######## sincos_scheduler ########
sincos_scheduler, supply network:
Scale: 4 px per um. Pins as bars on the die edge.
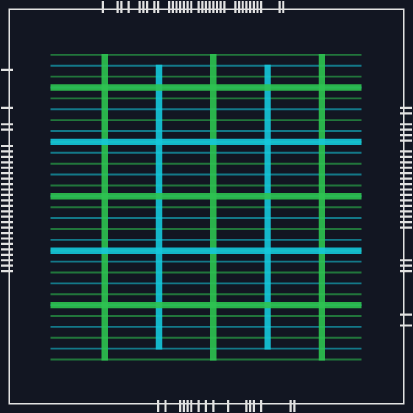

File: config.mk
export PLATFORM = sky130hd
export DESIGN_NAME = sincos_scheduler
export DESIGN_NICKNAME = d
export VERILOG_FILES = /design/src/rtl/sincos_scheduler.sv
export SDC_FILE = /design/constraint.sdc
export NUM_CORES = 1
export LEC_CHECK = 0
export ABC_AREA = 0
export CAP_MARGIN = 40
export CORE_MARGIN = 10
export CORE_UTILIZATION = 43
export CTS_CLUSTER_SIZE = 12
export DETAILED_ROUTE_END_ITERATION = 16
export PLACE_DENSITY_LB_ADDON = 0.12
export SYNTH_ARGS = -nofsm -noshare
export SYNTH_HDL_FRONTEND = slang
export SYNTH_SLANG_ARGS = --single-unit
File: constraint.sdc
create_clock -name clk -period 1.9 [get_ports clk]
set_input_delay 0.38 -clock clk [delete_from_list [all_inputs] [get_ports clk]]
set_output_delay 0.38 -clock clk [all_outputs]
set_load 0.005 [all_outputs]
File: src/rtl/sincos_scheduler.sv
// Time-shares one sin/cos evaluator: each accepted phase is evaluated as sin, then cos,
// and the captured pair is presented on a valid/ready output for the Box-Muller stage.
module sincos_scheduler #(
    parameter int unsigned DATA_W   = 16,
    parameter int unsigned TRIG_LAT = 1,
    parameter int unsigned CNT_W    = 16
) (
    input  logic              clk,
    input  logic              reset,
    input  logic              in_valid,
    output logic              in_ready,
    input  logic [DATA_W-1:0] in_phase,
    output logic              trig_func,
    output logic [DATA_W-1:0] trig_x,
    input  logic [DATA_W-1:0] trig_value,
    output logic              out_valid,
    input  logic              out_ready,
    output logic [DATA_W-1:0] out_sin,
    output logic [DATA_W-1:0] out_cos,
    output logic              busy,
    output logic [CNT_W-1:0]  pair_count
);

    localparam int unsigned CW = (TRIG_LAT < 1) ? 1 : $clog2(TRIG_LAT + 1);
    localparam logic [CW-1:0] CNT_LAST = CW'(TRIG_LAT);

    typedef enum logic [1:0] {
        IDLE = 2'd0,
        SIN  = 2'd1,
        COS  = 2'd2,
        DONE = 2'd3
    } state_t;

    state_t             state_q, state_d;
    logic [CW-1:0]      cnt_q, cnt_d;
    logic               func_q, func_d;
    logic [DATA_W-1:0]  x_q, x_d;
    logic [DATA_W-1:0]  sin_q, sin_d;
    logic [DATA_W-1:0]  cos_q, cos_d;
    logic [CNT_W-1:0]   pc_q, pc_d;

    // State register; synchronous reset discards any in-flight phase.
    always_ff @(posedge clk) begin
        if (reset) begin
            state_q <= IDLE;
            cnt_q   <= '0;
            func_q  <= 1'b0;
            x_q     <= '0;
            sin_q   <= '0;
            cos_q   <= '0;
            pc_q    <= '0;
        end else begin
            state_q <= state_d;
            cnt_q   <= cnt_d;
            func_q  <= func_d;
            x_q     <= x_d;
            sin_q   <= sin_d;
            cos_q   <= cos_d;
            pc_q    <= pc_d;
        end
    end

    // Next state: capture the evaluator once cnt reaches its latency, sin first then cos.
    always_comb begin
        state_d = state_q;
        cnt_d   = cnt_q;
        func_d  = func_q;
        x_d     = x_q;
        sin_d   = sin_q;
        cos_d   = cos_q;
        pc_d    = pc_q;
        case (state_q)
            IDLE: begin
                if (in_valid) begin
                    x_d     = in_phase;
                    func_d  = 1'b0;
                    cnt_d   = '0;
                    state_d = SIN;
                end
            end
            SIN: begin
                if (cnt_q == CNT_LAST) begin
                    sin_d   = trig_value;
                    func_d  = 1'b1;
                    cnt_d   = '0;
                    state_d = COS;
                end else begin
                    cnt_d = cnt_q + CW'(1);
                end
            end
            COS: begin
                if (cnt_q == CNT_LAST) begin
                    cos_d   = trig_value;
                    cnt_d   = '0;
                    state_d = DONE;
                end else begin
                    cnt_d = cnt_q + CW'(1);
                end
            end
            DONE: begin
                if (out_ready) begin
                    pc_d    = pc_q + CNT_W'(1);
                    state_d = IDLE;
                end
            end
            default: state_d = IDLE;
        endcase
    end

    assign in_ready   = (state_q == IDLE) & ~reset;
    assign out_valid  = (state_q == DONE);
    assign busy       = (state_q != IDLE);
    assign trig_func  = func_q;
    assign trig_x     = x_q;
    assign out_sin    = sin_q;
    assign out_cos    = cos_q;
    assign pair_count = pc_q;

endmodule

######## fetch_unit ########
## config.mk

```make
export PLATFORM = sky130hd
export DESIGN_NAME = fetch_unit
export DESIGN_NICKNAME = d
export VERILOG_FILES = /design/src/rtl/cpu32_pkg.sv /design/src/rtl/fetch_fifo.sv /design/src/rtl/fetch_unit.sv
export SDC_FILE = /design/constraint.sdc
export NUM_CORES = 1
export LEC_CHECK = 0
export CAP_MARGIN = 15
export CORE_ASPECT_RATIO = 0.9
export CORE_MARGIN = 5
export CORE_UTILIZATION = 50
export CTS_BUF_LIST = sky130_fd_sc_hd__clkbuf_8 sky130_fd_sc_hd__clkbuf_16
export DETAILED_ROUTE_END_ITERATION = 7
export GPL_TIMING_DRIVEN = 0
export PLACE_DENSITY = 0.8
export SLEW_MARGIN = 20
export SYNTH_ARGS = -nofsm -noshare
export SYNTH_HDL_FRONTEND = slang
export SYNTH_SLANG_ARGS = --single-unit
```

## constraint.sdc

```tcl
create_clock -name clk -period 2.5 [get_ports clk]
set_clock_uncertainty 0.1 [all_clocks]
set_input_delay 0.5 -clock clk [delete_from_list [all_inputs] [get_ports clk]]
set_output_delay 0.5 -clock clk [all_outputs]
set_load 0.02 [all_outputs]
```

## src/rtl/cpu32_pkg.sv

```systemverilog
// rtl/cpu32_pkg.sv - shared widths, reset address, fetch FSM encoding and buffer entry type
package cpu32_pkg;

    localparam int INSTR_W = 32;
    localparam int ADDR_W  = 32;

    localparam logic [ADDR_W-1:0] PC_STEP          = 32'd4;
    localparam logic [ADDR_W-1:0] DEFAULT_RESET_PC = 32'h0000_0000;

    // Fetch FSM encoding
    typedef logic [0:0] fetch_state_t;
    localparam fetch_state_t IDLE = 1'b0;
    localparam fetch_state_t RUN  = 1'b1;

    // One instruction buffer slot: fetched word plus the address it came from
    typedef struct packed {
        logic [INSTR_W-1:0] instr;
        logic [ADDR_W-1:0]  pc;
    } fetch_entry_t;

endpackage

```

## src/rtl/fetch_fifo.sv

```systemverilog
// rtl/fetch_fifo.sv - DEPTH-entry instruction buffer of {instr, pc} with dominant flush
//
// Ports:
//   clk, reset_n      clock, asynchronous active-low reset
//   push, push_data   write an entry at the tail (ignored when full)
//   pop               drop the head entry (ignored when empty)
//   flush             discard all entries; wins over push and pop
//   full, empty       occupancy flags
//   head              registered head entry; stale when empty
module fetch_fifo
    import cpu32_pkg::*;
#(
    parameter int DEPTH = 2
) (
    input  logic         clk,
    input  logic         reset_n,
    input  logic         push,
    input  fetch_entry_t push_data,
    input  logic         pop,
    input  logic         flush,
    output logic         full,
    output logic         empty,
    output fetch_entry_t head
);

    localparam int PTR_W = $clog2(DEPTH);
    localparam int CNT_W = PTR_W + 1;

    fetch_entry_t     mem_q [DEPTH];
    logic [PTR_W-1:0] rd_ptr_q;
    logic [PTR_W-1:0] wr_ptr_q;
    logic [CNT_W-1:0] count_q;
    logic [CNT_W-1:0] count_d;
    logic             do_push;
    logic             do_pop;

    assign full    = (count_q == CNT_W'(DEPTH));
    assign empty   = (count_q == '0);
    assign do_push = push & ~full;
    assign do_pop  = pop & ~empty;
    assign head    = mem_q[rd_ptr_q];

    always_comb begin
        count_d = count_q;
        if (do_push && !do_pop) begin
            count_d = count_q + CNT_W'(1);
        end else if (do_pop && !do_push) begin
            count_d = count_q - CNT_W'(1);
        end
    end

    // Storage is cleared on reset so ir/ir_pc read as zero out of reset.
    always_ff @(posedge clk or negedge reset_n) begin
        if (!reset_n) begin
            rd_ptr_q <= '0;
            wr_ptr_q <= '0;
            count_q  <= '0;
            for (int i = 0; i < DEPTH; i++) begin
                mem_q[i] <= '0;
            end
        end else if (flush) begin
            rd_ptr_q <= '0;
            wr_ptr_q <= '0;
            count_q  <= '0;
        end else begin
            if (do_push) begin
                mem_q[wr_ptr_q] <= push_data;
                wr_ptr_q        <= wr_ptr_q + PTR_W'(1);
            end
            if (do_pop) begin
                rd_ptr_q <= rd_ptr_q + PTR_W'(1);
            end
            count_q <= count_d;
        end
    end

endmodule

```

## src/rtl/fetch_unit.sv

```systemverilog
// rtl/fetch_unit.sv - instruction fetch front end: fetch PC, imem req/ack, buffer, decode handshake
//
// Ports:
//   clk, reset_n              clock, asynchronous active-low reset
//   imem_req, imem_addr       fetch request and word-aligned address
//   imem_ack, imem_rdata      memory accept with same-cycle instruction word
//   redirect, redirect_pc     taken branch and its target (flushes the buffer)
//   ir_valid, ir, ir_pc       instruction to decode and its address
//   ir_ready                  decode accepts ir this cycle
//   perf_bubbles, perf_flushes  saturating counters, present only with FETCH_PERF_EN
module fetch_unit
    import cpu32_pkg::*;
#(
    parameter logic [ADDR_W-1:0] RESET_PC = DEFAULT_RESET_PC,
    parameter int                DEPTH    = 2
) (
    input  logic               clk,
    input  logic               reset_n,
    output logic               imem_req,
    output logic [ADDR_W-1:0]  imem_addr,
    input  logic               imem_ack,
    input  logic [INSTR_W-1:0] imem_rdata,
    input  logic               redirect,
    input  logic [ADDR_W-1:0]  redirect_pc,
    output logic               ir_valid,
    output logic [INSTR_W-1:0] ir,
    output logic [ADDR_W-1:0]  ir_pc,
    input  logic               ir_ready
`ifdef FETCH_PERF_EN
    ,
    output logic [31:0]        perf_bubbles,
    output logic [15:0]        perf_flushes
`endif
);

    localparam logic [ADDR_W-1:0] PC_MASK = ~32'h3;

    fetch_state_t      state_q;
    fetch_state_t      state_d;
    logic [ADDR_W-1:0] fetch_pc_q;
    logic [ADDR_W-1:0] fetch_pc_d;
    logic              fifo_full;
    logic              fifo_empty;
    logic              do_push;
    logic              do_pop;
    fetch_entry_t      push_entry;
    fetch_entry_t      head;

    assign imem_req  = (state_q == RUN) & ~fifo_full;
    assign imem_addr = fetch_pc_q;
    assign ir_valid  = ~fifo_empty;
    assign ir        = head.instr;
    assign ir_pc     = head.pc;

    // A redirect discards any same-cycle ack; the read has no side effects.
    assign do_push = imem_req & imem_ack & ~redirect;
    assign do_pop  = ir_valid & ir_ready & ~redirect;

    assign push_entry.instr = imem_rdata;
    assign push_entry.pc    = fetch_pc_q;

    always_comb begin
        state_d = state_q;
        case (state_q)
            IDLE:    state_d = RUN;
            default: state_d = RUN;
        endcase
    end

    // Redirect is honoured in IDLE as well, so the first RUN fetch goes to the target.
    always_comb begin
        fetch_pc_d = fetch_pc_q;
        if (redirect) begin
            fetch_pc_d = redirect_pc & PC_MASK;
        end else if (do_push) begin
            fetch_pc_d = fetch_pc_q + PC_STEP;
        end
    end

    always_ff @(posedge clk or negedge reset_n) begin
        if (!reset_n) begin
            state_q    <= IDLE;
            fetch_pc_q <= RESET_PC & PC_MASK;
        end else begin
            state_q    <= state_d;
            fetch_pc_q <= fetch_pc_d;
        end
    end

    fetch_fifo #(
        .DEPTH(DEPTH)
    ) u_fifo (
        .clk      (clk),
        .reset_n  (reset_n),
        .push     (do_push),
        .push_data(push_entry),
        .pop      (do_pop),
        .flush    (redirect),
        .full     (fifo_full),
        .empty    (fifo_empty),
        .head     (head)
    );

`ifdef FETCH_PERF_EN
    logic [31:0] bubbles_q;
    logic [15:0] flushes_q;

    always_ff @(posedge clk or negedge reset_n) begin
        if (!reset_n) begin
            bubbles_q <= '0;
            flushes_q <= '0;
        end else begin
            if ((state_q == RUN) && ir_ready && !ir_valid && (bubbles_q != '1)) begin
                bubbles_q <= bubbles_q + 32'd1;
            end
            // Only flushes that actually throw away a buffered word are counted.
            if (redirect && ir_valid && (flushes_q != '1)) begin
                flushes_q <= flushes_q + 16'd1;
            end
        end
    end

    assign perf_bubbles = bubbles_q;
    assign perf_flushes = flushes_q;
`endif

endmodule

```

fetch_unit, placement view:
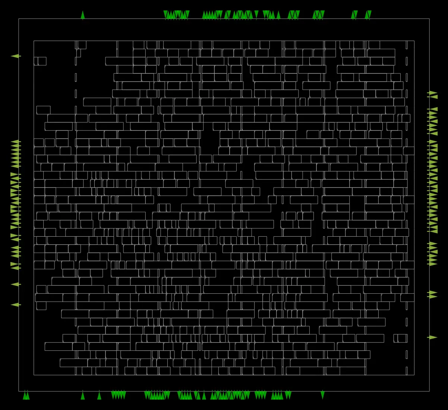
sequential cells: 159
final standard cell count with taps included and fillers excluded: 944
total number of placement rows: 41

==> tab_implementation.tex, fetch_unit <==
% Synthesis and place-and-route results
\begin{tabular}{lr}
\hline
Metric & Value \\
\hline
\multicolumn{2}{l}{\textbf{Worst setup path}} \\
Number of buffers and inverters on the critical path & 3 \\
Required arrival time at the worst endpoint & 1.90 ns \\
Critical Path Sink Type & output pin \\
Kind of start point of the critical path & flop \\
\multicolumn{2}{l}{\textbf{Power}} \\
Leading power group & registers \\
Power attributed to the clock group & 2500 uW \\
Internal power consumption & 5829 uW \\
\multicolumn{2}{l}{\textbf{Yosys}} \\
Area reported by Yosys stat & 0.007266 mm2 \\
Commonest register cell after synthesis & sky130\_fd\_sc\_hd\_\_dfrtp\_1 \\
Synthesized instance count & 551 \\
Fraction of the yosys area taken by sequential cells & 0.5476 \\
Simple logic cell fraction of the synthesized area & 0.07543 \\
Xor and xnor fraction of the mapped netlist area & 0.03014 \\
Synth mux share & 0.2897 \\
\multicolumn{2}{l}{\textbf{Clock network}} \\
Worst skew pair latency & 0.42 ns \\
TritonCTS Buffers & 17 \\
Clock-pin transition on the worst setup and hold timing paths & 0.06 ns \\
Clock tree from TritonCTS & done \\
\multicolumn{2}{l}{\textbf{Layout}} \\
Final instance area & 0.009813 mm2 \\
Fillers & 1,044 \\
Fin util & 0.6931 \\
\multicolumn{2}{l}{\textbf{Placement}} \\
Cell Count Post-Placement & 907 \\
Instance area at placement & 0.009143 mm2 \\
Number of buffers added on ports & 159 \\
\multicolumn{2}{l}{\textbf{Routing}} \\
Routed length on met2 & 8.854 mm \\
Residual DRC count & 0 \\
Post-DR vias/cell & 5.347 \\
Wire length per cell & 18.84 um \\
\multicolumn{2}{l}{\textbf{Global routing}} \\
Overall global routing resource usage & 0.2152 \\
Met3 global-route usage & 0.04927 \\
\multicolumn{2}{l}{\textbf{Status}} \\
Run status & finished clean \\
\hline
\end{tabular}
==> fetch_unit: area by class of cell <==
class | instances | area share
well taps | 193 | 0.02461
flip-flops and latches | 159 | 0.4056
plain buffers | 32 | 0.02231
clock inverters | 12 | 0.01237
repair buffers | 167 | 0.1687
inverters | 4 | 0.001530
clock buffers | 19 | 0.04616
multi-input cells | 358 | 0.3188
==> fetch_unit: layout by cell type, fill, tap and decap left out, types with 9 or more instances in the layout <==
master,Yosys,routed
sky130_fd_sc_hd__nor2_1,10,10
sky130_fd_sc_hd__mux2_2,182,182
sky130_fd_sc_hd__o21ai_0,29,29
sky130_fd_sc_hd__nand2_1,38,38
sky130_fd_sc_hd__nand3_1,9,9
sky130_fd_sc_hd__dlygate4sd2_1,0,47
sky130_fd_sc_hd__buf_4,10,16
sky130_fd_sc_hd__dfrtp_1,159,158
sky130_fd_sc_hd__clkdlybuf4s50_1,0,95
sky130_fd_sc_hd__dlymetal6s2s_1,0,14
sky130_fd_sc_hd__xor2_1,19,19
sky130_fd_sc_hd__buf_2,9,9
sky130_fd_sc_hd__clkbuf_16,0,17
sky130_fd_sc_hd__nand4_1,9,9
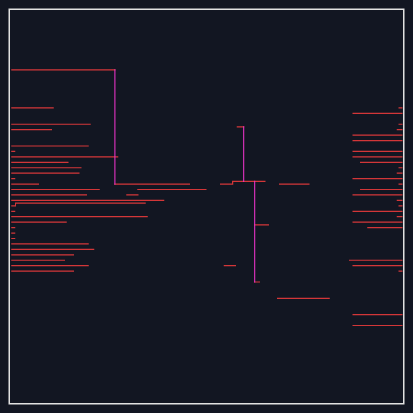
sincos_scheduler: metal layers overlaid
Scale: 4 px per um. Two of the layers only.
M4 -> magenta  # wire length 67.3 um
M3 -> red  # wire length 709 um

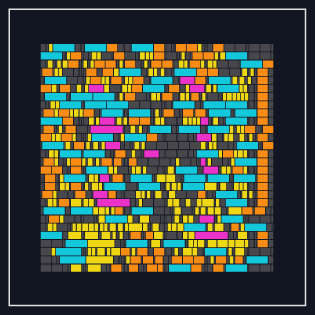
sincos_scheduler: cells coloured by class
Scale: 3 px per um. Fill, decap, tap and diode cells in grey.
remaining logic cells -> yellow  # cells 243
remaining buffers and delay cells -> orange  # cells 113
registers -> cyan  # cells 68
clock drivers and dummy loads -> magenta  # cells 16

Notes on 'supply network' of sincos_scheduler above:
VSS -> green
VDD -> cyan
signal pins = 104
met4 straps = 5

==> tab_implementation.tex, sincos_scheduler <==
% Synthesis and place-and-route results
\begin{tabular}{lr}
\hline
Metric & Value \\
\hline
\multicolumn{2}{l}{\textbf{Yosys}} \\
Leading cell types by total area after synthesis & sky130\_fd\_sc\_hd\_\_dfxtp\_1 (52\%), sky130\_fd\_sc\_hd\_\_nand2\_1 (15\%), sky130\_fd\_sc\_hd\_\_a21oi\_1 (10\%) \\
Fraction of the yosys area taken by sequential cells & 0.5169 \\
Main logic family after synthesis & simple AND/OR/NAND/NOR gates \\
Warnings from Yosys & 0 \\
Commonest register cell after synthesis & sky130\_fd\_sc\_hd\_\_dfxtp\_1 \\
And-or/or-and share of the synthesized area & 0.1164 \\
\multicolumn{2}{l}{\textbf{Global routing}} \\
Met3 global-route usage & 0.07611 \\
Overall global routing resource usage & 0.1568 \\
\multicolumn{2}{l}{\textbf{Layout}} \\
Multi-input gate share of total cell area & 0.3014 \\
Share of post-route cells with drive strength above 1 & 0.08409 \\
\multicolumn{2}{l}{\textbf{Status}} \\
Run status & finished clean \\
\multicolumn{2}{l}{\textbf{STA}} \\
Fmax & 562.0 MHz \\
\multicolumn{2}{l}{\textbf{Routing}} \\
Wire length per cell & 14.83 um \\
\multicolumn{2}{l}{\textbf{Power}} \\
Static Leakage & 0.001441 uW \\
\multicolumn{2}{l}{\textbf{Placement}} \\
Instance area at placement & 0.003765 mm2 \\
\hline
\end{tabular}
sincos_scheduler: where the power goes:
group          internal (uW)  switching, uW
Sequential              1550           91.6
Clock                    907            540
Combinational            454            421
sincos_scheduler: per-stage QoR:
stage / instances / utilization / worst slack, ns / power (uW)
3_5_place_dp: 499 / 0.6359 / 0.03927 / 2528
4_1_cts: 515 / 0.6813 / 0.01614 / 4013
5_1_grt: 515 / 0.6830 / 0.05824 / 4177
6_report: 515 / 0.6830 / 0.1207 / 3967
3_3_place_gp: 499 / 0.6359 / 0.05038 / 2495
2_1_floorplan: 328 / - / 0.2602 / 2069
sincos_scheduler: worst min-delay path: cells and delay by family, from the launching register on:
kind               cells  cell delay (ns)
and+or+nand+nor        1             0.05
DFF                    1             0.31
AOI/OAI and AO/OA      1             0.05
sincos_scheduler: kinds of logic after synthesis:
family                   count (synthesis)
AND-OR/OR-AND                           60
XOR/XNOR                                10
adder cells (fa/ha/maj)                  6
buffers and inverters                   21
flip-flops                              68
multiplexers                             3
AND/OR/NAND/NOR                        160
sincos_scheduler: sequential cells by signal (all words and copies together), names as in the netlist:
signal	count
cnt_q	1
trig_x	16
trig_func	1
out_cos	16
out_sin	16
state_q	2
pair_count	16

## Gallery

Clock distribution.
panel A
Scale: 6 px per um.
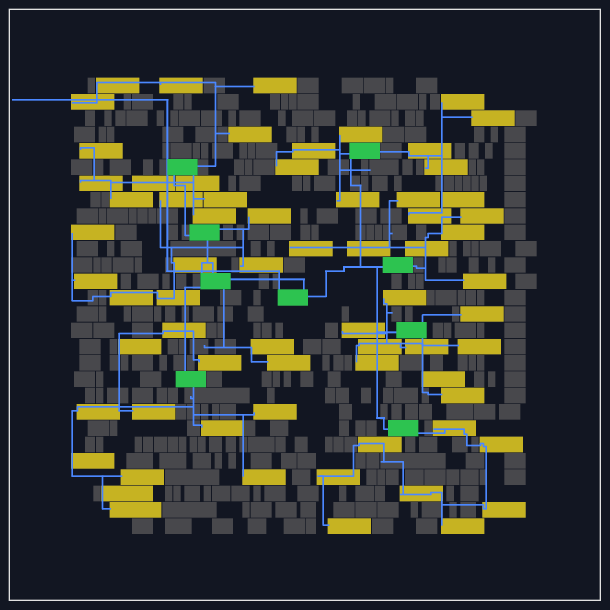
panel B
Scale: 4 px per um.
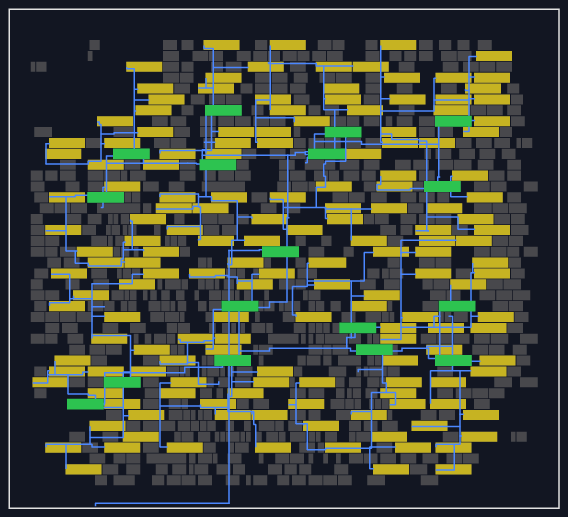
The one with the largest die is panel B.
The one with the most sequential cells is panel B.
panel B -> fetch_unit
panel A -> sincos_scheduler


######## bch_keyeq_flat ########
## src/rtl/bch_keyeq_if.sv

```systemverilog
// Handshake bundle between the syndrome stage, the key-equation stage and the Chien search.
// With BCH_KEYEQ_ERRCNT_EN defined the bundle also carries the 2-bit error count.
interface bch_keyeq_if;
  logic        in_valid;
  logic        in_ready;
  logic [3:0]  syn1;
  logic [3:0]  syn3;
  logic [14:0] received_in;
  logic        out_valid;
  logic        out_ready;
  logic [3:0]  locator0;
  logic [3:0]  locator1;
  logic [3:0]  locator2;
  logic [14:0] received_out;
  logic        uncorrectable;
`ifdef BCH_KEYEQ_ERRCNT_EN
  logic [1:0]  num_err;

  modport slave (
    input  in_valid, syn1, syn3, received_in, out_ready,
    output in_ready, out_valid, locator0, locator1, locator2, received_out, uncorrectable,
    output num_err
  );

  modport master (
    output in_valid, syn1, syn3, received_in, out_ready,
    input  in_ready, out_valid, locator0, locator1, locator2, received_out, uncorrectable,
    input  num_err
  );
`else
  modport slave (
    input  in_valid, syn1, syn3, received_in, out_ready,
    output in_ready, out_valid, locator0, locator1, locator2, received_out, uncorrectable
  );

  modport master (
    output in_valid, syn1, syn3, received_in, out_ready,
    input  in_ready, out_valid, locator0, locator1, locator2, received_out, uncorrectable
  );
`endif
endinterface

```

## src/rtl/bch_keyeq.sv

```systemverilog
// BCH(15,7) key-equation stage over GF(16) (x^4+x+1): scaled error locator from S1/S3.
// Optional macro BCH_KEYEQ_ERRCNT_EN adds the registered num_err output.
module bch_keyeq (
  input  logic        clk,
  input  logic        rst,
  bch_keyeq_if.slave  bus
);

  typedef enum logic [1:0] {StIdle, StMul1, StMul2, StDone} state_e;

  state_e      state_q;
  logic [3:0]  s1_q;
  logic [3:0]  s3_q;
  logic [3:0]  sq_q;
  logic [14:0] recv_q;

  logic        out_valid_q;
  logic [3:0]  loc0_q;
  logic [3:0]  loc1_q;
  logic [3:0]  loc2_q;
  logic [14:0] recv_out_q;
  logic        uncorr_q;

  logic [3:0]  mul_a;
  logic [3:0]  cube;
  logic [3:0]  loc0_d;
  logic [3:0]  loc1_d;
  logic [3:0]  loc2_d;
  logic        uncorr_d;
  logic [1:0]  num_err_d;

  // Horner multiply, MSB of b first, reducing by x^4 = x + 1 on each shift.
  function automatic logic [3:0] gf_mul(input logic [3:0] a, input logic [3:0] b);
    logic [3:0] p;
    p = 4'b0000;
    for (int i = 3; i >= 0; i--) begin
      p = {p[2:0], 1'b0} ^ (p[3] ? 4'b0011 : 4'b0000);
      if (b[i]) p = p ^ a;
    end
    return p;
  endfunction

  // The single shared multiplier: S1*S1 in MUL1, sq*S1 in MUL2.
  always_comb begin
    mul_a = (state_q == StMul2) ? sq_q : s1_q;
    cube  = gf_mul(mul_a, s1_q);
  end

  always_comb begin
    loc0_d    = 4'b0001;
    loc1_d    = 4'b0000;
    loc2_d    = 4'b0000;
    uncorr_d  = 1'b0;
    num_err_d = 2'd0;
    if (s1_q == 4'b0000) begin
      uncorr_d  = (s3_q != 4'b0000);
      num_err_d = uncorr_d ? 2'd3 : 2'd0;
    end else begin
      loc0_d    = s1_q;
      loc1_d    = sq_q;
      loc2_d    = s3_q ^ cube;
      num_err_d = (loc2_d == 4'b0000) ? 2'd1 : 2'd2;
    end
  end

`ifdef BCH_KEYEQ_ERRCNT_EN
  logic [1:0] num_err_q;

  always_ff @(posedge clk) begin
    if (rst) begin
      num_err_q <= 2'd0;
    end else if (state_q == StMul2) begin
      num_err_q <= num_err_d;
    end
  end

  assign bus.num_err = num_err_q;
`else
  logic unused_num_err;
  assign unused_num_err = ^num_err_d;
`endif

  always_ff @(posedge clk) begin
    if (rst) begin
      state_q     <= StIdle;
      s1_q        <= 4'b0000;
      s3_q        <= 4'b0000;
      sq_q        <= 4'b0000;
      recv_q      <= 15'd0;
      out_valid_q <= 1'b0;
      loc0_q      <= 4'b0000;
      loc1_q      <= 4'b0000;
      loc2_q      <= 4'b0000;
      recv_out_q  <= 15'd0;
      uncorr_q    <= 1'b0;
    end else begin
      unique case (state_q)
        StIdle: begin
          if (bus.in_valid) begin
            s1_q    <= bus.syn1;
            s3_q    <= bus.syn3;
            recv_q  <= bus.received_in;
            state_q <= StMul1;
          end
        end
        StMul1: begin
          sq_q    <= cube;
          state_q <= StMul2;
        end
        StMul2: begin
          loc0_q      <= loc0_d;
          loc1_q      <= loc1_d;
          loc2_q      <= loc2_d;
          uncorr_q    <= uncorr_d;
          recv_out_q  <= recv_q;
          out_valid_q <= 1'b1;
          state_q     <= StDone;
        end
        StDone: begin
          if (bus.out_ready) begin
            out_valid_q <= 1'b0;
            state_q     <= StIdle;
          end
        end
        default: state_q <= StIdle;
      endcase
    end
  end

  assign bus.in_ready      = (state_q == StIdle) && !rst;
  assign bus.out_valid     = out_valid_q;
  assign bus.locator0      = loc0_q;
  assign bus.locator1      = loc1_q;
  assign bus.locator2      = loc2_q;
  assign bus.received_out  = recv_out_q;
  assign bus.uncorrectable = uncorr_q;

endmodule
```

## src/flat_wrapper.sv

```systemverilog
// flat-port wrapper written by rule: the top's interface ports become plain ports
module bch_keyeq_flat 
  (clk, rst, bus_in_valid, bus_syn1, bus_syn3, bus_received_in, bus_out_ready, bus_in_ready, bus_out_valid, bus_locator0, bus_locator1, bus_locator2, bus_received_out, bus_uncorrectable);
  bch_keyeq_if bus_i ();
  input  logic clk;
  input  logic rst;
  input wire logic [$bits(bus_i.in_valid)-1:0] bus_in_valid;
  input wire logic [$bits(bus_i.syn1)-1:0] bus_syn1;
  input wire logic [$bits(bus_i.syn3)-1:0] bus_syn3;
  input wire logic [$bits(bus_i.received_in)-1:0] bus_received_in;
  input wire logic [$bits(bus_i.out_ready)-1:0] bus_out_ready;
  output wire logic [$bits(bus_i.in_ready)-1:0] bus_in_ready;
  output wire logic [$bits(bus_i.out_valid)-1:0] bus_out_valid;
  output wire logic [$bits(bus_i.locator0)-1:0] bus_locator0;
  output wire logic [$bits(bus_i.locator1)-1:0] bus_locator1;
  output wire logic [$bits(bus_i.locator2)-1:0] bus_locator2;
  output wire logic [$bits(bus_i.received_out)-1:0] bus_received_out;
  output wire logic [$bits(bus_i.uncorrectable)-1:0] bus_uncorrectable;
  assign bus_i.in_valid = bus_in_valid;
  assign bus_i.syn1 = bus_syn1;
  assign bus_i.syn3 = bus_syn3;
  assign bus_i.received_in = bus_received_in;
  assign bus_i.out_ready = bus_out_ready;
  assign bus_in_ready = bus_i.in_ready;
  assign bus_out_valid = bus_i.out_valid;
  assign bus_locator0 = bus_i.locator0;
  assign bus_locator1 = bus_i.locator1;
  assign bus_locator2 = bus_i.locator2;
  assign bus_received_out = bus_i.received_out;
  assign bus_uncorrectable = bus_i.uncorrectable;
  bch_keyeq u_core (.clk(clk), .rst(rst), .bus(bus_i));
endmodule
```

## config.mk

```make
export PLATFORM = sky130hd
export DESIGN_NAME = bch_keyeq_flat
export DESIGN_NICKNAME = d
export VERILOG_FILES = /design/src/rtl/bch_keyeq_if.sv /design/src/rtl/bch_keyeq.sv /design/src/flat_wrapper.sv
export SDC_FILE = /design/constraint.sdc
export NUM_CORES = 1
export LEC_CHECK = 0
export CORE_MARGIN = 10
export CORE_UTILIZATION = 50
export CTS_CLUSTER_SIZE = 24
export DETAILED_ROUTE_END_ITERATION = 8
export PLACE_DENSITY = 0.83
export SLEW_MARGIN = 25
export SYNTH_ARGS = -nofsm -noshare
export SYNTH_HDL_FRONTEND = slang
export SYNTH_SLANG_ARGS = --single-unit
```

## constraint.sdc

```tcl
create_clock -name clk -period 5.1 [get_ports clk]
set_input_delay 1.02 -clock clk [delete_from_list [all_inputs] [get_ports clk]]
set_output_delay 1.02 -clock clk [all_outputs]
set_load 0.02 [all_outputs]
```

######## timing_sequencer_flat ########
--- src/rtl/timing_sequencer_if.sv ---
// rtl/timing_sequencer_if.sv - control/status bundle between the sequencer and its control logic
interface timing_sequencer_if;
  logic        run;
  logic        output_done;
  logic        mem_op;
  logic        Mif;
  logic        Mex;
  logic        T1_Mif;
  logic        T2_Mif;
  logic        T1;
  logic        T2;
  logic        T3;
  logic        T4;
  logic        busy;
  logic        fault;
  logic [15:0] retired_count;

  modport master (
    output run, output_done, mem_op,
    input  Mif, Mex, T1_Mif, T2_Mif, T1, T2, T3, T4, busy, fault, retired_count
  );

  modport slave (
    input  run, output_done, mem_op,
    output Mif, Mex, T1_Mif, T2_Mif, T1, T2, T3, T4, busy, fault, retired_count
  );
endinterface

--- src/rtl/timing_sequencer.sv ---
// rtl/timing_sequencer.sv - fetch/execute timing-state sequencer with bus-wait timeout
module timing_sequencer #(
  parameter int WAIT_LIMIT = 64
) (
  input  logic              clk,
  input  logic              rst,
  timing_sequencer_if.slave bus
);

  typedef enum logic [2:0] {
    S_IDLE  = 3'd0,
    S_IF1   = 3'd1,
    S_IF2   = 3'd2,
    S_EX1   = 3'd3,
    S_EX2   = 3'd4,
    S_EX3   = 3'd5,
    S_EX4   = 3'd6,
    S_FAULT = 3'd7
  } state_t;

  // Last wait cycle allowed before the bus is declared dead.
  localparam logic [7:0] WAIT_LAST = 8'(WAIT_LIMIT - 1);

  state_t      state_q, state_d;
  logic [7:0]  wait_cnt_q, wait_cnt_d;
  logic [15:0] retired_count_q, retired_count_d;
  state_t      fetch_target;
  logic        wait_expired;

  // run only matters at an instruction boundary, where it picks the next fetch.
  assign fetch_target = bus.run ? S_IF1 : S_IDLE;
  assign wait_expired = (wait_cnt_q == WAIT_LAST);

  // Next-state decode; output_done only counts in IF2/EX3, and a done on the
  // final permitted wait cycle still beats the timeout.
  always_comb begin
    state_d         = state_q;
    wait_cnt_d      = wait_cnt_q;
    retired_count_d = retired_count_q;
    case (state_q)
      S_IDLE: begin
        if (bus.run) state_d = S_IF1;
      end
      S_IF1: begin
        state_d    = S_IF2;
        wait_cnt_d = '0;
      end
      S_IF2: begin
        if (bus.output_done)   state_d = S_EX1;
        else if (wait_expired) state_d = S_FAULT;
        else                   wait_cnt_d = wait_cnt_q + 8'd1;
      end
      S_EX1: begin
        if (bus.mem_op) begin
          state_d = S_EX2;
        end else begin
          state_d         = fetch_target;
          retired_count_d = retired_count_q + 16'd1;
        end
      end
      S_EX2: begin
        state_d    = S_EX3;
        wait_cnt_d = '0;
      end
      S_EX3: begin
        if (bus.output_done)   state_d = S_EX4;
        else if (wait_expired) state_d = S_FAULT;
        else                   wait_cnt_d = wait_cnt_q + 8'd1;
      end
      S_EX4: begin
        state_d         = fetch_target;
        retired_count_d = retired_count_q + 16'd1;
      end
      S_FAULT: begin
        state_d = S_FAULT;
      end
      default: begin
        state_d = S_FAULT;
      end
    endcase
  end

  // State and counters; reset abandons any instruction in flight.
  always_ff @(posedge clk or posedge rst) begin
    if (rst) begin
      state_q         <= S_IDLE;
      wait_cnt_q      <= '0;
      retired_count_q <= '0;
    end else begin
      state_q         <= state_d;
      wait_cnt_q      <= wait_cnt_d;
      retired_count_q <= retired_count_d;
    end
  end

  assign bus.T1_Mif        = (state_q == S_IF1);
  assign bus.T2_Mif        = (state_q == S_IF2);
  assign bus.T1            = (state_q == S_EX1);
  assign bus.T2            = (state_q == S_EX2);
  assign bus.T3            = (state_q == S_EX3);
  assign bus.T4            = (state_q == S_EX4);
  assign bus.Mif           = bus.T1_Mif | bus.T2_Mif;
  assign bus.Mex           = bus.T1 | bus.T2 | bus.T3 | bus.T4;
  assign bus.fault         = (state_q == S_FAULT);
  assign bus.busy          = (state_q != S_IDLE) && (state_q != S_FAULT);
  assign bus.retired_count = retired_count_q;

endmodule

--- src/flat_wrapper.sv ---
// flat-port wrapper written by rule: the top's interface ports become plain ports
module timing_sequencer_flat 
#(
  parameter int WAIT_LIMIT = 64
)
  (clk, rst, bus_run, bus_output_done, bus_mem_op, bus_Mif, bus_Mex, bus_T1_Mif, bus_T2_Mif, bus_T1, bus_T2, bus_T3, bus_T4, bus_busy, bus_fault, bus_retired_count);
  timing_sequencer_if bus_i ();
  input  logic clk;
  input  logic rst;
  input wire logic [$bits(bus_i.run)-1:0] bus_run;
  input wire logic [$bits(bus_i.output_done)-1:0] bus_output_done;
  input wire logic [$bits(bus_i.mem_op)-1:0] bus_mem_op;
  output wire logic [$bits(bus_i.Mif)-1:0] bus_Mif;
  output wire logic [$bits(bus_i.Mex)-1:0] bus_Mex;
  output wire logic [$bits(bus_i.T1_Mif)-1:0] bus_T1_Mif;
  output wire logic [$bits(bus_i.T2_Mif)-1:0] bus_T2_Mif;
  output wire logic [$bits(bus_i.T1)-1:0] bus_T1;
  output wire logic [$bits(bus_i.T2)-1:0] bus_T2;
  output wire logic [$bits(bus_i.T3)-1:0] bus_T3;
  output wire logic [$bits(bus_i.T4)-1:0] bus_T4;
  output wire logic [$bits(bus_i.busy)-1:0] bus_busy;
  output wire logic [$bits(bus_i.fault)-1:0] bus_fault;
  output wire logic [$bits(bus_i.retired_count)-1:0] bus_retired_count;
  assign bus_i.run = bus_run;
  assign bus_i.output_done = bus_output_done;
  assign bus_i.mem_op = bus_mem_op;
  assign bus_Mif = bus_i.Mif;
  assign bus_Mex = bus_i.Mex;
  assign bus_T1_Mif = bus_i.T1_Mif;
  assign bus_T2_Mif = bus_i.T2_Mif;
  assign bus_T1 = bus_i.T1;
  assign bus_T2 = bus_i.T2;
  assign bus_T3 = bus_i.T3;
  assign bus_T4 = bus_i.T4;
  assign bus_busy = bus_i.busy;
  assign bus_fault = bus_i.fault;
  assign bus_retired_count = bus_i.retired_count;
  timing_sequencer #(.WAIT_LIMIT(WAIT_LIMIT)) u_core (.clk(clk), .rst(rst), .bus(bus_i));
endmodule
--- config.mk ---
export PLATFORM = sky130hd
export DESIGN_NAME = timing_sequencer_flat
export DESIGN_NICKNAME = d
export VERILOG_FILES = /design/src/rtl/timing_sequencer_if.sv /design/src/rtl/timing_sequencer.sv /design/src/flat_wrapper.sv
export SDC_FILE = /design/constraint.sdc
export NUM_CORES = 1
export LEC_CHECK = 0
export CAP_MARGIN = 5
export CORE_MARGIN = 2
export CORE_UTILIZATION = 42
export CTS_CLUSTER_SIZE = 20
export DETAILED_ROUTE_END_ITERATION = 8
export GPL_TIMING_DRIVEN = 0
export PLACE_DENSITY = 0.69
export SETUP_SLACK_MARGIN = 0.1
export SLEW_MARGIN = 20
export SYNTH_ARGS = -nofsm -noshare
export SYNTH_HDL_FRONTEND = slang
export SYNTH_SLANG_ARGS = --single-unit
--- constraint.sdc ---
create_clock -name clk -period 4.8 [get_ports clk]
set_clock_uncertainty 0.05 [all_clocks]
set_input_delay 0.96 -clock clk [delete_from_list [all_inputs] [get_ports clk]]
set_output_delay 0.96 -clock clk [all_outputs]
set_load 0.03 [all_outputs]
######## siso_chan_arbiter ########
**src/rtl/siso_chan_pkg.sv**
```systemverilog
// Shared types and defaults for the two-requester serial channel arbiter.
package siso_chan_pkg;

   localparam int DEFAULT_WIDTH = 4;

   typedef enum logic [1:0] {
      IDLE  = 2'd0,
      SHIFT = 2'd1,
      GAP   = 2'd2
   } state_t;

endpackage

```
**src/rtl/siso_chan_arbiter_rr_arb2.sv**
```systemverilog
// Two-way round-robin grant: on contention the requester that did not win last time gets the channel.
module rr_arb2 (
   input  logic       valid0,
   input  logic       valid1,
   input  logic       last_grant,
   input  logic       enable,
   output logic [1:0] grant
);

   always_comb begin
      grant = 2'b00;
      if (enable) begin
         if (valid0 && valid1) begin
            grant = last_grant ? 2'b01 : 2'b10;
         end else begin
            grant = {valid1, valid0};
         end
      end
   end

endmodule

```
**src/rtl/siso_chan_arbiter.sv**
```systemverilog
// Arbitrates two parallel producers onto one LSB-first serial channel, one frame plus one gap cycle per word.
//   state | meaning
//   IDLE  | channel free, arbitrating requesters
//   SHIFT | driving shreg[0] onto ser_out, one bit per clock
//   GAP   | frame separator, done pulse
module siso_chan_arbiter
   import siso_chan_pkg::*;
#(
   parameter int WIDTH = DEFAULT_WIDTH
) (
   input  logic             clk,
   input  logic             clear_n,
   input  logic             req0_valid,
   input  logic [WIDTH-1:0] req0_data,
   output logic             req0_ready,
   input  logic             req1_valid,
   input  logic [WIDTH-1:0] req1_data,
   output logic             req1_ready,
   output logic             ser_out,
   output logic             ser_valid,
   output logic             grant_id,
   output logic             busy,
   output logic             done
);

   localparam int CW = $clog2(WIDTH);
   localparam logic [CW-1:0] CNT_LAST = CW'(WIDTH - 1);

   state_t           state_q, state_d;
   logic [WIDTH-1:0] shreg_q, shreg_d;
   logic [CW-1:0]    cnt_q, cnt_d;
   logic             grant_id_q, grant_id_d;
   logic             last_grant_q, last_grant_d;
   logic [1:0]       grant;

   rr_arb2 u_rr_arb2 (
      .valid0     (req0_valid),
      .valid1     (req1_valid),
      .last_grant (last_grant_q),
      .enable     (state_q == IDLE),
      .grant      (grant)
   );

   assign req0_ready = grant[0];
   assign req1_ready = grant[1];

   always_ff @(posedge clk or negedge clear_n) begin
      if (!clear_n) begin
         state_q      <= IDLE;
         shreg_q      <= '0;
         cnt_q        <= '0;
         grant_id_q   <= 1'b0;
         last_grant_q <= 1'b1;
      end else begin
         state_q      <= state_d;
         shreg_q      <= shreg_d;
         cnt_q        <= cnt_d;
         grant_id_q   <= grant_id_d;
         last_grant_q <= last_grant_d;
      end
   end

   always_comb begin
      state_d      = state_q;
      shreg_d      = shreg_q;
      cnt_d        = cnt_q;
      grant_id_d   = grant_id_q;
      last_grant_d = last_grant_q;
      case (state_q)
         IDLE: begin
            if (grant[0]) begin
               shreg_d      = req0_data;
               cnt_d        = '0;
               grant_id_d   = 1'b0;
               last_grant_d = 1'b0;
               state_d      = SHIFT;
            end else if (grant[1]) begin
               shreg_d      = req1_data;
               cnt_d        = '0;
               grant_id_d   = 1'b1;
               last_grant_d = 1'b1;
               state_d      = SHIFT;
            end
         end
         SHIFT: begin
            shreg_d = {1'b0, shreg_q[WIDTH-1:1]};
            // Counter parks on the last index rather than wrapping.
            if (cnt_q == CNT_LAST) begin
               state_d = GAP;
            end else begin
               cnt_d = cnt_q + CW'(1);
            end
         end
         GAP: begin
            state_d = IDLE;
         end
         default: begin
            state_d = IDLE;
         end
      endcase
   end

   assign ser_valid = (state_q == SHIFT);
   assign ser_out   = ser_valid & shreg_q[0];
   assign done      = (state_q == GAP);
   assign busy      = (state_q != IDLE);
   assign grant_id  = grant_id_q;

endmodule

```
**config.mk**
```make
export PLATFORM = sky130hd
export DESIGN_NAME = siso_chan_arbiter
export DESIGN_NICKNAME = d
export VERILOG_FILES = /design/src/rtl/siso_chan_pkg.sv /design/src/rtl/siso_chan_arbiter_rr_arb2.sv /design/src/rtl/siso_chan_arbiter.sv
export SDC_FILE = /design/constraint.sdc
export NUM_CORES = 1
export LEC_CHECK = 0
export CAP_MARGIN = 20
export CORE_AREA = 8 8 45 47
export DETAILED_ROUTE_END_ITERATION = 10
export DIE_AREA = 0 0 53 55
export PLACE_DENSITY = 0.78
export SKIP_LAST_GASP = 1
export SLEW_MARGIN = 30
export SYNTH_ARGS = -nofsm -noshare
export SYNTH_HDL_FRONTEND = slang
export SYNTH_SLANG_ARGS = --single-unit
```
**constraint.sdc**
```tcl
create_clock -name clk -period 3.41 [get_ports clk]
set_input_delay 1.023 -clock clk [delete_from_list [all_inputs] [get_ports clk]]
set_output_delay 1.023 -clock clk [all_outputs]
set_load 0.02 [all_outputs]
```
siso_chan_arbiter, cells coloured by class:
Scale: 4 px per um. Fill, decap, tap and diode cells in grey.
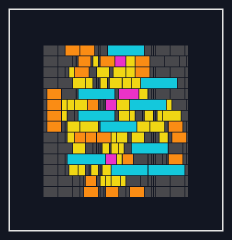
remaining logic cells -> yellow  # cells 46
registers -> cyan  # cells 10
clock drivers and dummy loads -> magenta  # cells 4
remaining buffers and delay cells -> orange  # cells 23

==> tab_implementation.tex, siso_chan_arbiter <==
% Synthesis and place-and-route results
\begin{tabular}{lr}
\hline
Metric & Value \\
\hline
\multicolumn{2}{l}{\textbf{Clock network}} \\
CTS Root Cell & sky130\_fd\_sc\_hd\_\_clkbuf\_4 \\
\multicolumn{2}{l}{\textbf{Yosys}} \\
Area reported by Yosys stat & 540.5 um2 \\
Cell count in the Yosys report & 56 \\
Fraction of the yosys area taken by sequential cells & 0.4653 \\
Post-synth top cells & sky130\_fd\_sc\_hd\_\_dfrtp\_1 (9), sky130\_fd\_sc\_hd\_\_inv\_1 (8), sky130\_fd\_sc\_hd\_\_and2\_1 (6), sky130\_fd\_sc\_hd\_\_nand3\_1 (4), sky130\_fd\_sc\_hd\_\_o311ai\_1 (4) \\
\multicolumn{2}{l}{\textbf{STA}} \\
Fin Hold WS & 0.4993 ns \\
Final Critical Period & 3.224 ns \\
Final Hold Fails & 0 \\
\multicolumn{2}{l}{\textbf{Worst setup path}} \\
Crit-path leading delay family & buffers and inverters \\
Kind of start point of the critical path & input pin \\
\multicolumn{2}{l}{\textbf{Hold path}} \\
Hold Path Cell Cnt & 1 \\
\multicolumn{2}{l}{\textbf{Global routing}} \\
Met3 global-route usage & 0.02139 \\
Overall global routing resource usage & 0.09658 \\
\multicolumn{2}{l}{\textbf{Power}} \\
Net Sw Frac & 0.3816 \\
\multicolumn{2}{l}{\textbf{Placement}} \\
Cell Count Post-Placement & 95 \\
\multicolumn{2}{l}{\textbf{Layout}} \\
Fillers & 126 \\
Fin util & 0.5868 \\
\multicolumn{2}{l}{\textbf{Status}} \\
Run status & finished clean \\
\multicolumn{2}{l}{\textbf{Routing}} \\
Pre-Repair DR Iteration Count & 4 \\
Uppermost routed layer & met4 \\
Residual DRC count & 0 \\
\hline
\end{tabular}
[siso_chan_arbiter: cell families after synthesis]
logic type / synth area share
DFF: 0.4653
and+or+nand+nor: 0.2361
buffers and inverters: 0.06250
AOI/OAI and AO/OA: 0.1944
adders and majority gates: 0.02314
muxes: 0.01852
[siso_chan_arbiter: power by group through the flow]
stage / sequential, uW / clock, uW / combinational [uW]
after floorplan: 224 / 0 / 222
after global placement: 225 / 0 / 357
after detailed placement: 228 / 0 / 362
after CTS: 225 / 110 / 358
after global routing: 235 / 115 / 393
final: 225 / 106 / 353
[siso_chan_arbiter: area by class of cell]
type	instances	share of cell area
Inverter	9	0.04160
Multi-Input combinational cell	37	0.3143
Timing Repair Buffer	23	0.2650
Clock buffer	4	0.04468
Sequential cell	10	0.3097
Tap cell	16	0.02465
[siso_chan_arbiter: how the worst max path moves through the flow]
stage | start | to
2_1_floorplan | req0_valid | req0_ready
3_3_place_gp | req0_valid | req0_ready
3_5_place_dp | req0_valid | req0_ready
4_1_cts | req0_valid | req0_ready
5_1_grt | req0_valid | req0_ready
6_report | req0_valid | req0_ready
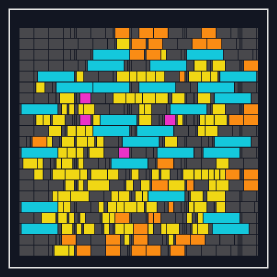
timing_sequencer_flat: cells coloured by class
Scale: 4 px per um. Fill, decap, tap and diode cells in grey.
remaining logic cells -> yellow  # cells 126
remaining buffers and delay cells -> orange  # cells 37
clock drivers and dummy loads -> magenta  # cells 4
registers -> cyan  # cells 27

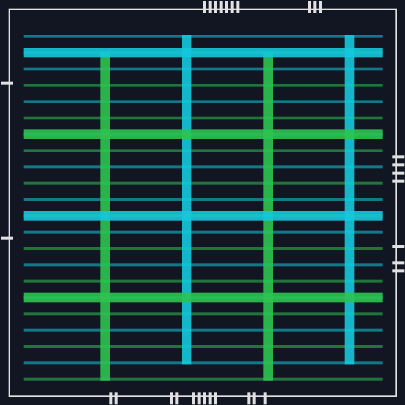
timing_sequencer_flat: supply network
Scale: 6 px per um. Pins as bars on the die edge.
VSS -> green
VDD -> cyan
rows = 21
met5 straps = 4
met4 straps = 4
signal pins = 31
met1 rails = 22

==> tab_implementation.tex, timing_sequencer_flat <==
% Synthesis and place-and-route results
\begin{tabular}{lr}
\hline
Metric & Value \\
\hline
\multicolumn{2}{l}{\textbf{Worst setup path}} \\
Cell repeated most along the worst path & sky130\_fd\_sc\_hd\_\_nor2b\_1 \\
Kind of start point of the critical path & flop \\
Critical Path Sink Type & output pin \\
\multicolumn{2}{l}{\textbf{Layout}} \\
Final standard cell count with taps included and fillers excluded & 240 \\
Final-layout clock buffer total & 3 \\
Number of buffers other than clock buffers in the final layout & 37 \\
FF+latch area & 675.6 um2 \\
Multi-input gate share of total cell area & 0.4031 \\
Diode insertion count for antenna repair & 0 \\
\multicolumn{2}{l}{\textbf{Global routing}} \\
Overall global routing resource usage & 0.1641 \\
\multicolumn{2}{l}{\textbf{Power}} \\
Pwr/cell area & 538.2 mW/mm2 \\
Leading power group & combinational cells \\
Maximum vdd drop & 0.2899 mV \\
Share of total power in combinational logic & 0.588 \\
Power attributed to the clock group & 104 uW \\
\multicolumn{2}{l}{\textbf{Floorplanning}} \\
Initial standard-cell utilization of the core & 0.4462 \\
\multicolumn{2}{l}{\textbf{Clock network}} \\
Clock tree from TritonCTS & done \\
Clock Tree Buf Depth & 2 \\
\multicolumn{2}{l}{\textbf{Yosys}} \\
Commonest register cell after synthesis & sky130\_fd\_sc\_hd\_\_dfrtp\_1 \\
Main logic family after synthesis & simple AND/OR/NAND/NOR gates \\
Area reported by Yosys stat & 0.001524 mm2 \\
\multicolumn{2}{l}{\textbf{Routing}} \\
Wire length per cell & 13.41 um \\
Detailed-route via count & 1,319 \\
Number of violations reported at the end of detailed-routing iteration 0 & 64 \\
\multicolumn{2}{l}{\textbf{Status}} \\
Run status & finished clean \\
\multicolumn{2}{l}{\textbf{STA}} \\
Fmax & 300.0 MHz \\
\hline
\end{tabular}
timing_sequencer_flat: final timing paths:
| kind | from | end | slack [ns] | depth (start not counted) |
|---|---|---|---|---|
| worst max-delay path | u_core.state_q[2] | bus_T2 | 1.47 | 5 |
| worst min-delay path | u_core.bus.retired_count[15] | u_core.bus.retired_count[15] | 0.44 | 1 |
| worst max register to register | u_core.wait_cnt_q[0] | u_core.wait_cnt_q[0] | 2.97 | 5 |
| worst min register to register | u_core.bus.retired_count[15] | u_core.bus.retired_count[15] | 0.44 | 1 |
| max in group asynchronous | rst | u_core.bus.retired_count[13] | 3.40 | 2 |
| min in group asynchronous | rst | u_core.bus.retired_count[9] | 0.92 | 2 |
timing_sequencer_flat: metal layers:
metal  track usage  vias to the layer above  part of all wire
li1              -                      644                 -
met1        0.2183                      636              0.45
met2        0.2656                       32              0.49
met3       0.03873                        7             0.036
met4       0.04787                        0             0.016
met5             0                        -                 0
timing_sequencer_flat: logic make-up after synthesis:
group,after synthesis
AND-OR/OR-AND,28
XOR/XNOR,17
adder cells (fa/ha/maj),2
buffers and inverters,16
flip-flops,27
multiplexers,2
AND/OR/NAND/NOR,68
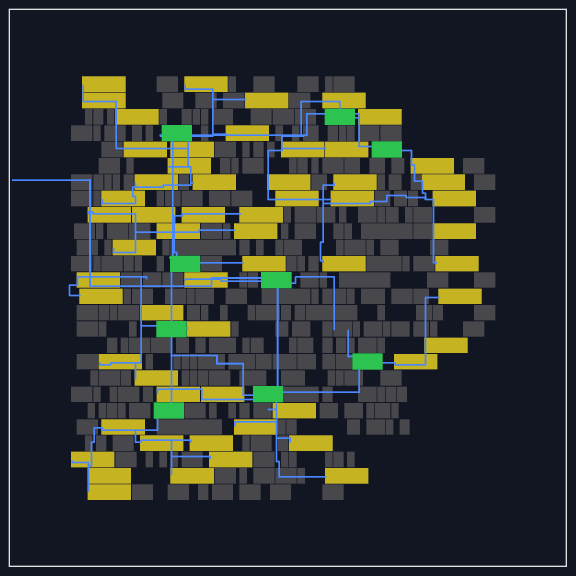
bch_keyeq_flat: clock distribution
Scale: 6 px per um.
clock-net drivers -> green  # count 9
clock wires -> blue  # length 718 um
flip-flops -> yellow  # count 58
routed clock nets = 10

==> tab_implementation.tex, bch_keyeq_flat <==
% Synthesis and place-and-route results
\begin{tabular}{lr}
\hline
Metric & Value \\
\hline
\multicolumn{2}{l}{\textbf{Global routing}} \\
Via count of the first global-routing pass & 2,235 \\
\multicolumn{2}{l}{\textbf{Placement}} \\
RePlAce Congestion & 0.8738 \\
\multicolumn{2}{l}{\textbf{Worst setup path}} \\
Critical Path Fanout Max & 2 \\
Slowest cell delay on critical path & 0.63 ns \\
Launch point of the worst reg-to-reg path & u\_core.state\_q[0] \\
Critical Path Sink Type & output pin \\
\multicolumn{2}{l}{\textbf{Yosys}} \\
Distinct cell type count after synthesis & 48 \\
Cell taking the most area after synthesis & sky130\_fd\_sc\_hd\_\_dfxtp\_1 \\
\multicolumn{2}{l}{\textbf{STA}} \\
Fin Hold WS & 0.4533 ns \\
Setup repair after global routing missed its margin & false \\
Sum Neg Setup Slack & 0 ns \\
\multicolumn{2}{l}{\textbf{Status}} \\
Run status & finished clean \\
\multicolumn{2}{l}{\textbf{Routing}} \\
Detailed-route via count & 2,225 \\
Residual DRC count & 0 \\
\multicolumn{2}{l}{\textbf{Layout}} \\
Count of inverters not on the clock network in the layout & 5 \\
\hline
\end{tabular}
[bch_keyeq_flat: report_power, final]
| part | leakage [uW] | internal (uW) | switching [uW] |
|---|---|---|---|
| clock network | 0.000106 | 278 | 196 |
| logic | 0.000692 | 218 | 287 |
| registers | 0.000472 | 523 | 79.9 |
| total | 0.00127 | 1020 | 563 |
[bch_keyeq_flat: stage by stage]
| stage | setup slack, ns | cell area (um2) | total power (uW) | cells | utilization |
|---|---|---|---|---|---|
| after floorplan | 2.556 | 2636 | 980.7 | 298 | - |
| after CTS | 2.169 | 3382 | 1588 | 420 | 0.6622 |
| final | 2.192 | 3382 | 1581 | 420 | 0.6622 |
| after global routing | 2.118 | 3382 | 1670 | 420 | 0.6622 |
| after global placement | 2.145 | 3157 | 1092 | 404 | 0.6181 |
| after detailed placement | 2.170 | 3157 | 1107 | 404 | 0.6181 |
[bch_keyeq_flat: logic make-up (layout without fill, tap and decap cells)]
logic type,count (synthesis),in the layout,synth area share
flops,58,58,0.4404
simple gates,120,120,0.2017
buf+inv,27,79,0.05933
fa+ha+maj,4,4,0.01899
mux,22,22,0.08400
xor+xnor,12,12,0.06265
compound gates,55,55,0.1329

######## pipe_hazard_unit ########
pipe_hazard_unit, metal layers overlaid:
Scale: 4 px per um. Two of the layers only.
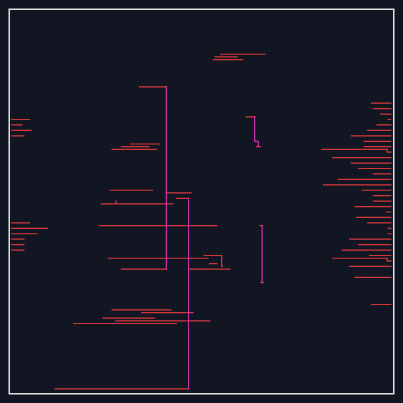

`config.mk`:
```
export PLATFORM = sky130hd
export DESIGN_NAME = pipe_hazard_unit
export DESIGN_NICKNAME = d
export VERILOG_FILES = /design/src/rtl/pipe_hazard_unit_pkg.sv /design/src/rtl/pipe_hazard_unit_md_scoreboard.sv /design/src/rtl/pipe_hazard_unit.sv
export SDC_FILE = /design/constraint.sdc
export NUM_CORES = 1
export LEC_CHECK = 0
export CAP_MARGIN = 20
export CORE_UTILIZATION = 35
export CTS_BUF_LIST = sky130_fd_sc_hd__clkbuf_8
export CTS_CLUSTER_SIZE = 12
export DETAILED_ROUTE_END_ITERATION = 12
export PLACE_DENSITY = 0.64
export SYNTH_ARGS = -nofsm -noshare
export SYNTH_HDL_FRONTEND = slang
export SYNTH_SLANG_ARGS = --single-unit
```
`constraint.sdc`:
```
create_clock -name clk -period 2.7 [get_ports clk]
set_clock_uncertainty 0.05 [all_clocks]
set_input_delay 0.54 -clock clk [delete_from_list [all_inputs] [get_ports clk]]
set_output_delay 0.54 -clock clk [all_outputs]
set_load 0.01 [all_outputs]
```
`src/rtl/pipe_hazard_unit_pkg.sv`:
```
// Shared definitions for the hazard/forwarding controller.
//   md_state_e  : mul/div tracker states
//   FWD_SEL_RF  : forwarding select value meaning "read the regfile"
package pipe_hazard_unit_pkg;

  typedef enum logic [1:0] {
    MD_ST_IDLE = 2'd0,
    MD_ST_BUSY = 2'd1,
    MD_ST_DONE = 2'd2
  } md_state_e;

  localparam int FWD_SEL_RF = 0;

endpackage

```
`src/rtl/pipe_hazard_unit_md_scoreboard.sv`:
```
// md_scoreboard: one pending-write bit per architectural register, with a
// two-port combinational lookup for the ID-stage source operands.
//   clk, rst            : clock, async active-high reset (clears all bits)
//   i_set / i_set_req   : mark a register as pending (register 0 is never marked)
//   i_clr / i_clr_req   : release a pending register
//   i_rd_a / i_rd_b     : lookup addresses
//   o_hit_a / o_hit_b   : lookup register is pending
module md_scoreboard #(
  parameter int RA_W = 5
) (
  input  logic            clk,
  input  logic            rst,
  input  logic            i_set,
  input  logic [RA_W-1:0] i_set_req,
  input  logic            i_clr,
  input  logic [RA_W-1:0] i_clr_req,
  input  logic [RA_W-1:0] i_rd_a,
  input  logic [RA_W-1:0] i_rd_b,
  output logic            o_hit_a,
  output logic            o_hit_b
);

  logic [(1<<RA_W)-1:0] r_sb;
  logic [(1<<RA_W)-1:0] w_sb_nxt;

  // Set is applied after clear so a new op reusing the retiring op's
  // destination keeps its bit.
  always_comb begin
    w_sb_nxt = r_sb;
    if (i_clr)                    w_sb_nxt[i_clr_req] = 1'b0;
    if (i_set && i_set_req != '0) w_sb_nxt[i_set_req] = 1'b1;
  end

  always_ff @(posedge clk or posedge rst) begin
    if (rst) r_sb <= '0;
    else     r_sb <= w_sb_nxt;
  end

  assign o_hit_a = r_sb[i_rd_a];
  assign o_hit_b = r_sb[i_rd_b];

endmodule

```
`src/rtl/pipe_hazard_unit.sv`:
```
// pipe_hazard_unit: hazard/forwarding controller for the 5-stage core.
// Generates forwarding selects, load-use bubbles, branch flushes, the sticky
// halt latch, and tracks one multi-cycle mul/div op with a scoreboard.
//   clk, rst                 : clock, async active-high reset
//   i_id_req_a/b, i_id_use_a/b : ID source registers and whether they are read
//   i_stg_w_en/req_w/is_load : per forwarding stage (bit/slice k-1 = stage k)
//   i_md_start/is_div/req_w  : mul/div issue from ID
//   i_branch_taken, i_syscall_halt : EX-resolved control events
//   o_fwd_sel_a/b            : 0 = regfile, k = forward from stage k
//   o_stall_if/id, o_flush_id/ex : pipeline control
//   o_md_busy, o_md_done, o_md_wb_req : mul/div status and writeback register
//   o_halted                 : sticky halt
module pipe_hazard_unit
  import pipe_hazard_unit_pkg::*;
#(
  parameter int NUM_FWD = 2,
  parameter int MUL_LAT = 4,
  parameter int DIV_LAT = 16,
  parameter int RA_W    = 5,
  localparam int SEL_W  = $clog2(NUM_FWD + 1)
) (
  input  logic                    clk,
  input  logic                    rst,
  input  logic [RA_W-1:0]         i_id_req_a,
  input  logic [RA_W-1:0]         i_id_req_b,
  input  logic                    i_id_use_a,
  input  logic                    i_id_use_b,
  input  logic [NUM_FWD-1:0]      i_stg_w_en,
  input  logic [NUM_FWD*RA_W-1:0] i_stg_req_w,
  input  logic [NUM_FWD-1:0]      i_stg_is_load,
  input  logic                    i_md_start,
  input  logic                    i_md_is_div,
  input  logic [RA_W-1:0]         i_md_req_w,
  input  logic                    i_branch_taken,
  input  logic                    i_syscall_halt,
  output logic [SEL_W-1:0]        o_fwd_sel_a,
  output logic [SEL_W-1:0]        o_fwd_sel_b,
  output logic                    o_stall_if,
  output logic                    o_stall_id,
  output logic                    o_flush_id,
  output logic                    o_flush_ex,
  output logic                    o_md_busy,
  output logic                    o_md_done,
  output logic [RA_W-1:0]         o_md_wb_req,
  output logic                    o_halted
);

  localparam int MAX_LAT = (DIV_LAT > MUL_LAT) ? DIV_LAT : MUL_LAT;
  localparam int CNT_W   = $clog2(MAX_LAT + 1);

  md_state_e        r_state;
  logic [CNT_W-1:0] r_cnt;
  logic             r_md_busy, r_md_done, r_halted;
  logic [RA_W-1:0]  r_md_wb_req;

  logic [SEL_W-1:0] w_fwd_a, w_fwd_b;
  logic [RA_W-1:0]  w_ld_dst;
  logic             w_lu, w_raw, w_struct, w_hazard, w_stall, w_accept;
  logic             w_hit_a, w_hit_b;
  logic             w_unused;

  // Only the stage-1 load flag matters; older loads have their data.
  assign w_unused = ^i_stg_is_load;

  // Scan oldest to youngest so the youngest matching stage wins. A stage-1
  // load has no data yet, so it is skipped (load-use covers that case).
  always_comb begin
    w_fwd_a = SEL_W'(FWD_SEL_RF);
    w_fwd_b = SEL_W'(FWD_SEL_RF);
    for (int k = NUM_FWD; k >= 1; k--) begin
      if (i_stg_w_en[k-1] && !(k == 1 && i_stg_is_load[0])) begin
        if (i_id_use_a && i_id_req_a != '0 &&
            i_stg_req_w[(k-1)*RA_W +: RA_W] == i_id_req_a) w_fwd_a = SEL_W'(k);
        if (i_id_use_b && i_id_req_b != '0 &&
            i_stg_req_w[(k-1)*RA_W +: RA_W] == i_id_req_b) w_fwd_b = SEL_W'(k);
      end
    end
  end

  assign w_ld_dst = i_stg_req_w[RA_W-1:0];
  assign w_lu     = i_stg_w_en[0] && i_stg_is_load[0] && w_ld_dst != '0 &&
                    ((i_id_use_a && i_id_req_a == w_ld_dst) ||
                     (i_id_use_b && i_id_req_b == w_ld_dst));
  assign w_raw    = (i_id_use_a && i_id_req_a != '0 && w_hit_a) ||
                    (i_id_use_b && i_id_req_b != '0 && w_hit_b);
  assign w_struct = i_md_start && r_md_busy;
  assign w_hazard = w_lu || w_raw || w_struct;
  // A taken branch squashes the stalled instruction, so it lifts hazard stalls;
  // halt still freezes the front end.
  assign w_stall  = r_halted || (!i_branch_taken && w_hazard);
  assign w_accept = i_md_start && !w_stall && !i_branch_taken;

  assign o_fwd_sel_a = rst ? '0 : w_fwd_a;
  assign o_fwd_sel_b = rst ? '0 : w_fwd_b;
  assign o_stall_if  = rst || w_stall;
  assign o_stall_id  = rst || w_stall;
  assign o_flush_id  = !rst && i_branch_taken;
  assign o_flush_ex  = !rst && (i_branch_taken || w_hazard || r_halted);

  md_scoreboard #(.RA_W(RA_W)) u_sb (
    .clk       (clk),
    .rst       (rst),
    .i_set     (w_accept),
    .i_set_req (i_md_req_w),
    .i_clr     (r_state == MD_ST_DONE),
    .i_clr_req (r_md_wb_req),
    .i_rd_a    (i_id_req_a),
    .i_rd_b    (i_id_req_b),
    .o_hit_a   (w_hit_a),
    .o_hit_b   (w_hit_b)
  );

  // Counter loads LAT-1 and DONE is entered as it reaches 0, giving an
  // issue-to-md_done spacing of exactly LAT cycles.
  always_ff @(posedge clk or posedge rst) begin
    if (rst) begin
      r_state     <= MD_ST_IDLE;
      r_cnt       <= '0;
      r_md_busy   <= 1'b0;
      r_md_done   <= 1'b0;
      r_md_wb_req <= '0;
    end else begin
      case (r_state)
        MD_ST_IDLE, MD_ST_DONE: begin
          r_md_done <= 1'b0;
          if (w_accept) begin
            r_state     <= MD_ST_BUSY;
            r_cnt       <= i_md_is_div ? CNT_W'(DIV_LAT - 1) : CNT_W'(MUL_LAT - 1);
            r_md_wb_req <= i_md_req_w;
            r_md_busy   <= 1'b1;
          end else begin
            r_state <= MD_ST_IDLE;
          end
        end
        MD_ST_BUSY: begin
          r_cnt <= r_cnt - 1'b1;
          if (r_cnt == CNT_W'(1)) begin
            r_state   <= MD_ST_DONE;
            r_md_busy <= 1'b0;
            r_md_done <= 1'b1;
          end
        end
        default: r_state <= MD_ST_IDLE;
      endcase
    end
  end

  always_ff @(posedge clk or posedge rst) begin
    if (rst)                 r_halted <= 1'b0;
    else if (i_syscall_halt) r_halted <= 1'b1;
  end

  assign o_md_busy   = r_md_busy;
  assign o_md_done   = r_md_done;
  assign o_md_wb_req = r_md_wb_req;
  assign o_halted    = r_halted;

endmodule

```
######## mem_port_arbiter ########
$ cat config.mk
export PLATFORM = sky130hd
export DESIGN_NAME = mem_port_arbiter
export DESIGN_NICKNAME = d
export VERILOG_FILES = /design/src/rtl/nyakuo_pkg.sv /design/src/rtl/mem_port_arbiter_arb_pick.sv /design/src/rtl/mem_port_arbiter.sv
export SDC_FILE = /design/constraint.sdc
export NUM_CORES = 1
export LEC_CHECK = 0
export CORE_AREA = 2 2 104 106
export DETAILED_ROUTE_END_ITERATION = 8
export DIE_AREA = 0 0 106 108
export GPL_TIMING_DRIVEN = 0
export SYNTH_ARGS = -nofsm -noshare
export SYNTH_HDL_FRONTEND = slang
export SYNTH_SLANG_ARGS = --single-unit
$ cat constraint.sdc
create_clock -name clk_i -period 1.6 [get_ports clk_i]
set_input_delay 0.24 -clock clk_i [delete_from_list [all_inputs] [get_ports clk_i]]
set_output_delay 0.24 -clock clk_i [all_outputs]
set_load 0.02 [all_outputs]
$ cat src/rtl/nyakuo_pkg.sv
// Shared types and constants for the core memory-port arbiter.
// No logic; consumed by mem_port_arbiter and arb_pick.
// Backpressure: n/a.
package nyakuo_pkg;

  typedef enum logic {
    IDLE = 1'b0,
    RESP = 1'b1
  } arb_state_e;

  localparam int   REQ_IFETCH   = 0;
  localparam int   REQ_LSU      = 1;
  localparam logic MEM_RW_READ  = 1'b0;
  localparam logic MEM_RW_WRITE = 1'b1;

  function automatic int idx_w(input int n);
    return (n > 1) ? $clog2(n) : 1;
  endfunction

endpackage

$ cat src/rtl/mem_port_arbiter_arb_pick.sv
// One-hot winner select: first valid bit found searching upward from start, wrapping.
// Latency: purely combinational.
// Backpressure: none; any = 0 when no bit of valid is set.
module arb_pick
  import nyakuo_pkg::*;
#(
  parameter int N  = 2,
  parameter int IW = idx_w(N)
) (
  input  logic [N-1:0]  valid,
  input  logic [IW-1:0] start,
  output logic [N-1:0]  grant,
  output logic [IW-1:0] idx,
  output logic          any
);

  logic [IW-1:0] kk;

  always_comb begin
    grant = '0;
    idx   = '0;
    any   = 1'b0;
    kk    = '0;
    for (int i = 0; i < N; i++) begin
      kk = IW'((int'(start) + i) % N);
      if (!any && valid[kk]) begin
        any       = 1'b1;
        idx       = kk;
        grant[kk] = 1'b1;
      end
    end
  end

endmodule

$ cat src/rtl/mem_port_arbiter.sv
// Shares one single-port memory between NUM_REQ requesters; MEM_ARB_ROUND_ROBIN_EN selects round-robin.
// Latency: write accepted/committed in the grant cycle, read response one cycle after grant.
// Backpressure: ready is one-hot to the winner in IDLE only; losers hold their request.
module mem_port_arbiter
  import nyakuo_pkg::*;
#(
  parameter int NUM_REQ = 2,
  parameter int ADDR_W  = 32,
  parameter int DATA_W  = 32
) (
  input  logic                      clk_i,
  input  logic                      rst_ni,
  input  logic [NUM_REQ-1:0]        req_valid_i,
  input  logic [NUM_REQ-1:0]        req_we_i,
  input  logic [NUM_REQ*ADDR_W-1:0] req_addr_i,
  input  logic [NUM_REQ*DATA_W-1:0] req_wdata_i,
  output logic [NUM_REQ-1:0]        req_ready_o,
  output logic [NUM_REQ-1:0]        rsp_valid_o,
  output logic [DATA_W-1:0]         rsp_rdata_o,
  output logic                      mem_rw_o,
  output logic [ADDR_W-1:0]         mem_addr_o,
  output logic [DATA_W-1:0]         mem_data_o,
  input  logic [DATA_W-1:0]         mem_out_i
);

  localparam int IW = idx_w(NUM_REQ);

  arb_state_e          state_q, state_d;
  logic [IW-1:0]       owner_q;
  logic [IW-1:0]       start;
  logic [IW-1:0]       win_idx;
  logic [NUM_REQ-1:0]  win_gnt;
  logic                win_any;
  logic                grant;

`ifdef MEM_ARB_ROUND_ROBIN_EN
  logic [IW-1:0] rr_ptr_q;

  assign start = (rr_ptr_q == IW'(NUM_REQ - 1)) ? '0 : rr_ptr_q + 1'b1;

  always_ff @(posedge clk_i or negedge rst_ni) begin
    if (!rst_ni) begin
      rr_ptr_q <= IW'(NUM_REQ - 1);
    end else if (grant) begin
      rr_ptr_q <= win_idx;
    end
  end
`else
  assign start = '0;
`endif

  arb_pick #(
    .N  (NUM_REQ),
    .IW (IW)
  ) u_pick (
    .valid (req_valid_i),
    .start (start),
    .grant (win_gnt),
    .idx   (win_idx),
    .any   (win_any)
  );

  assign grant       = (state_q == IDLE) && win_any;
  assign rsp_rdata_o = mem_out_i;

  always_comb begin
    state_d     = state_q;
    req_ready_o = '0;
    rsp_valid_o = '0;
    mem_rw_o    = MEM_RW_READ;
    mem_addr_o  = '0;
    mem_data_o  = '0;
    case (state_q)
      IDLE: begin
        if (win_any) begin
          req_ready_o = win_gnt;
          mem_rw_o    = req_we_i[win_idx];
          mem_addr_o  = req_addr_i[win_idx*ADDR_W +: ADDR_W];
          mem_data_o  = req_wdata_i[win_idx*DATA_W +: DATA_W];
          if (req_we_i[win_idx] == MEM_RW_READ) state_d = RESP;
        end
      end
      RESP: begin
        rsp_valid_o[owner_q] = 1'b1;
        state_d              = IDLE;
      end
      default: state_d = IDLE;
    endcase
  end

  always_ff @(posedge clk_i or negedge rst_ni) begin
    if (!rst_ni) begin
      state_q <= IDLE;
      owner_q <= '0;
    end else begin
      state_q <= state_d;
      if (grant && (req_we_i[win_idx] == MEM_RW_READ)) owner_q <= win_idx;
    end
  end

  // A requester must hold its whole request stable until it is accepted.
  for (genvar g = 0; g < NUM_REQ; g++) begin : g_hold
    a_req_hold: assert property (@(posedge clk_i) disable iff (!rst_ni)
      (req_valid_i[g] && !req_ready_o[g]) |=>
        (req_valid_i[g] && $stable(req_we_i[g]) &&
         $stable(req_addr_i[g*ADDR_W +: ADDR_W]) &&
         $stable(req_wdata_i[g*DATA_W +: DATA_W])));
  end

endmodule

######## param_fifo ########
**src/rtl/fifo_pkg.sv**
```systemverilog
// Shared defaults and read-mode encoding for the parameterised FIFO.
package fifo_pkg;

   localparam int DEF_DATA_W = 8;
   localparam int DEF_DEPTH  = 16;

   typedef enum logic {
      FIFO_STD  = 1'b0,
      FIFO_FWFT = 1'b1
   } fifo_mode_e;

endpackage : fifo_pkg

```
**src/rtl/fifo_mem.sv**
```systemverilog
// FIFO storage: DEPTH x DATA_W array, one synchronous write port and one
// asynchronous read port. The array is intentionally not reset.
module fifo_mem #(
   parameter int DATA_W = 8,
   parameter int DEPTH  = 16,
   parameter int AW     = $clog2(DEPTH)
) (
   input  logic              clk,
   input  logic              we,
   input  logic [AW-1:0]     waddr,
   input  logic [DATA_W-1:0] wdata,
   input  logic [AW-1:0]     raddr,
   output logic [DATA_W-1:0] rdata
);

   logic [DATA_W-1:0] mem_q [DEPTH];

   // Store the incoming word on an accepted write.
   always_ff @(posedge clk) begin
      if (we) begin
         mem_q[waddr] <= wdata;
      end
   end

   assign rdata = mem_q[raddr];

endmodule : fifo_mem

```
**src/rtl/param_fifo.sv**
```systemverilog
// Parameterised synchronous FIFO: wrap-bit pointers, registered occupancy
// count, programmable almost flags, sticky overflow/underflow, and a choice
// of registered or first-word-fall-through read data.
module param_fifo
   import fifo_pkg::*;
#(
   parameter int DATA_W = DEF_DATA_W,
   parameter int DEPTH  = DEF_DEPTH,
   parameter int AF_LVL = DEPTH - 2,
   parameter int AE_LVL = 2,
   parameter int FWFT   = 0
) (
   input  logic                     clk,
   input  logic                     rst_n,
   input  logic                     wr_en,
   input  logic                     rd_en,
   input  logic [DATA_W-1:0]        wdata,
   input  logic                     err_clr,
   output logic [DATA_W-1:0]        rdata,
   output logic                     empty,
   output logic                     full,
   output logic                     almost_empty,
   output logic                     almost_full,
   output logic [$clog2(DEPTH):0]   count,
   output logic                     overflow,
   output logic                     underflow
);

   localparam int AW = $clog2(DEPTH);
   localparam int PW = AW + 1;

   localparam fifo_mode_e       MODE = (FWFT != 0) ? FIFO_FWFT : FIFO_STD;
   localparam logic [PW-1:0]    ONE  = PW'(1);
   localparam logic [PW-1:0]    AF_C = PW'(AF_LVL);
   localparam logic [PW-1:0]    AE_C = PW'(AE_LVL);

   logic [PW-1:0]     wr_ptr_q, wr_ptr_d;
   logic [PW-1:0]     rd_ptr_q, rd_ptr_d;
   logic [PW-1:0]     count_q,  count_d;
   logic [DATA_W-1:0] rdata_q,  rdata_d;
   logic              overflow_q,  overflow_d;
   logic              underflow_q, underflow_d;

   logic              wr_acc;
   logic              rd_acc;
   logic [DATA_W-1:0] mem_rdata;

   fifo_mem #(
      .DATA_W (DATA_W),
      .DEPTH  (DEPTH),
      .AW     (AW)
   ) u_mem (
      .clk   (clk),
      .we    (wr_acc),
      .waddr (wr_ptr_q[AW-1:0]),
      .wdata (wdata),
      .raddr (rd_ptr_q[AW-1:0]),
      .rdata (mem_rdata)
   );

   // Status flags come straight from the registered pointers and count.
   assign empty        = (wr_ptr_q == rd_ptr_q);
   assign full         = (wr_ptr_q[AW-1:0] == rd_ptr_q[AW-1:0]) &&
                         (wr_ptr_q[AW] != rd_ptr_q[AW]);
   assign almost_full  = (count_q >= AF_C);
   assign almost_empty = (count_q <= AE_C);
   assign count        = count_q;
   assign overflow     = overflow_q;
   assign underflow    = underflow_q;

   assign wr_acc = wr_en && !full;
   assign rd_acc = rd_en && !empty;

   // rdata_q always holds the most recently popped word; in FWFT mode it
   // doubles as the "last head" value shown while the FIFO is empty.
   assign rdata = (MODE == FIFO_FWFT && !empty) ? mem_rdata : rdata_q;

   // Next-state for pointers, count, read register and sticky errors.
   always_comb begin
      wr_ptr_d    = wr_ptr_q;
      rd_ptr_d    = rd_ptr_q;
      count_d     = count_q;
      rdata_d     = rdata_q;
      overflow_d  = overflow_q;
      underflow_d = underflow_q;

      if (wr_acc) begin
         wr_ptr_d = wr_ptr_q + ONE;
      end
      if (rd_acc) begin
         rd_ptr_d = rd_ptr_q + ONE;
         rdata_d  = mem_rdata;
      end

      case ({wr_acc, rd_acc})
         2'b10:   count_d = count_q + ONE;
         2'b01:   count_d = count_q - ONE;
         default: count_d = count_q;
      endcase

      if (err_clr) begin
         overflow_d  = 1'b0;
         underflow_d = 1'b0;
      end
      if (wr_en && full) begin
         overflow_d = 1'b1;
      end
      if (rd_en && empty) begin
         underflow_d = 1'b1;
      end
   end

   // State registers with asynchronous active-low reset.
   always_ff @(posedge clk or negedge rst_n) begin
      if (!rst_n) begin
         wr_ptr_q    <= '0;
         rd_ptr_q    <= '0;
         count_q     <= '0;
         rdata_q     <= '0;
         overflow_q  <= 1'b0;
         underflow_q <= 1'b0;
      end else begin
         wr_ptr_q    <= wr_ptr_d;
         rd_ptr_q    <= rd_ptr_d;
         count_q     <= count_d;
         rdata_q     <= rdata_d;
         overflow_q  <= overflow_d;
         underflow_q <= underflow_d;
      end
   end

endmodule : param_fifo

```
**config.mk**
```make
export PLATFORM = sky130hd
export DESIGN_NAME = param_fifo
export DESIGN_NICKNAME = d
export VERILOG_FILES = /design/src/rtl/fifo_pkg.sv /design/src/rtl/fifo_mem.sv /design/src/rtl/param_fifo.sv
export SDC_FILE = /design/constraint.sdc
export NUM_CORES = 1
export LEC_CHECK = 0
export CAP_MARGIN = 20
export CORE_UTILIZATION = 40
export CTS_BUF_LIST = sky130_fd_sc_hd__clkbuf_4 sky130_fd_sc_hd__clkbuf_8
export CTS_CLUSTER_DIAMETER = 150
export DETAILED_ROUTE_END_ITERATION = 6
export SYNTH_ARGS = -nofsm -noshare
export SYNTH_HDL_FRONTEND = slang
export SYNTH_SLANG_ARGS = --single-unit
```
**constraint.sdc**
```tcl
create_clock -name clk -period 6.7 [get_ports clk]
set_input_delay 2.01 -clock clk [delete_from_list [all_inputs] [get_ports clk]]
set_output_delay 2.01 -clock clk [all_outputs]
set_load 0.05 [all_outputs]
```
mem_port_arbiter, cells coloured by class:
Scale: 2 px per um. Fill, decap, tap and diode cells in grey.
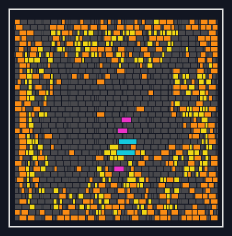
registers -> cyan  # cells 2
clock-net drivers -> magenta  # cells 3
remaining buffers and delay cells -> orange  # cells 296
remaining logic cells -> yellow  # cells 205

==> tab_implementation.tex, mem_port_arbiter <==
% Synthesis and place-and-route results
\begin{tabular}{lr}
\hline
Metric & Value \\
\hline
\multicolumn{2}{l}{\textbf{STA}} \\
Final Critical Period & 1.553 ns \\
Pins over their slew limit & 0 \\
\multicolumn{2}{l}{\textbf{Global routing}} \\
Via count of the first global-routing pass & 2,752 \\
Pin count of the biggest net entering global routing & 11 \\
\multicolumn{2}{l}{\textbf{Worst setup path}} \\
Worst flop-to-flop path endpoint & owner\_q \\
Data arrival, critical path & 1.31 ns \\
Slowest cell delay on critical path & 0.34 ns \\
\multicolumn{2}{l}{\textbf{Routing}} \\
Met3 layer wire length in the routed design & 810 um \\
Wire length per cell & 14.28 um \\
\multicolumn{2}{l}{\textbf{Yosys}} \\
Cell count in the Yosys report & 269 \\
Synthesized instance count & 269 \\
Post-synthesis area per instance & 5.963 um2 \\
Share of async-settable or async-resettable flops after synthesis & 1.000 \\
\multicolumn{2}{l}{\textbf{Layout}} \\
Fraction of area in registers & 0.01289 \\
Sequential cells & 2 \\
Fillers & 1,107 \\
Top cell class by occupied area & non-clock buffers \\
\multicolumn{2}{l}{\textbf{Hold path}} \\
Class of the most critical hold timing path & input pin to asynchronous set/reset pin \\
\multicolumn{2}{l}{\textbf{Floorplanning}} \\
Core ar. & 0.01023 mm2 \\
\multicolumn{2}{l}{\textbf{Status}} \\
Run status & finished clean \\
\multicolumn{2}{l}{\textbf{Placement}} \\
Total half-perimeter wirelength after legalization and detailed placement & 7.440 mm \\
\hline
\end{tabular}
[mem_port_arbiter: through the flow]
step                      total power [uW]  setup slack [ns]  setup TNS [ns]
after detailed placement              1434           -0.9202          -49.05
after global routing                  1614        0.00003242               0
final                                 1512           0.04658               0
after global placement                1425           -0.9165          -48.25
after CTS                             1547          0.004552               0
after floorplan                      656.8            0.3231               0
[mem_port_arbiter: power by group]
group          internal, uW  switching [uW]  leakage [uW]
clock network           159            42.7     0.0000216
logic                   660             591       0.00163
registers              55.6            2.85     0.0000260
total                   875             637       0.00167
[mem_port_arbiter: repair_timing]
action	in CTS	in global routing
hold endpoints to repair	0	0
hold buffers	0	0
gates resized	275	27
endpoints found under the setup margin	69	24
setup buffers	1	0
[mem_port_arbiter: logic make-up after synthesis]
logic type,after synthesis,share of synthesized area
AOI/OAI and AO/OA,68,0.2168
buffers and inverters,62,0.2590
DFF,2,0.03120
and+or+nand+nor,137,0.4930
[mem_port_arbiter: flip-flops by register name (all words and copies together) (netlist names)]
name / count
state_q: 1
owner_q: 1
[mem_port_arbiter: metal layers]
metal / up-vias / GRT usage
met3: 6 / 0.02833
met2: 155 / 0.2765
met1: 1201 / 0.1568
met5: - / 0
met4: 0 / 0.03195
li1: 1357 / -
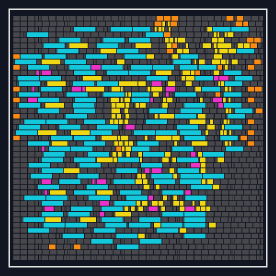
param_fifo: cells coloured by class
Scale: 2 px per um. Fill, decap, tap and diode cells in grey.
clock drivers and dummy loads -> magenta  # cells 32
remaining buffers and delay cells -> orange  # cells 37
remaining logic cells -> yellow  # cells 181
registers -> cyan  # cells 153

==> tab_implementation.tex, param_fifo <==
% Synthesis and place-and-route results
\begin{tabular}{lr}
\hline
Metric & Value \\
\hline
\multicolumn{2}{l}{\textbf{Status}} \\
Run status & finished clean \\
\multicolumn{2}{l}{\textbf{Worst setup path}} \\
Worst flop-to-flop path endpoint & count[4] \\
Required arrival time at the worst endpoint & 4.69 ns \\
WS Path Type & flop to output pin \\
Critical Path Sink Type & output pin \\
Critical Path Slowest Stage Cell & sky130\_fd\_sc\_hd\_\_dfrtp\_1 \\
\multicolumn{2}{l}{\textbf{Layout}} \\
Number of buffers other than clock buffers in the final layout & 37 \\
Fin util & 0.4664 \\
Share of post-route cells with drive strength above 1 & 0.1638 \\
Final-layout clock buffer total & 18 \\
Clock network share of area & 0.04554 \\
\multicolumn{2}{l}{\textbf{STA}} \\
Fmax & 205.2 MHz \\
Worst-Margin Slew & 0.8754 ns \\
Pins over their slew limit & 0 \\
Sum Neg Setup Slack & 0 ns \\
\multicolumn{2}{l}{\textbf{Floorplanning}} \\
Boundary Pins & 32 \\
Initial standard-cell utilization of the core & 0.4143 \\
\multicolumn{2}{l}{\textbf{Global routing}} \\
Most Used Layer, Global Route & met2 \\
\multicolumn{2}{l}{\textbf{Yosys}} \\
Leading cell type by number of instances after synthesis & sky130\_fd\_sc\_hd\_\_edfxtp\_1 \\
\multicolumn{2}{l}{\textbf{Power}} \\
Internal power consumption & 1924 uW \\
\multicolumn{2}{l}{\textbf{Hold path}} \\
Origin of the worst min-delay path & wr\_ptr\_q[4] \\
\multicolumn{2}{l}{\textbf{Clock network}} \\
TritonCTS Buffers & 17 \\
\hline
\end{tabular}
## param_fifo: kinds of logic (layout without fill, tap and decap cells)
logic type      count (synthesis)  after routing  synth area share
compound gates                 45             45           0.04674
xor+xnor                       18             18           0.02603
simple gates                   60             60           0.05423
buf+inv                        27             75           0.02682
mux                            42             42            0.1209
fa+ha+maj                      10             10           0.02090
flops                         153            153            0.7044
## param_fifo: layer usage
layer / vias up / wire [um]
met4: 0 / 178
met3: 8 / 553
met5: - / 0
li1: 1465 / -
met1: 1595 / 5735
met2: 62 / 5675
## param_fifo: through the flow
stage | std cells | instance area [um2] | setup WS (ns) | hold slack [ns] | power, uW
final | 614 | 7143 | 1.827 | 0.4902 | 3074
after CTS | 614 | 7143 | 1.740 | 0.4952 | 3107
after detailed placement | 582 | 6818 | 1.954 | 0.4817 | 2519
after floorplan | 355 | 6345 | 1.523 | 0.4607 | 2201
after global placement | 582 | 6818 | 2.014 | 0.4748 | 2502
after global routing | 614 | 7143 | 1.621 | 0.5048 | 3249
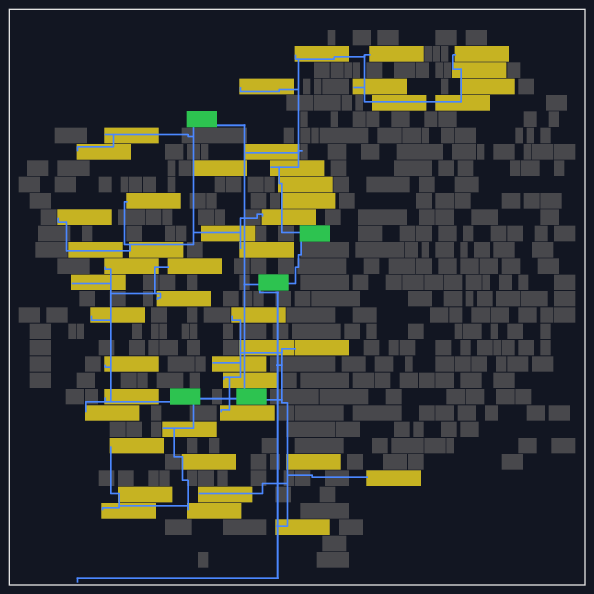
pipe_hazard_unit: clock distribution
Scale: 6 px per um.
clock-net drivers -> green  # count 5
clock wires -> blue  # length 612 um
flip-flops -> yellow  # count 47
routed clock nets = 6

## Picture notes: 'metal layers overlaid' of pipe_hazard_unit
M3 -> red  # wire length 595 um
M4 -> magenta  # wire length 116 um

==> tab_implementation.tex, pipe_hazard_unit <==
% Synthesis and place-and-route results
\begin{tabular}{lr}
\hline
Metric & Value \\
\hline
\multicolumn{2}{l}{\textbf{Layout}} \\
Diode insertion count for antenna repair & 0 \\
\multicolumn{2}{l}{\textbf{Routing}} \\
Routed length on met2 & 3.890 mm \\
Final Routed Wirelength & 8.631 mm \\
Post-DR vias/cell & 5.469 \\
\multicolumn{2}{l}{\textbf{Worst setup path}} \\
Critical path, cell by cell & buf\_8 -> buf\_6 -> mux4\_2 -> mux4\_2 -> a22oi\_2 -> and4\_4 -> a21oi\_1 -> buf\_2 \\
Critical Path Fanout Max & 4 \\
Data arrival, critical path & 2.37 ns \\
\multicolumn{2}{l}{\textbf{Placement}} \\
RePlAce Congestion & 0.8254 \\
Setup slack after placement & -1.146 ns \\
\multicolumn{2}{l}{\textbf{Global routing}} \\
Overflow left after global routing & 0 \\
Pin count of the biggest net entering global routing & 48 \\
\multicolumn{2}{l}{\textbf{Clock network}} \\
Clock-pin transition on the worst setup and hold timing paths & 0.09 ns \\
CTS Root Cell & sky130\_fd\_sc\_hd\_\_clkbuf\_8 \\
\multicolumn{2}{l}{\textbf{STA}} \\
Setup violators final & 3 \\
Post-route worst setup slack & -0.2602 ns \\
\multicolumn{2}{l}{\textbf{Yosys}} \\
Synthesis-stage register bit count & 47 \\
\multicolumn{2}{l}{\textbf{Status}} \\
Violations in the final reports & negative setup slack \\
Run status & finished, violations left \\
\hline
\end{tabular}
[pipe_hazard_unit: report_power, final]
part	internal [uW]	switching, uW	leakage (uW)	total [uW]
combinational	127	118	0.00103	245
clock	366	244	0.0000695	610
sequential	703	0.0188	0.000490	703
[pipe_hazard_unit: layout make-up]
type | instances | area, um2 | area share
Inverter | 6 | 22.52 | 0.005319
Timing Repair Buffer | 105 | 930.9 | 0.2199
Multi-Input combinational cell | 219 | 1841 | 0.4347
Tap cell | 105 | 131.4 | 0.03103
Clock buffer | 5 | 68.82 | 0.01625
Clock inverter | 3 | 63.81 | 0.01507
Sequential cell | 47 | 1176 | 0.2778
[pipe_hazard_unit: worst max-delay path, delay by kind of cell]
family	cells	cell delay, ns
multiplexers	2	0.99
buffers and inverters	3	0.33
AND-OR/OR-AND	2	0.26
AND/OR/NAND/NOR	1	0.25
[pipe_hazard_unit: sequential cells by signal, indices dropped and copies added, names as in the netlist]
register,count
r_state,2
u_sb.r_sb,32
r_cnt,5
o_md_done,1
o_md_busy,1
o_halted,1
o_md_wb_req,5
[pipe_hazard_unit: what timing repair did]
item,in CTS,in global routing
cloned,1,0
setup endpoints to repair,50,19
pin swaps,7,5
resized,53,20

######## pio_in_debounced ########
**src/rtl/pio_in_pkg.sv**
```systemverilog
`default_nettype none
// ============================================================================
// Module   : pio_in_pkg
// Purpose  : Shared register-map constants for the debounced input PIO.
// Revision : 1.0  initial release
// ============================================================================
package pio_in_pkg;

    // Avalon word addresses of the PIO register file
    localparam logic [2:0] ADDR_DATA  = 3'd0;  // debounced value (RO)
    localparam logic [2:0] ADDR_RAW   = 3'd1;  // synchronised value (RO)
    localparam logic [2:0] ADDR_MASK  = 3'd2;  // irq mask (RW)
    localparam logic [2:0] ADDR_EDGE  = 3'd3;  // edge capture (R / W1C)
    localparam logic [2:0] ADDR_RISE  = 3'd4;  // rising-edge enable (RW)
    localparam logic [2:0] ADDR_FALL  = 3'd5;  // falling-edge enable (RW)
    localparam logic [2:0] ADDR_DBLIM = 3'd6;  // debounce limit (RW)

endpackage : pio_in_pkg
`default_nettype wire

```
**src/rtl/pio_debounce_bit.sv**
```systemverilog
`default_nettype none
// ============================================================================
// Module   : pio_debounce_bit
// Purpose  : One input bit: multi-flop synchroniser followed by a
//            consecutive-mismatch debounce counter and the stable flop.
// Revision : 1.0  initial release
// ============================================================================
module pio_debounce_bit #(
    parameter int SYNC_STAGES = 2,
    parameter int DB_W        = 16
) (
    input  logic            clk,
    input  logic            reset,
    input  logic            d_async,
    input  logic [DB_W-1:0] limit,
    output logic            q_stable,
    output logic            q_sync
);

    localparam logic [DB_W-1:0] c_one = DB_W'(1);

    logic [SYNC_STAGES-1:0] r_sync;
    logic [DB_W-1:0]        r_cnt;
    logic                   r_stable;
    logic [DB_W-1:0]        w_last;
    logic                   w_mismatch;

    // A limit of 0 behaves as 1, so the last counted cycle index is limit-1
    // clamped at 0. The live limit is used, so a mid-count write applies at once.
    assign w_last     = (limit == '0) ? '0 : (limit - c_one);
    assign w_mismatch = r_sync[SYNC_STAGES-1] ^ r_stable;

    // Synchronise the raw input and accept a new level after N mismatch cycles
    always_ff @(posedge clk) begin
        if (reset) begin
            r_sync   <= '0;
            r_cnt    <= '0;
            r_stable <= 1'b0;
        end else begin
            r_sync <= {r_sync[SYNC_STAGES-2:0], d_async};
            if (!w_mismatch) begin
                r_cnt <= '0;
            end else if (r_cnt >= w_last) begin
                r_stable <= r_sync[SYNC_STAGES-1];
                r_cnt    <= '0;
            end else if (r_cnt != '1) begin
                r_cnt <= r_cnt + c_one;
            end
        end
    end

    assign q_stable = r_stable;
    assign q_sync   = r_sync[SYNC_STAGES-1];

endmodule : pio_debounce_bit
`default_nettype wire

```
**src/rtl/pio_in_debounced.sv**
```systemverilog
`default_nettype none
// ============================================================================
// Module   : pio_in_debounced
// Purpose  : Avalon-MM input PIO with per-bit synchroniser, software-timed
//            debounce, per-bit rise/fall edge select, W1C edge capture and
//            a masked level interrupt.
// Revision : 1.0  initial release
// ============================================================================
module pio_in_debounced
    import pio_in_pkg::*;
#(
    parameter int              WIDTH       = 10,
    parameter int              SYNC_STAGES = 2,
    parameter int              DB_W        = 16,
    parameter logic [DB_W-1:0] DB_DEFAULT  = 16'd50000
) (
    input  logic             clk,
    input  logic             reset,
    input  logic [2:0]       address,
    input  logic             chipselect,
    input  logic             write_n,
    input  logic [31:0]      writedata,
    input  logic [WIDTH-1:0] in_port,
    output logic [31:0]      readdata,
    output logic             irq
);

    logic [WIDTH-1:0] w_stable;
    logic [WIDTH-1:0] w_sync;
    logic [WIDTH-1:0] w_ev;
    logic [WIDTH-1:0] w_clr;
    logic             w_wr;
    logic [31:0]      w_rdata;
    logic             w_unused_wdata;

    logic [WIDTH-1:0] r_stable_d;
    logic [WIDTH-1:0] r_irq_mask;
    logic [WIDTH-1:0] r_edge_capture;
    logic [WIDTH-1:0] r_rise_en;
    logic [WIDTH-1:0] r_fall_en;
    logic [DB_W-1:0]  r_db_limit;
    logic [31:0]      r_readdata;

    // One synchroniser + debouncer per input bit
    for (genvar gi = 0; gi < WIDTH; gi++) begin : g_bit
        pio_debounce_bit #(
            .SYNC_STAGES (SYNC_STAGES),
            .DB_W        (DB_W)
        ) u_db (
            .clk      (clk),
            .reset    (reset),
            .d_async  (in_port[gi]),
            .limit    (r_db_limit),
            .q_stable (w_stable[gi]),
            .q_sync   (w_sync[gi])
        );
    end

    assign w_wr = chipselect && !write_n;

    // Qualified edges on the debounced value
    assign w_ev = ( w_stable & ~r_stable_d & r_rise_en)
                | (~w_stable &  r_stable_d & r_fall_en);

    assign w_clr = (w_wr && (address == ADDR_EDGE)) ? writedata[WIDTH-1:0] : '0;

    // Upper write-data bits have no storage behind them
    assign w_unused_wdata = ^writedata;

    // Read multiplexer; reads have no side effects
    always_comb begin
        w_rdata = '0;
        case (address)
            ADDR_DATA:  w_rdata = 32'(w_stable);
            ADDR_RAW:   w_rdata = 32'(w_sync);
            ADDR_MASK:  w_rdata = 32'(r_irq_mask);
            ADDR_EDGE:  w_rdata = 32'(r_edge_capture);
            ADDR_RISE:  w_rdata = 32'(r_rise_en);
            ADDR_FALL:  w_rdata = 32'(r_fall_en);
            ADDR_DBLIM: w_rdata = 32'(r_db_limit);
            default:    w_rdata = '0;
        endcase
    end

    // Register file, edge history, W1C capture (set beats clear) and read data
    always_ff @(posedge clk) begin
        if (reset) begin
            r_stable_d     <= '0;
            r_irq_mask     <= '0;
            r_edge_capture <= '0;
            r_rise_en      <= '1;
            r_fall_en      <= '1;
            r_db_limit     <= DB_DEFAULT;
            r_readdata     <= '0;
        end else begin
            r_stable_d     <= w_stable;
            r_edge_capture <= (r_edge_capture & ~w_clr) | w_ev;
            r_readdata     <= w_rdata;
            if (w_wr) begin
                case (address)
                    ADDR_MASK:  r_irq_mask <= writedata[WIDTH-1:0];
                    ADDR_RISE:  r_rise_en  <= writedata[WIDTH-1:0];
                    ADDR_FALL:  r_fall_en  <= writedata[WIDTH-1:0];
                    ADDR_DBLIM: r_db_limit <= writedata[DB_W-1:0];
                    default:    ;
                endcase
            end
        end
    end

    assign readdata = r_readdata;
    assign irq      = |(r_edge_capture & r_irq_mask);

endmodule : pio_in_debounced
`default_nettype wire

```
**config.mk**
```make
export PLATFORM = sky130hd
export DESIGN_NAME = pio_in_debounced
export DESIGN_NICKNAME = d
export VERILOG_FILES = /design/src/rtl/pio_in_pkg.sv /design/src/rtl/pio_debounce_bit.sv /design/src/rtl/pio_in_debounced.sv
export SDC_FILE = /design/constraint.sdc
export NUM_CORES = 1
export LEC_CHECK = 0
export CAP_MARGIN = 10
export CORE_UTILIZATION = 57
export CTS_BUF_LIST = sky130_fd_sc_hd__clkbuf_16
export CTS_CLUSTER_SIZE = 16
export DETAILED_ROUTE_END_ITERATION = 10
export GPL_TIMING_DRIVEN = 0
export PLACE_DENSITY = 0.9
export SLEW_MARGIN = 10
export SYNTH_ARGS = -nofsm -noshare
export SYNTH_HDL_FRONTEND = slang
export SYNTH_HIERARCHICAL = 1
export SYNTH_SLANG_ARGS = --single-unit
export TNS_END_PERCENT = 5
```
**constraint.sdc**
```tcl
create_clock -name clk -period 4.35 [get_ports clk]
set_input_delay 1.305 -clock clk [delete_from_list [all_inputs] [get_ports clk]]
set_output_delay 1.305 -clock clk [all_outputs]
set_load 0.02 [all_outputs]
```
######## shared_reg_arbiter ########
--- src/rtl/shared_reg_arbiter_pkg.sv ---
// Shared types and the round-robin pick helper for the shared register arbiter.
package shared_reg_arbiter_pkg;

  localparam int MAX_REQ   = 32;
  localparam int N_REQ_DEF = 4;
  localparam int OWNER_W   = $clog2(N_REQ_DEF);

  typedef enum logic {
    IDLE = 1'b0,
    HOLD = 1'b1
  } state_e;

  // One-hot grant at the first set bit of vld[n-1:0], scanning upward from ptr with wrap.
  function automatic logic [MAX_REQ-1:0] rr_pick(input logic [MAX_REQ-1:0] vld,
                                                 input int ptr,
                                                 input int n);
    logic [MAX_REQ-1:0] gnt;
    int idx;
    gnt = '0;
    for (int k = 0; k < MAX_REQ; k++) begin
      idx = ptr + k;
      if (idx >= n) idx = idx - n;
      if (k < n && gnt == '0 && vld[idx]) gnt[idx] = 1'b1;
    end
    return gnt;
  endfunction

endpackage

--- src/rtl/shared_reg_arbiter_rr_arbiter.sv ---
// Round-robin arbiter: combinational one-hot grant, pointer advances past each winner.
module rr_arbiter
  import shared_reg_arbiter_pkg::*;
#(
  parameter  int N_REQ = 4,
  localparam int IDX_W = $clog2(N_REQ)
) (
  input  logic             clk,
  input  logic             rst,
  input  logic [N_REQ-1:0] req_i,
  input  logic             en_i,
  output logic [N_REQ-1:0] gnt_o,
  output logic [IDX_W-1:0] gnt_idx_o,
  output logic             acc_o
);

  logic [IDX_W-1:0] ptr_q;
  logic [IDX_W-1:0] ptr_d;

  always_comb begin
    gnt_o = '0;
    if (en_i) gnt_o = N_REQ'(rr_pick(MAX_REQ'(req_i), int'(ptr_q), N_REQ));
  end

  always_comb begin
    gnt_idx_o = '0;
    for (int k = 0; k < N_REQ; k++) begin
      if (gnt_o[k]) gnt_idx_o = IDX_W'(k);
    end
  end

  assign acc_o = |gnt_o;
  assign ptr_d = (gnt_idx_o == IDX_W'(N_REQ - 1)) ? '0 : gnt_idx_o + 1'b1;

  always_ff @(posedge clk) begin
    if (rst) begin
      ptr_q <= '0;
    end else if (acc_o) begin
      ptr_q <= ptr_d;
    end
  end

endmodule

--- src/rtl/shared_reg_arbiter.sv ---
// Shared data register with round-robin write arbitration and a post-write hold window.
//   state | meaning
//   IDLE  | accepts allowed
//   HOLD  | counting down HOLD_CYCLES, all requesters blocked
module shared_reg_arbiter
  import shared_reg_arbiter_pkg::*;
#(
  parameter  int                N_REQ       = 4,
  parameter  int                DATA_W      = 8,
  parameter  logic [DATA_W-1:0] RESET_VAL   = '0,
  parameter  int                HOLD_CYCLES = 0,
  localparam int                IDX_W       = $clog2(N_REQ)
) (
  input  logic                    clk,
  input  logic                    rst,
  input  logic [N_REQ*DATA_W-1:0] wr_data,
  input  logic [N_REQ-1:0]        wr_vld,
  output logic [N_REQ-1:0]        wr_rd,
  input  logic                    clr,
  output logic [DATA_W-1:0]       dout,
  output logic                    dout_vld,
  output logic [IDX_W-1:0]        dout_owner,
  output logic                    upd
);

  localparam int CNT_W = (HOLD_CYCLES < 1) ? 1 : $clog2(HOLD_CYCLES + 1);

  state_e            state_q;
  logic [CNT_W-1:0]  cnt_q;
  logic [DATA_W-1:0] dout_q;
  logic [DATA_W-1:0] dout_d;
  logic              vld_q;
  logic [IDX_W-1:0]  owner_q;
  logic              upd_q;

  logic              arb_en;
  logic [IDX_W-1:0]  gnt_idx;
  logic              acc;

  // Reset and clear both suppress the grant, so no accept can coincide with them.
  assign arb_en = (state_q == IDLE) && !clr && !rst;

  rr_arbiter #(
    .N_REQ (N_REQ)
  ) u_arb (
    .clk       (clk),
    .rst       (rst),
    .req_i     (wr_vld),
    .en_i      (arb_en),
    .gnt_o     (wr_rd),
    .gnt_idx_o (gnt_idx),
    .acc_o     (acc)
  );

  assign dout_d = wr_data[gnt_idx*DATA_W +: DATA_W];

  always_ff @(posedge clk) begin
    if (rst) begin
      state_q <= IDLE;
      cnt_q   <= '0;
      dout_q  <= RESET_VAL;
      vld_q   <= 1'b0;
      owner_q <= '0;
      upd_q   <= 1'b0;
    end else begin
      upd_q <= acc;
      if (clr) begin
        dout_q <= RESET_VAL;
        vld_q  <= 1'b0;
      end else if (acc) begin
        dout_q  <= dout_d;
        vld_q   <= 1'b1;
        owner_q <= gnt_idx;
      end
      // The hold window keeps running through a clear.
      case (state_q)
        IDLE: begin
          if (acc && HOLD_CYCLES > 0) begin
            state_q <= HOLD;
            cnt_q   <= CNT_W'(HOLD_CYCLES);
          end
        end
        HOLD: begin
          cnt_q <= cnt_q - 1'b1;
          if (cnt_q == CNT_W'(1)) state_q <= IDLE;
        end
        default: state_q <= IDLE;
      endcase
    end
  end

  assign dout       = dout_q;
  assign dout_vld   = vld_q;
  assign dout_owner = owner_q;
  assign upd        = upd_q;

endmodule

--- config.mk ---
export PLATFORM = sky130hd
export DESIGN_NAME = shared_reg_arbiter
export DESIGN_NICKNAME = d
export VERILOG_FILES = /design/src/rtl/shared_reg_arbiter_pkg.sv /design/src/rtl/shared_reg_arbiter_rr_arbiter.sv /design/src/rtl/shared_reg_arbiter.sv
export SDC_FILE = /design/constraint.sdc
export NUM_CORES = 1
export LEC_CHECK = 0
export ABC_AREA = 0
export ABC_CLOCK_PERIOD_IN_PS = 4800
export CAP_MARGIN = 20
export CORE_MARGIN = 4
export CORE_UTILIZATION = 30
export CTS_BUF_LIST = sky130_fd_sc_hd__clkbuf_4
export CTS_CLUSTER_DIAMETER = 30
export DETAILED_ROUTE_END_ITERATION = 8
export GPL_ROUTABILITY_DRIVEN = 0
export PLACE_DENSITY = 0.67
export SKIP_CTS_REPAIR_TIMING = 1
export SLEW_MARGIN = 10
export SYNTH_ARGS = -nofsm -noshare
export SYNTH_HDL_FRONTEND = slang
export SYNTH_SLANG_ARGS = --single-unit
--- constraint.sdc ---
create_clock -name clk -period 4.8 [get_ports clk]
set_clock_uncertainty 0.1 [all_clocks]
set_input_delay 0.48 -clock clk [delete_from_list [all_inputs] [get_ports clk]]
set_output_delay 0.48 -clock clk [all_outputs]
set_load 0.01 [all_outputs]
shared_reg_arbiter, metal layers overlaid:
Scale: 4 px per um. Two of the layers only.
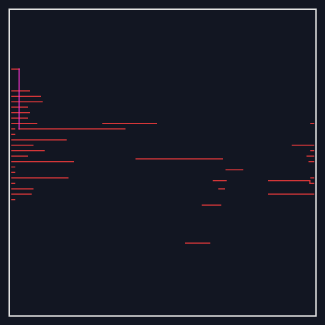
M4 -> magenta  # wire length 15.0 um
M3 -> red  # wire length 228 um

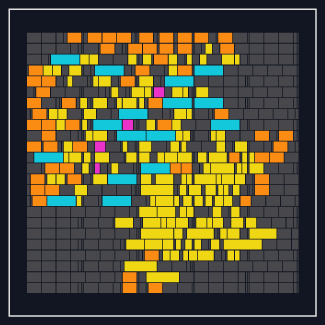
shared_reg_arbiter: cells coloured by class
Scale: 4 px per um. Fill, decap, tap and diode cells in grey.
remaining logic cells -> yellow  # cells 138
remaining buffers and delay cells -> orange  # cells 58
clock drivers and dummy loads -> magenta  # cells 4
registers -> cyan  # cells 16

==> tab_implementation.tex, shared_reg_arbiter <==
% Synthesis and place-and-route results
\begin{tabular}{lr}
\hline
Metric & Value \\
\hline
\multicolumn{2}{l}{\textbf{Layout}} \\
Clock network share of area & 0.01303 \\
Number of logic gates & 126 \\
Fillers & 428 \\
Commonest non-fill, non-tap cell in the layout & sky130\_fd\_sc\_hd\_\_clkdlybuf4s50\_1 \\
\multicolumn{2}{l}{\textbf{Yosys}} \\
Number of nets in the synthesized netlist & 208 \\
Xor and xnor fraction of the mapped netlist area & 0.006256 \\
Cell taking the most area after synthesis & sky130\_fd\_sc\_hd\_\_dfxtp\_1 \\
\multicolumn{2}{l}{\textbf{Worst setup path}} \\
Critical Path Sink Type & output pin \\
Critical Path Slowest Stage Cell & sky130\_fd\_sc\_hd\_\_dfxtp\_1 \\
Kind of start point of the critical path & flop \\
\multicolumn{2}{l}{\textbf{Clock network}} \\
Clock tree from TritonCTS & done \\
TritonCTS Buffers & 3 \\
\multicolumn{2}{l}{\textbf{Floorplanning}} \\
Height of the die & 76.32 um \\
\multicolumn{2}{l}{\textbf{Status}} \\
Run status & finished clean \\
\multicolumn{2}{l}{\textbf{Global routing}} \\
Overflow left after global routing & 0 \\
\multicolumn{2}{l}{\textbf{Routing}} \\
Post-DR vias/cell & 5.463 \\
\multicolumn{2}{l}{\textbf{STA}} \\
Fin Hold WS & 0.3439 ns \\
\hline
\end{tabular}
shared_reg_arbiter: through the flow:
| step | area [um2] | std cells | utilization |
|---|---|---|---|
| floorplan | 1400 | 161 | - |
| global placement | 1991 | 264 | 0.4479 |
| detailed placement | 1991 | 264 | 0.4479 |
| CTS | 2017 | 268 | 0.4538 |
| global route | 2017 | 268 | 0.4538 |
| finish | 2017 | 268 | 0.4538 |
shared_reg_arbiter: worst max-delay path: cells and delay by family (launching register included):
family / cells / cell delay, ns
AND/OR/NAND/NOR: 2 / 0.50
adder cells (fa/ha/maj): 1 / 0.37
buffers and inverters: 2 / 0.73
multiplexers: 1 / 0.56
AND-OR/OR-AND: 3 / 0.66
flip-flops: 1 / 0.57
shared_reg_arbiter: power by group:
| group | leakage, uW | total (uW) | switching [uW] | internal [uW] |
|---|---|---|---|---|
| sequential | 0.000131 | 207 | 35.3 | 171 |
| clock | 0.0000154 | 75.6 | 45.4 | 30.2 |
| combinational | 0.000590 | 858 | 468 | 391 |
| total | 0.000737 | 1140 | 548 | 592 |
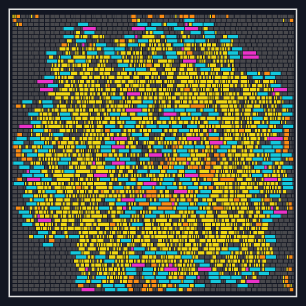
pio_in_debounced: cells coloured by class
Scale: 1.5 px per um. Fill, decap, tap and diode cells in grey.
clock drivers and dummy loads -> magenta  # cells 56
registers -> cyan  # cells 272
remaining buffers and delay cells -> orange  # cells 129
remaining logic cells -> yellow  # cells 2,022

==> tab_implementation.tex, pio_in_debounced <==
% Synthesis and place-and-route results
\begin{tabular}{lr}
\hline
Metric & Value \\
\hline
\multicolumn{2}{l}{\textbf{Status}} \\
Run status & finished clean \\
\multicolumn{2}{l}{\textbf{Yosys}} \\
Leading cell types by total area after synthesis & sky130\_fd\_sc\_hd\_\_dfxtp\_1 (27\%), sky130\_fd\_sc\_hd\_\_ha\_1 (12\%), sky130\_fd\_sc\_hd\_\_xnor2\_1 (6.0\%) \\
Commonest register cell after synthesis & sky130\_fd\_sc\_hd\_\_dfxtp\_1 \\
Share of async-settable or async-resettable flops after synthesis & 0 \\
Cell count in the Yosys report & 2,351 \\
\multicolumn{2}{l}{\textbf{STA}} \\
Max-Slew Margin vs Limit & 0.3422 \\
Fin Hold WS & 0.4363 ns \\
\multicolumn{2}{l}{\textbf{Worst setup path}} \\
Required arrival time at the worst endpoint & 4.77 ns \\
Data arrival, critical path & 4.63 ns \\
Critical Path Sink Type & flop \\
Critical Path Fanout Max & 23 \\
Slowest cell delay on critical path & 0.61 ns \\
\multicolumn{2}{l}{\textbf{Power}} \\
Share of total power in combinational logic & 0.076 \\
Net Sw Frac & 0.2446 \\
\multicolumn{2}{l}{\textbf{Routing}} \\
Wl on met1 & 21.49 mm \\
Met3 layer wire length in the routed design & 4.370 mm \\
\multicolumn{2}{l}{\textbf{Layout}} \\
Fillers & 2,761 \\
Clock network share of area & 0.04282 \\
\hline
\end{tabular}
-- pio_in_debounced: registers in the layout, indices dropped and copies added, names as in the netlist --
signal,flops
g_bit.u_db/q_stable,10
r_fall_en,10
g_bit.u_db/r_sync,20
g_bit.u_db/r_cnt,160
r_stable_d,10
r_irq_mask,10
readdata,16
r_db_limit,16
r_rise_en,10
r_edge_capture,10
-- pio_in_debounced: cells by family (layout without fill, tap and decap cells) --
family / count (synthesis) / in the layout
XOR/XNOR: 204 / 204
AND-OR/OR-AND: 433 / 433
multiplexers: 44 / 44
AND/OR/NAND/NOR: 1061 / 1061
buffers and inverters: 146 / 259
other: 1 / 17
flip-flops: 272 / 272
adder cells (fa/ha/maj): 190 / 190
-- pio_in_debounced: final timing paths --
check	from	endpoint	slack (ns)	depth (start not counted)
max	r_db_limit[5]	g_bit[4].u_db/r_cnt[5]	0.14	14
min reg2reg	g_bit[4].u_db/r_sync[0]	g_bit[4].u_db/r_sync[1]	0.44	1
min	g_bit[4].u_db/r_sync[0]	g_bit[4].u_db/r_sync[1]	0.44	1
max reg2reg	r_db_limit[5]	g_bit[4].u_db/r_cnt[5]	0.14	14

######## dpu_sequencer ########
`config.mk`:
```
export PLATFORM = sky130hd
export DESIGN_NAME = dpu_sequencer
export DESIGN_NICKNAME = d
export VERILOG_FILES = /design/src/rtl/dpu_sequencer.sv
export SDC_FILE = /design/constraint.sdc
export NUM_CORES = 1
export LEC_CHECK = 0
export CORE_ASPECT_RATIO = 1.4
export CORE_MARGIN = 2
export CORE_UTILIZATION = 44
export CTS_CLUSTER_DIAMETER = 30
export CTS_CLUSTER_SIZE = 10
export DETAILED_ROUTE_END_ITERATION = 10
export PLACE_DENSITY = 0.87
export REMOVE_ABC_BUFFERS = 1
export SETUP_SLACK_MARGIN = 0.3
export SKIP_LAST_GASP = 1
export SYNTH_ARGS = -nofsm -noshare
export SYNTH_HDL_FRONTEND = slang
export SYNTH_SLANG_ARGS = --single-unit
```
`constraint.sdc`:
```
create_clock -name clk -period 2.24 [get_ports clk]
set_input_delay 0.336 -clock clk [delete_from_list [all_inputs] [get_ports clk]]
set_output_delay 0.336 -clock clk [all_outputs]
set_load 0.01 [all_outputs]
```
`src/rtl/dpu_sequencer.sv`:
```
// dpu_sequencer: microcoded sequencer for the 4-register-address DPU.
// Fetches 16-bit instructions from a synchronous ROM and drives the DPU
// control buses. It also runs data-memory loads over a req/ack handshake,
// takes branches on the DPU condition codes and toggles outEnable for video.
//
// state    | meaning
// ---------+------------------------------------------------------------
// IDLE     | waiting for start; pc parked
// FETCH    | imem_addr = pc, ROM read in flight
// DECODE   | imem_data valid; dispatch on op
// EXEC     | ALU op held on the buses for EXEC_CYCLES cycles
// LOAD_REQ | mem_req held until mem_ack or timeout
// LOAD_WR  | loaded byte on mData, n_op = 8 for one cycle
// VIDEO    | toggle out_enable
// HALT     | done pulse visible, busy low, start ignored
// ERROR    | load timed out; wait for start
module dpu_sequencer #(
  parameter int         PC_W        = 8,
  parameter logic [3:0] IDLE_OP     = 4'd15,
  parameter int         EXEC_CYCLES = 2,
  parameter int         MEM_TIMEOUT = 16
) (
  input  logic            clk,
  input  logic            reset,
  input  logic            start,
  output logic            busy,
  output logic            done,
  output logic            error,
  output logic [PC_W-1:0] imem_addr,
  input  logic [15:0]     imem_data,
  output logic            mem_req,
  output logic [7:0]      mem_addr,
  input  logic            mem_ack,
  input  logic [7:0]      mem_rdata,
  output logic [3:0]      a_bus,
  output logic [3:0]      b_bus,
  output logic [3:0]      r_bus,
  output logic [3:0]      n_op,
  output logic [7:0]      m_data,
  output logic            out_enable,
  input  logic [3:0]      cc
);

  typedef enum logic [3:0] {
    S_IDLE, S_FETCH, S_DECODE, S_EXEC, S_LOAD_REQ,
    S_LOAD_WR, S_VIDEO, S_HALT, S_ERROR
  } state_t;

  localparam logic [3:0] OP_LOAD   = 4'd8;
  localparam logic [3:0] OP_BRANCH = 4'd14;
  localparam logic [3:0] OP_CTRL   = 4'd15;

  // One down-counter serves both the EXEC hold and the load timeout;
  // the two never overlap. Terminal count is zero.
  localparam logic [7:0] EXEC_LOAD = 8'(EXEC_CYCLES - 1);
  localparam logic [7:0] TMO_LOAD  = 8'(MEM_TIMEOUT - 1);

  state_t          state_q, state_d;
  logic [PC_W-1:0] pc_q, pc_d;
  logic [7:0]      cnt_q, cnt_d;
  logic [3:0]      ir_r_q, ir_r_d;
  logic            busy_q, busy_d;
  logic            done_q, done_d;
  logic            error_q, error_d;
  logic            mem_req_q, mem_req_d;
  logic [7:0]      mem_addr_q, mem_addr_d;
  logic [3:0]      a_q, a_d, b_q, b_d, r_q, r_d, n_q, n_d;
  logic [7:0]      m_q, m_d;
  logic            oe_q, oe_d;

  logic [3:0]      f_op, f_r, f_a, f_b;
  logic [7:0]      f_imm;
  logic [PC_W-1:0] pc_inc, pc_imm;

  assign f_op   = imem_data[15:12];
  assign f_r    = imem_data[11:8];
  assign f_a    = imem_data[7:4];
  assign f_b    = imem_data[3:0];
  assign f_imm  = imem_data[7:0];
  assign pc_inc = pc_q + PC_W'(1);
  assign pc_imm = PC_W'(f_imm);

  // State and output registers; synchronous reset to the idle bus values.
  always_ff @(posedge clk) begin
    if (reset) begin
      state_q    <= S_IDLE;
      pc_q       <= '0;
      cnt_q      <= '0;
      ir_r_q     <= '0;
      busy_q     <= 1'b0;
      done_q     <= 1'b0;
      error_q    <= 1'b0;
      mem_req_q  <= 1'b0;
      mem_addr_q <= '0;
      a_q        <= '0;
      b_q        <= '0;
      r_q        <= '0;
      n_q        <= IDLE_OP;
      m_q        <= '0;
      oe_q       <= 1'b0;
    end else begin
      state_q    <= state_d;
      pc_q       <= pc_d;
      cnt_q      <= cnt_d;
      ir_r_q     <= ir_r_d;
      busy_q     <= busy_d;
      done_q     <= done_d;
      error_q    <= error_d;
      mem_req_q  <= mem_req_d;
      mem_addr_q <= mem_addr_d;
      a_q        <= a_d;
      b_q        <= b_d;
      r_q        <= r_d;
      n_q        <= n_d;
      m_q        <= m_d;
      oe_q       <= oe_d;
    end
  end

  // Next-state and next-output decode.
  always_comb begin
    state_d    = state_q;
    pc_d       = pc_q;
    cnt_d      = cnt_q;
    ir_r_d     = ir_r_q;
    busy_d     = busy_q;
    done_d     = 1'b0;
    error_d    = error_q;
    mem_req_d  = mem_req_q;
    mem_addr_d = mem_addr_q;
    a_d        = a_q;
    b_d        = b_q;
    r_d        = r_q;
    n_d        = n_q;
    m_d        = m_q;
    oe_d       = oe_q;

    case (state_q)
      S_IDLE, S_ERROR: begin
        if (start) begin
          pc_d    = '0;
          error_d = 1'b0;
          busy_d  = 1'b1;
          state_d = S_FETCH;
        end
      end
      S_FETCH: state_d = S_DECODE;
      S_DECODE: begin
        ir_r_d = f_r;
        case (f_op)
          OP_LOAD: begin
            mem_req_d  = 1'b1;
            mem_addr_d = f_imm;
            cnt_d      = TMO_LOAD;
            state_d    = S_LOAD_REQ;
          end
          OP_BRANCH: begin
            pc_d    = ((cc & f_r) != 4'd0) ? pc_imm : pc_inc;
            state_d = S_FETCH;
          end
          OP_CTRL: begin
            case (f_r)
              4'd0: begin
                done_d  = 1'b1;
                busy_d  = 1'b0;
                state_d = S_HALT;
              end
              4'd1: state_d = S_VIDEO;
              4'd2: begin
                pc_d    = pc_imm;
                state_d = S_FETCH;
              end
              default: begin
                pc_d    = pc_inc;
                state_d = S_FETCH;
              end
            endcase
          end
          default: begin
            a_d     = f_a;
            b_d     = f_b;
            r_d     = f_r;
            n_d     = f_op;
            cnt_d   = EXEC_LOAD;
            state_d = S_EXEC;
          end
        endcase
      end
      S_EXEC: begin
        if (cnt_q == 8'd0) begin
          n_d     = IDLE_OP;
          pc_d    = pc_inc;
          state_d = S_FETCH;
        end else begin
          cnt_d = cnt_q - 8'd1;
        end
      end
      S_LOAD_REQ: begin
        // An ack on the terminal-count cycle still wins over the timeout.
        if (mem_ack) begin
          m_d       = mem_rdata;
          mem_req_d = 1'b0;
          r_d       = ir_r_q;
          n_d       = OP_LOAD;
          state_d   = S_LOAD_WR;
        end else if (cnt_q == 8'd0) begin
          mem_req_d = 1'b0;
          error_d   = 1'b1;
          busy_d    = 1'b0;
          state_d   = S_ERROR;
        end else begin
          cnt_d = cnt_q - 8'd1;
        end
      end
      S_LOAD_WR: begin
        n_d     = IDLE_OP;
        pc_d    = pc_inc;
        state_d = S_FETCH;
      end
      S_VIDEO: begin
        oe_d    = ~oe_q;
        pc_d    = pc_inc;
        state_d = S_FETCH;
      end
      S_HALT:  state_d = S_IDLE;
      default: state_d = S_IDLE;
    endcase
  end

  assign imem_addr  = pc_q;
  assign busy       = busy_q;
  assign done       = done_q;
  assign error      = error_q;
  assign mem_req    = mem_req_q;
  assign mem_addr   = mem_addr_q;
  assign a_bus      = a_q;
  assign b_bus      = b_q;
  assign r_bus      = r_q;
  assign n_op       = n_q;
  assign m_data     = m_q;
  assign out_enable = oe_q;

endmodule
```
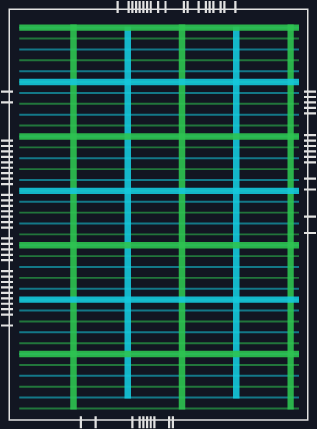
dpu_sequencer: supply network
Scale: 4 px per um. Pins as bars on the die edge.
VSS -> green
VDD -> cyan
rows = 35
signal pins = 77

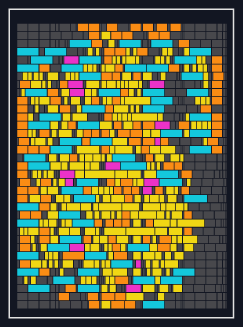
dpu_sequencer: cells coloured by class
Scale: 3 px per um. Fill, decap, tap and diode cells in grey.
clock drivers and dummy loads -> magenta  # cells 14
remaining logic cells -> yellow  # cells 277
registers -> cyan  # cells 61
remaining buffers and delay cells -> orange  # cells 128

==> worst max-delay path, cell delays in order, from the launching register on <==
cell	delay, ns
sky130_fd_sc_hd__dfxtp_2	0.33
sky130_fd_sc_hd__inv_2	0.07
sky130_fd_sc_hd__ha_4	0.13
sky130_fd_sc_hd__or4b_4	0.50
sky130_fd_sc_hd__o211ai_4	0.24
sky130_fd_sc_hd__nand4_4	0.15
sky130_fd_sc_hd__or4b_4	0.51
sky130_fd_sc_hd__o211ai_1	0.11
==> per-layer routing <==
| metal | routed length (um) | up-vias |
|---|---|---|
| met5 | 0 | - |
| met4 | 349 | 0 |
| met3 | 476 | 36 |
| met1 | 3804 | 1571 |
| li1 | - | 1553 |
| met2 | 5067 | 130 |
==> final cells by class <==
cell class	count	share of cell area
flip-flops and latches	61	0.2645
clock inverters	4	0.005651
multi-input cells	270	0.4109
inverters	7	0.005651
repair buffers	128	0.2589
clock buffers	10	0.02960
well taps	92	0.02476
==> repair_timing <==
action,4_1_cts,5_1_grt
endpoints found under the hold margin,0,0
setup endpoints to repair,37,34
gates cloned,0,0
hold buffers,0,0
resized,40,28
pin swaps,18,15
setup buffers,3,6
==> tab_implementation.tex <==
% Synthesis and place-and-route results
\begin{tabular}{lr}
\hline
Metric & Value \\
\hline
\multicolumn{2}{l}{\textbf{Yosys}} \\
Fraction of the yosys area taken by sequential cells & 0.4018 \\
Top area contributor share & 0.4018 \\
Share of async-settable or async-resettable flops after synthesis & 0 \\
Synth mux share & 0.03294 \\
Post-synthesis area per instance & 8.489 um2 \\
Leading cell type by number of instances after synthesis & sky130\_fd\_sc\_hd\_\_dfxtp\_1 \\
\multicolumn{2}{l}{\textbf{Floorplanning}} \\
Initial standard-cell utilization of the core & 0.4566 \\
Total number of placement rows & 35 \\
\multicolumn{2}{l}{\textbf{Hold path}} \\
Hold Path Cell Cnt & 3 \\
Terminating pin of the worst hold path & n\_op[3] \\
\multicolumn{2}{l}{\textbf{Worst setup path}} \\
Critical Path Sink Type & flop \\
Worst R2R Setup Slack & 0.11 ns \\
\multicolumn{2}{l}{\textbf{Placement}} \\
Total half-perimeter wirelength after legalization and detailed placement & 6.388 mm \\
\multicolumn{2}{l}{\textbf{Global routing}} \\
Met1 layer usage reported by global route & 0.2852 \\
Global-route wire length before repair & 15.12 mm \\
\multicolumn{2}{l}{\textbf{Clock network}} \\
Clock Tree Buf Depth & 2 \\
Clock net sink count & 61 \\
Clock tree from TritonCTS & done \\
Worst skew pair latency & 0.35 ns \\
\multicolumn{2}{l}{\textbf{Routing}} \\
Pre-Repair DR Iteration Count & 4 \\
Final Routed Wirelength & 9.698 mm \\
\multicolumn{2}{l}{\textbf{Run}} \\
Total of max-cap violations & 0 \\
\multicolumn{2}{l}{\textbf{Power}} \\
Power consumed by sequential cells & 1380 uW \\
Sw Pwr & 1578 uW \\
\multicolumn{2}{l}{\textbf{Status}} \\
Run status & finished clean \\
\multicolumn{2}{l}{\textbf{STA}} \\
Final Hold Fails & 0 \\
Final Critical Period & 2.128 ns \\
\hline
\end{tabular}


==> screenshots <==
Clock distribution.
shot_01.png
Scale: 6 px per um.
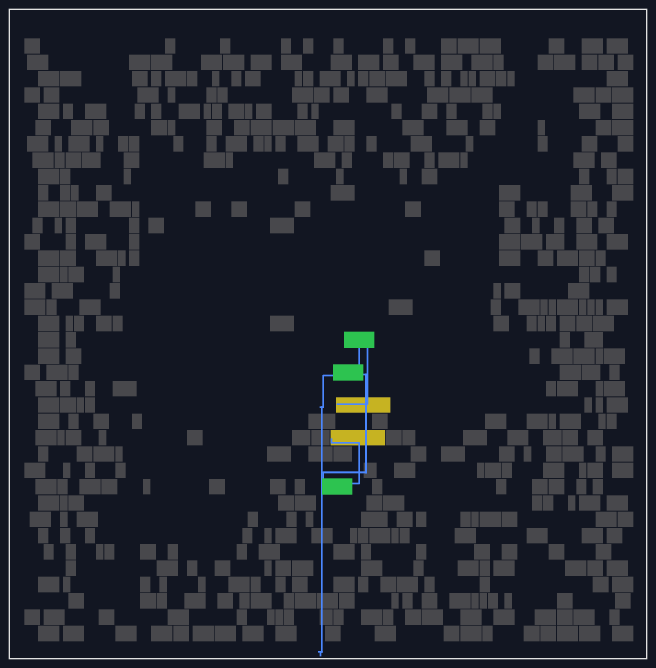
shot_02.png
Scale: 4 px per um.
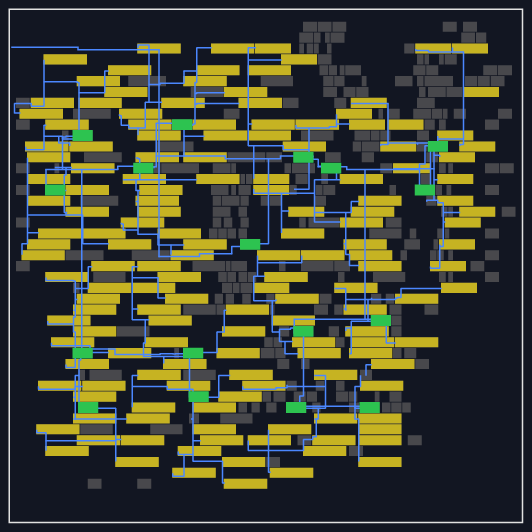
shot_03.png
Scale: 8 px per um.
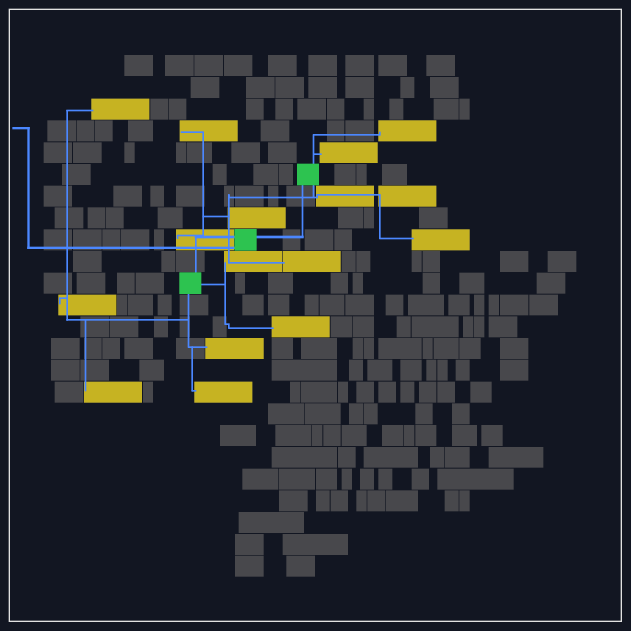
shot_04.png
Scale: 10 px per um.
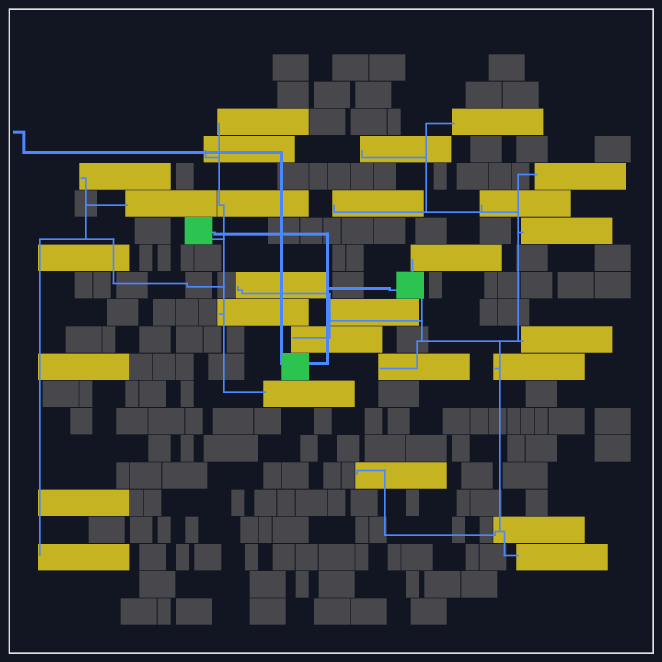
shot_05.png
Scale: 6 px per um.
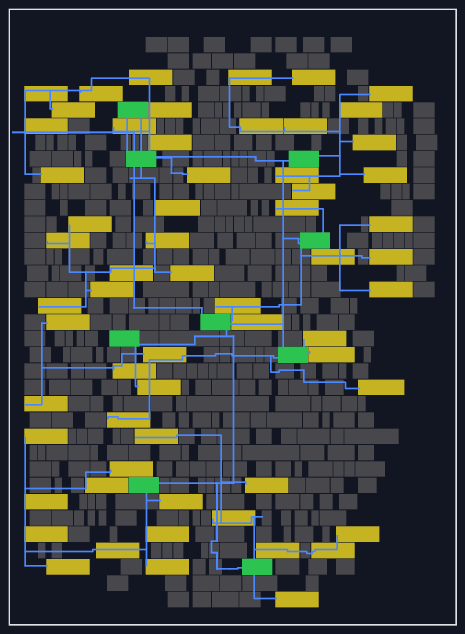
shot_06.png
Scale: 3 px per um.
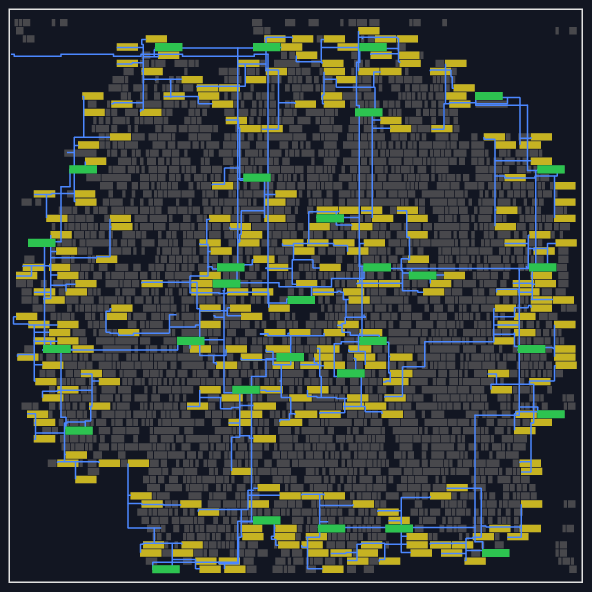
- pio_in_debounced = shot_06.png
- dpu_sequencer = shot_05.png
- timing_sequencer_flat = shot_04.png
- shared_reg_arbiter = shot_03.png
- param_fifo = shot_02.png
- mem_port_arbiter = shot_01.png
The one with the largest die is shot_06.png.
The one with the most sequential cells is shot_06.png.

Key to shot_04.png:
clock wires -> blue  # length 344 um
clock-net drivers -> green  # count 3
flip-flops -> yellow  # count 27
routed clock nets = 4


==> notes/layouts.md <==
Pictures saved along the way, in no particular order.

Placement view.
(a)
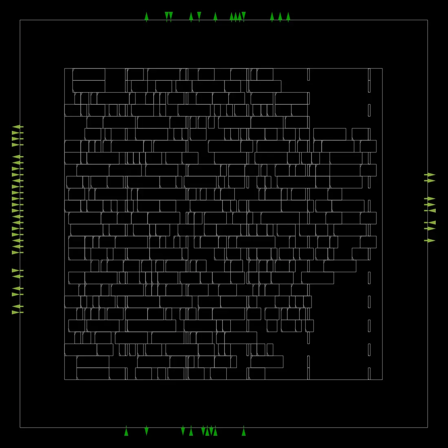
(b)
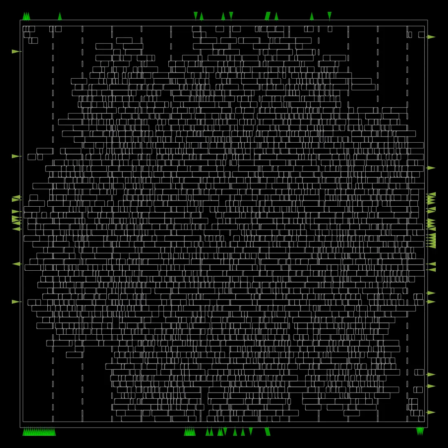
(c)
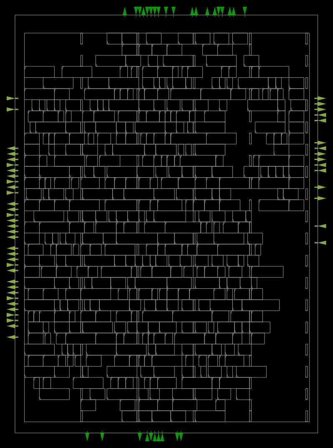
(d)
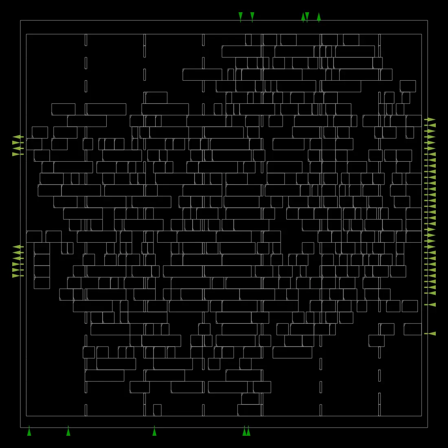
(e)
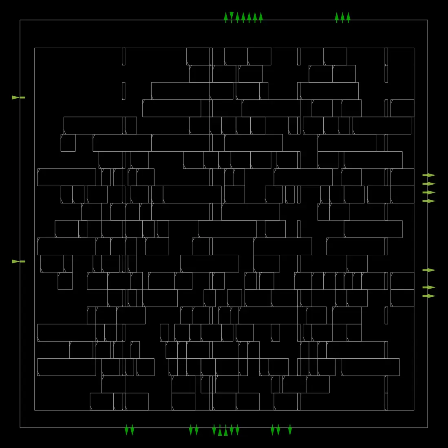
(f)
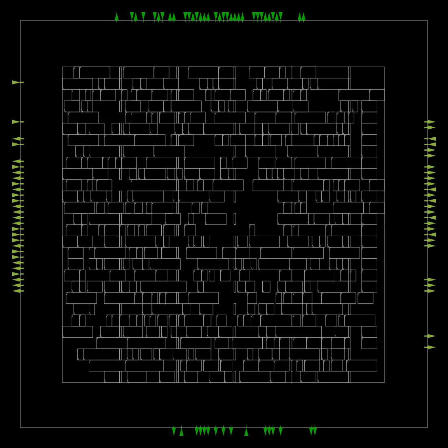
The one with the fewest cells is (e).
bch_keyeq_flat: (a)
sincos_scheduler: (f)
pio_in_debounced: (b)
dpu_sequencer: (c)
timing_sequencer_flat: (e)
pipe_hazard_unit: (d)

Power and IR drop assume default switching activity.
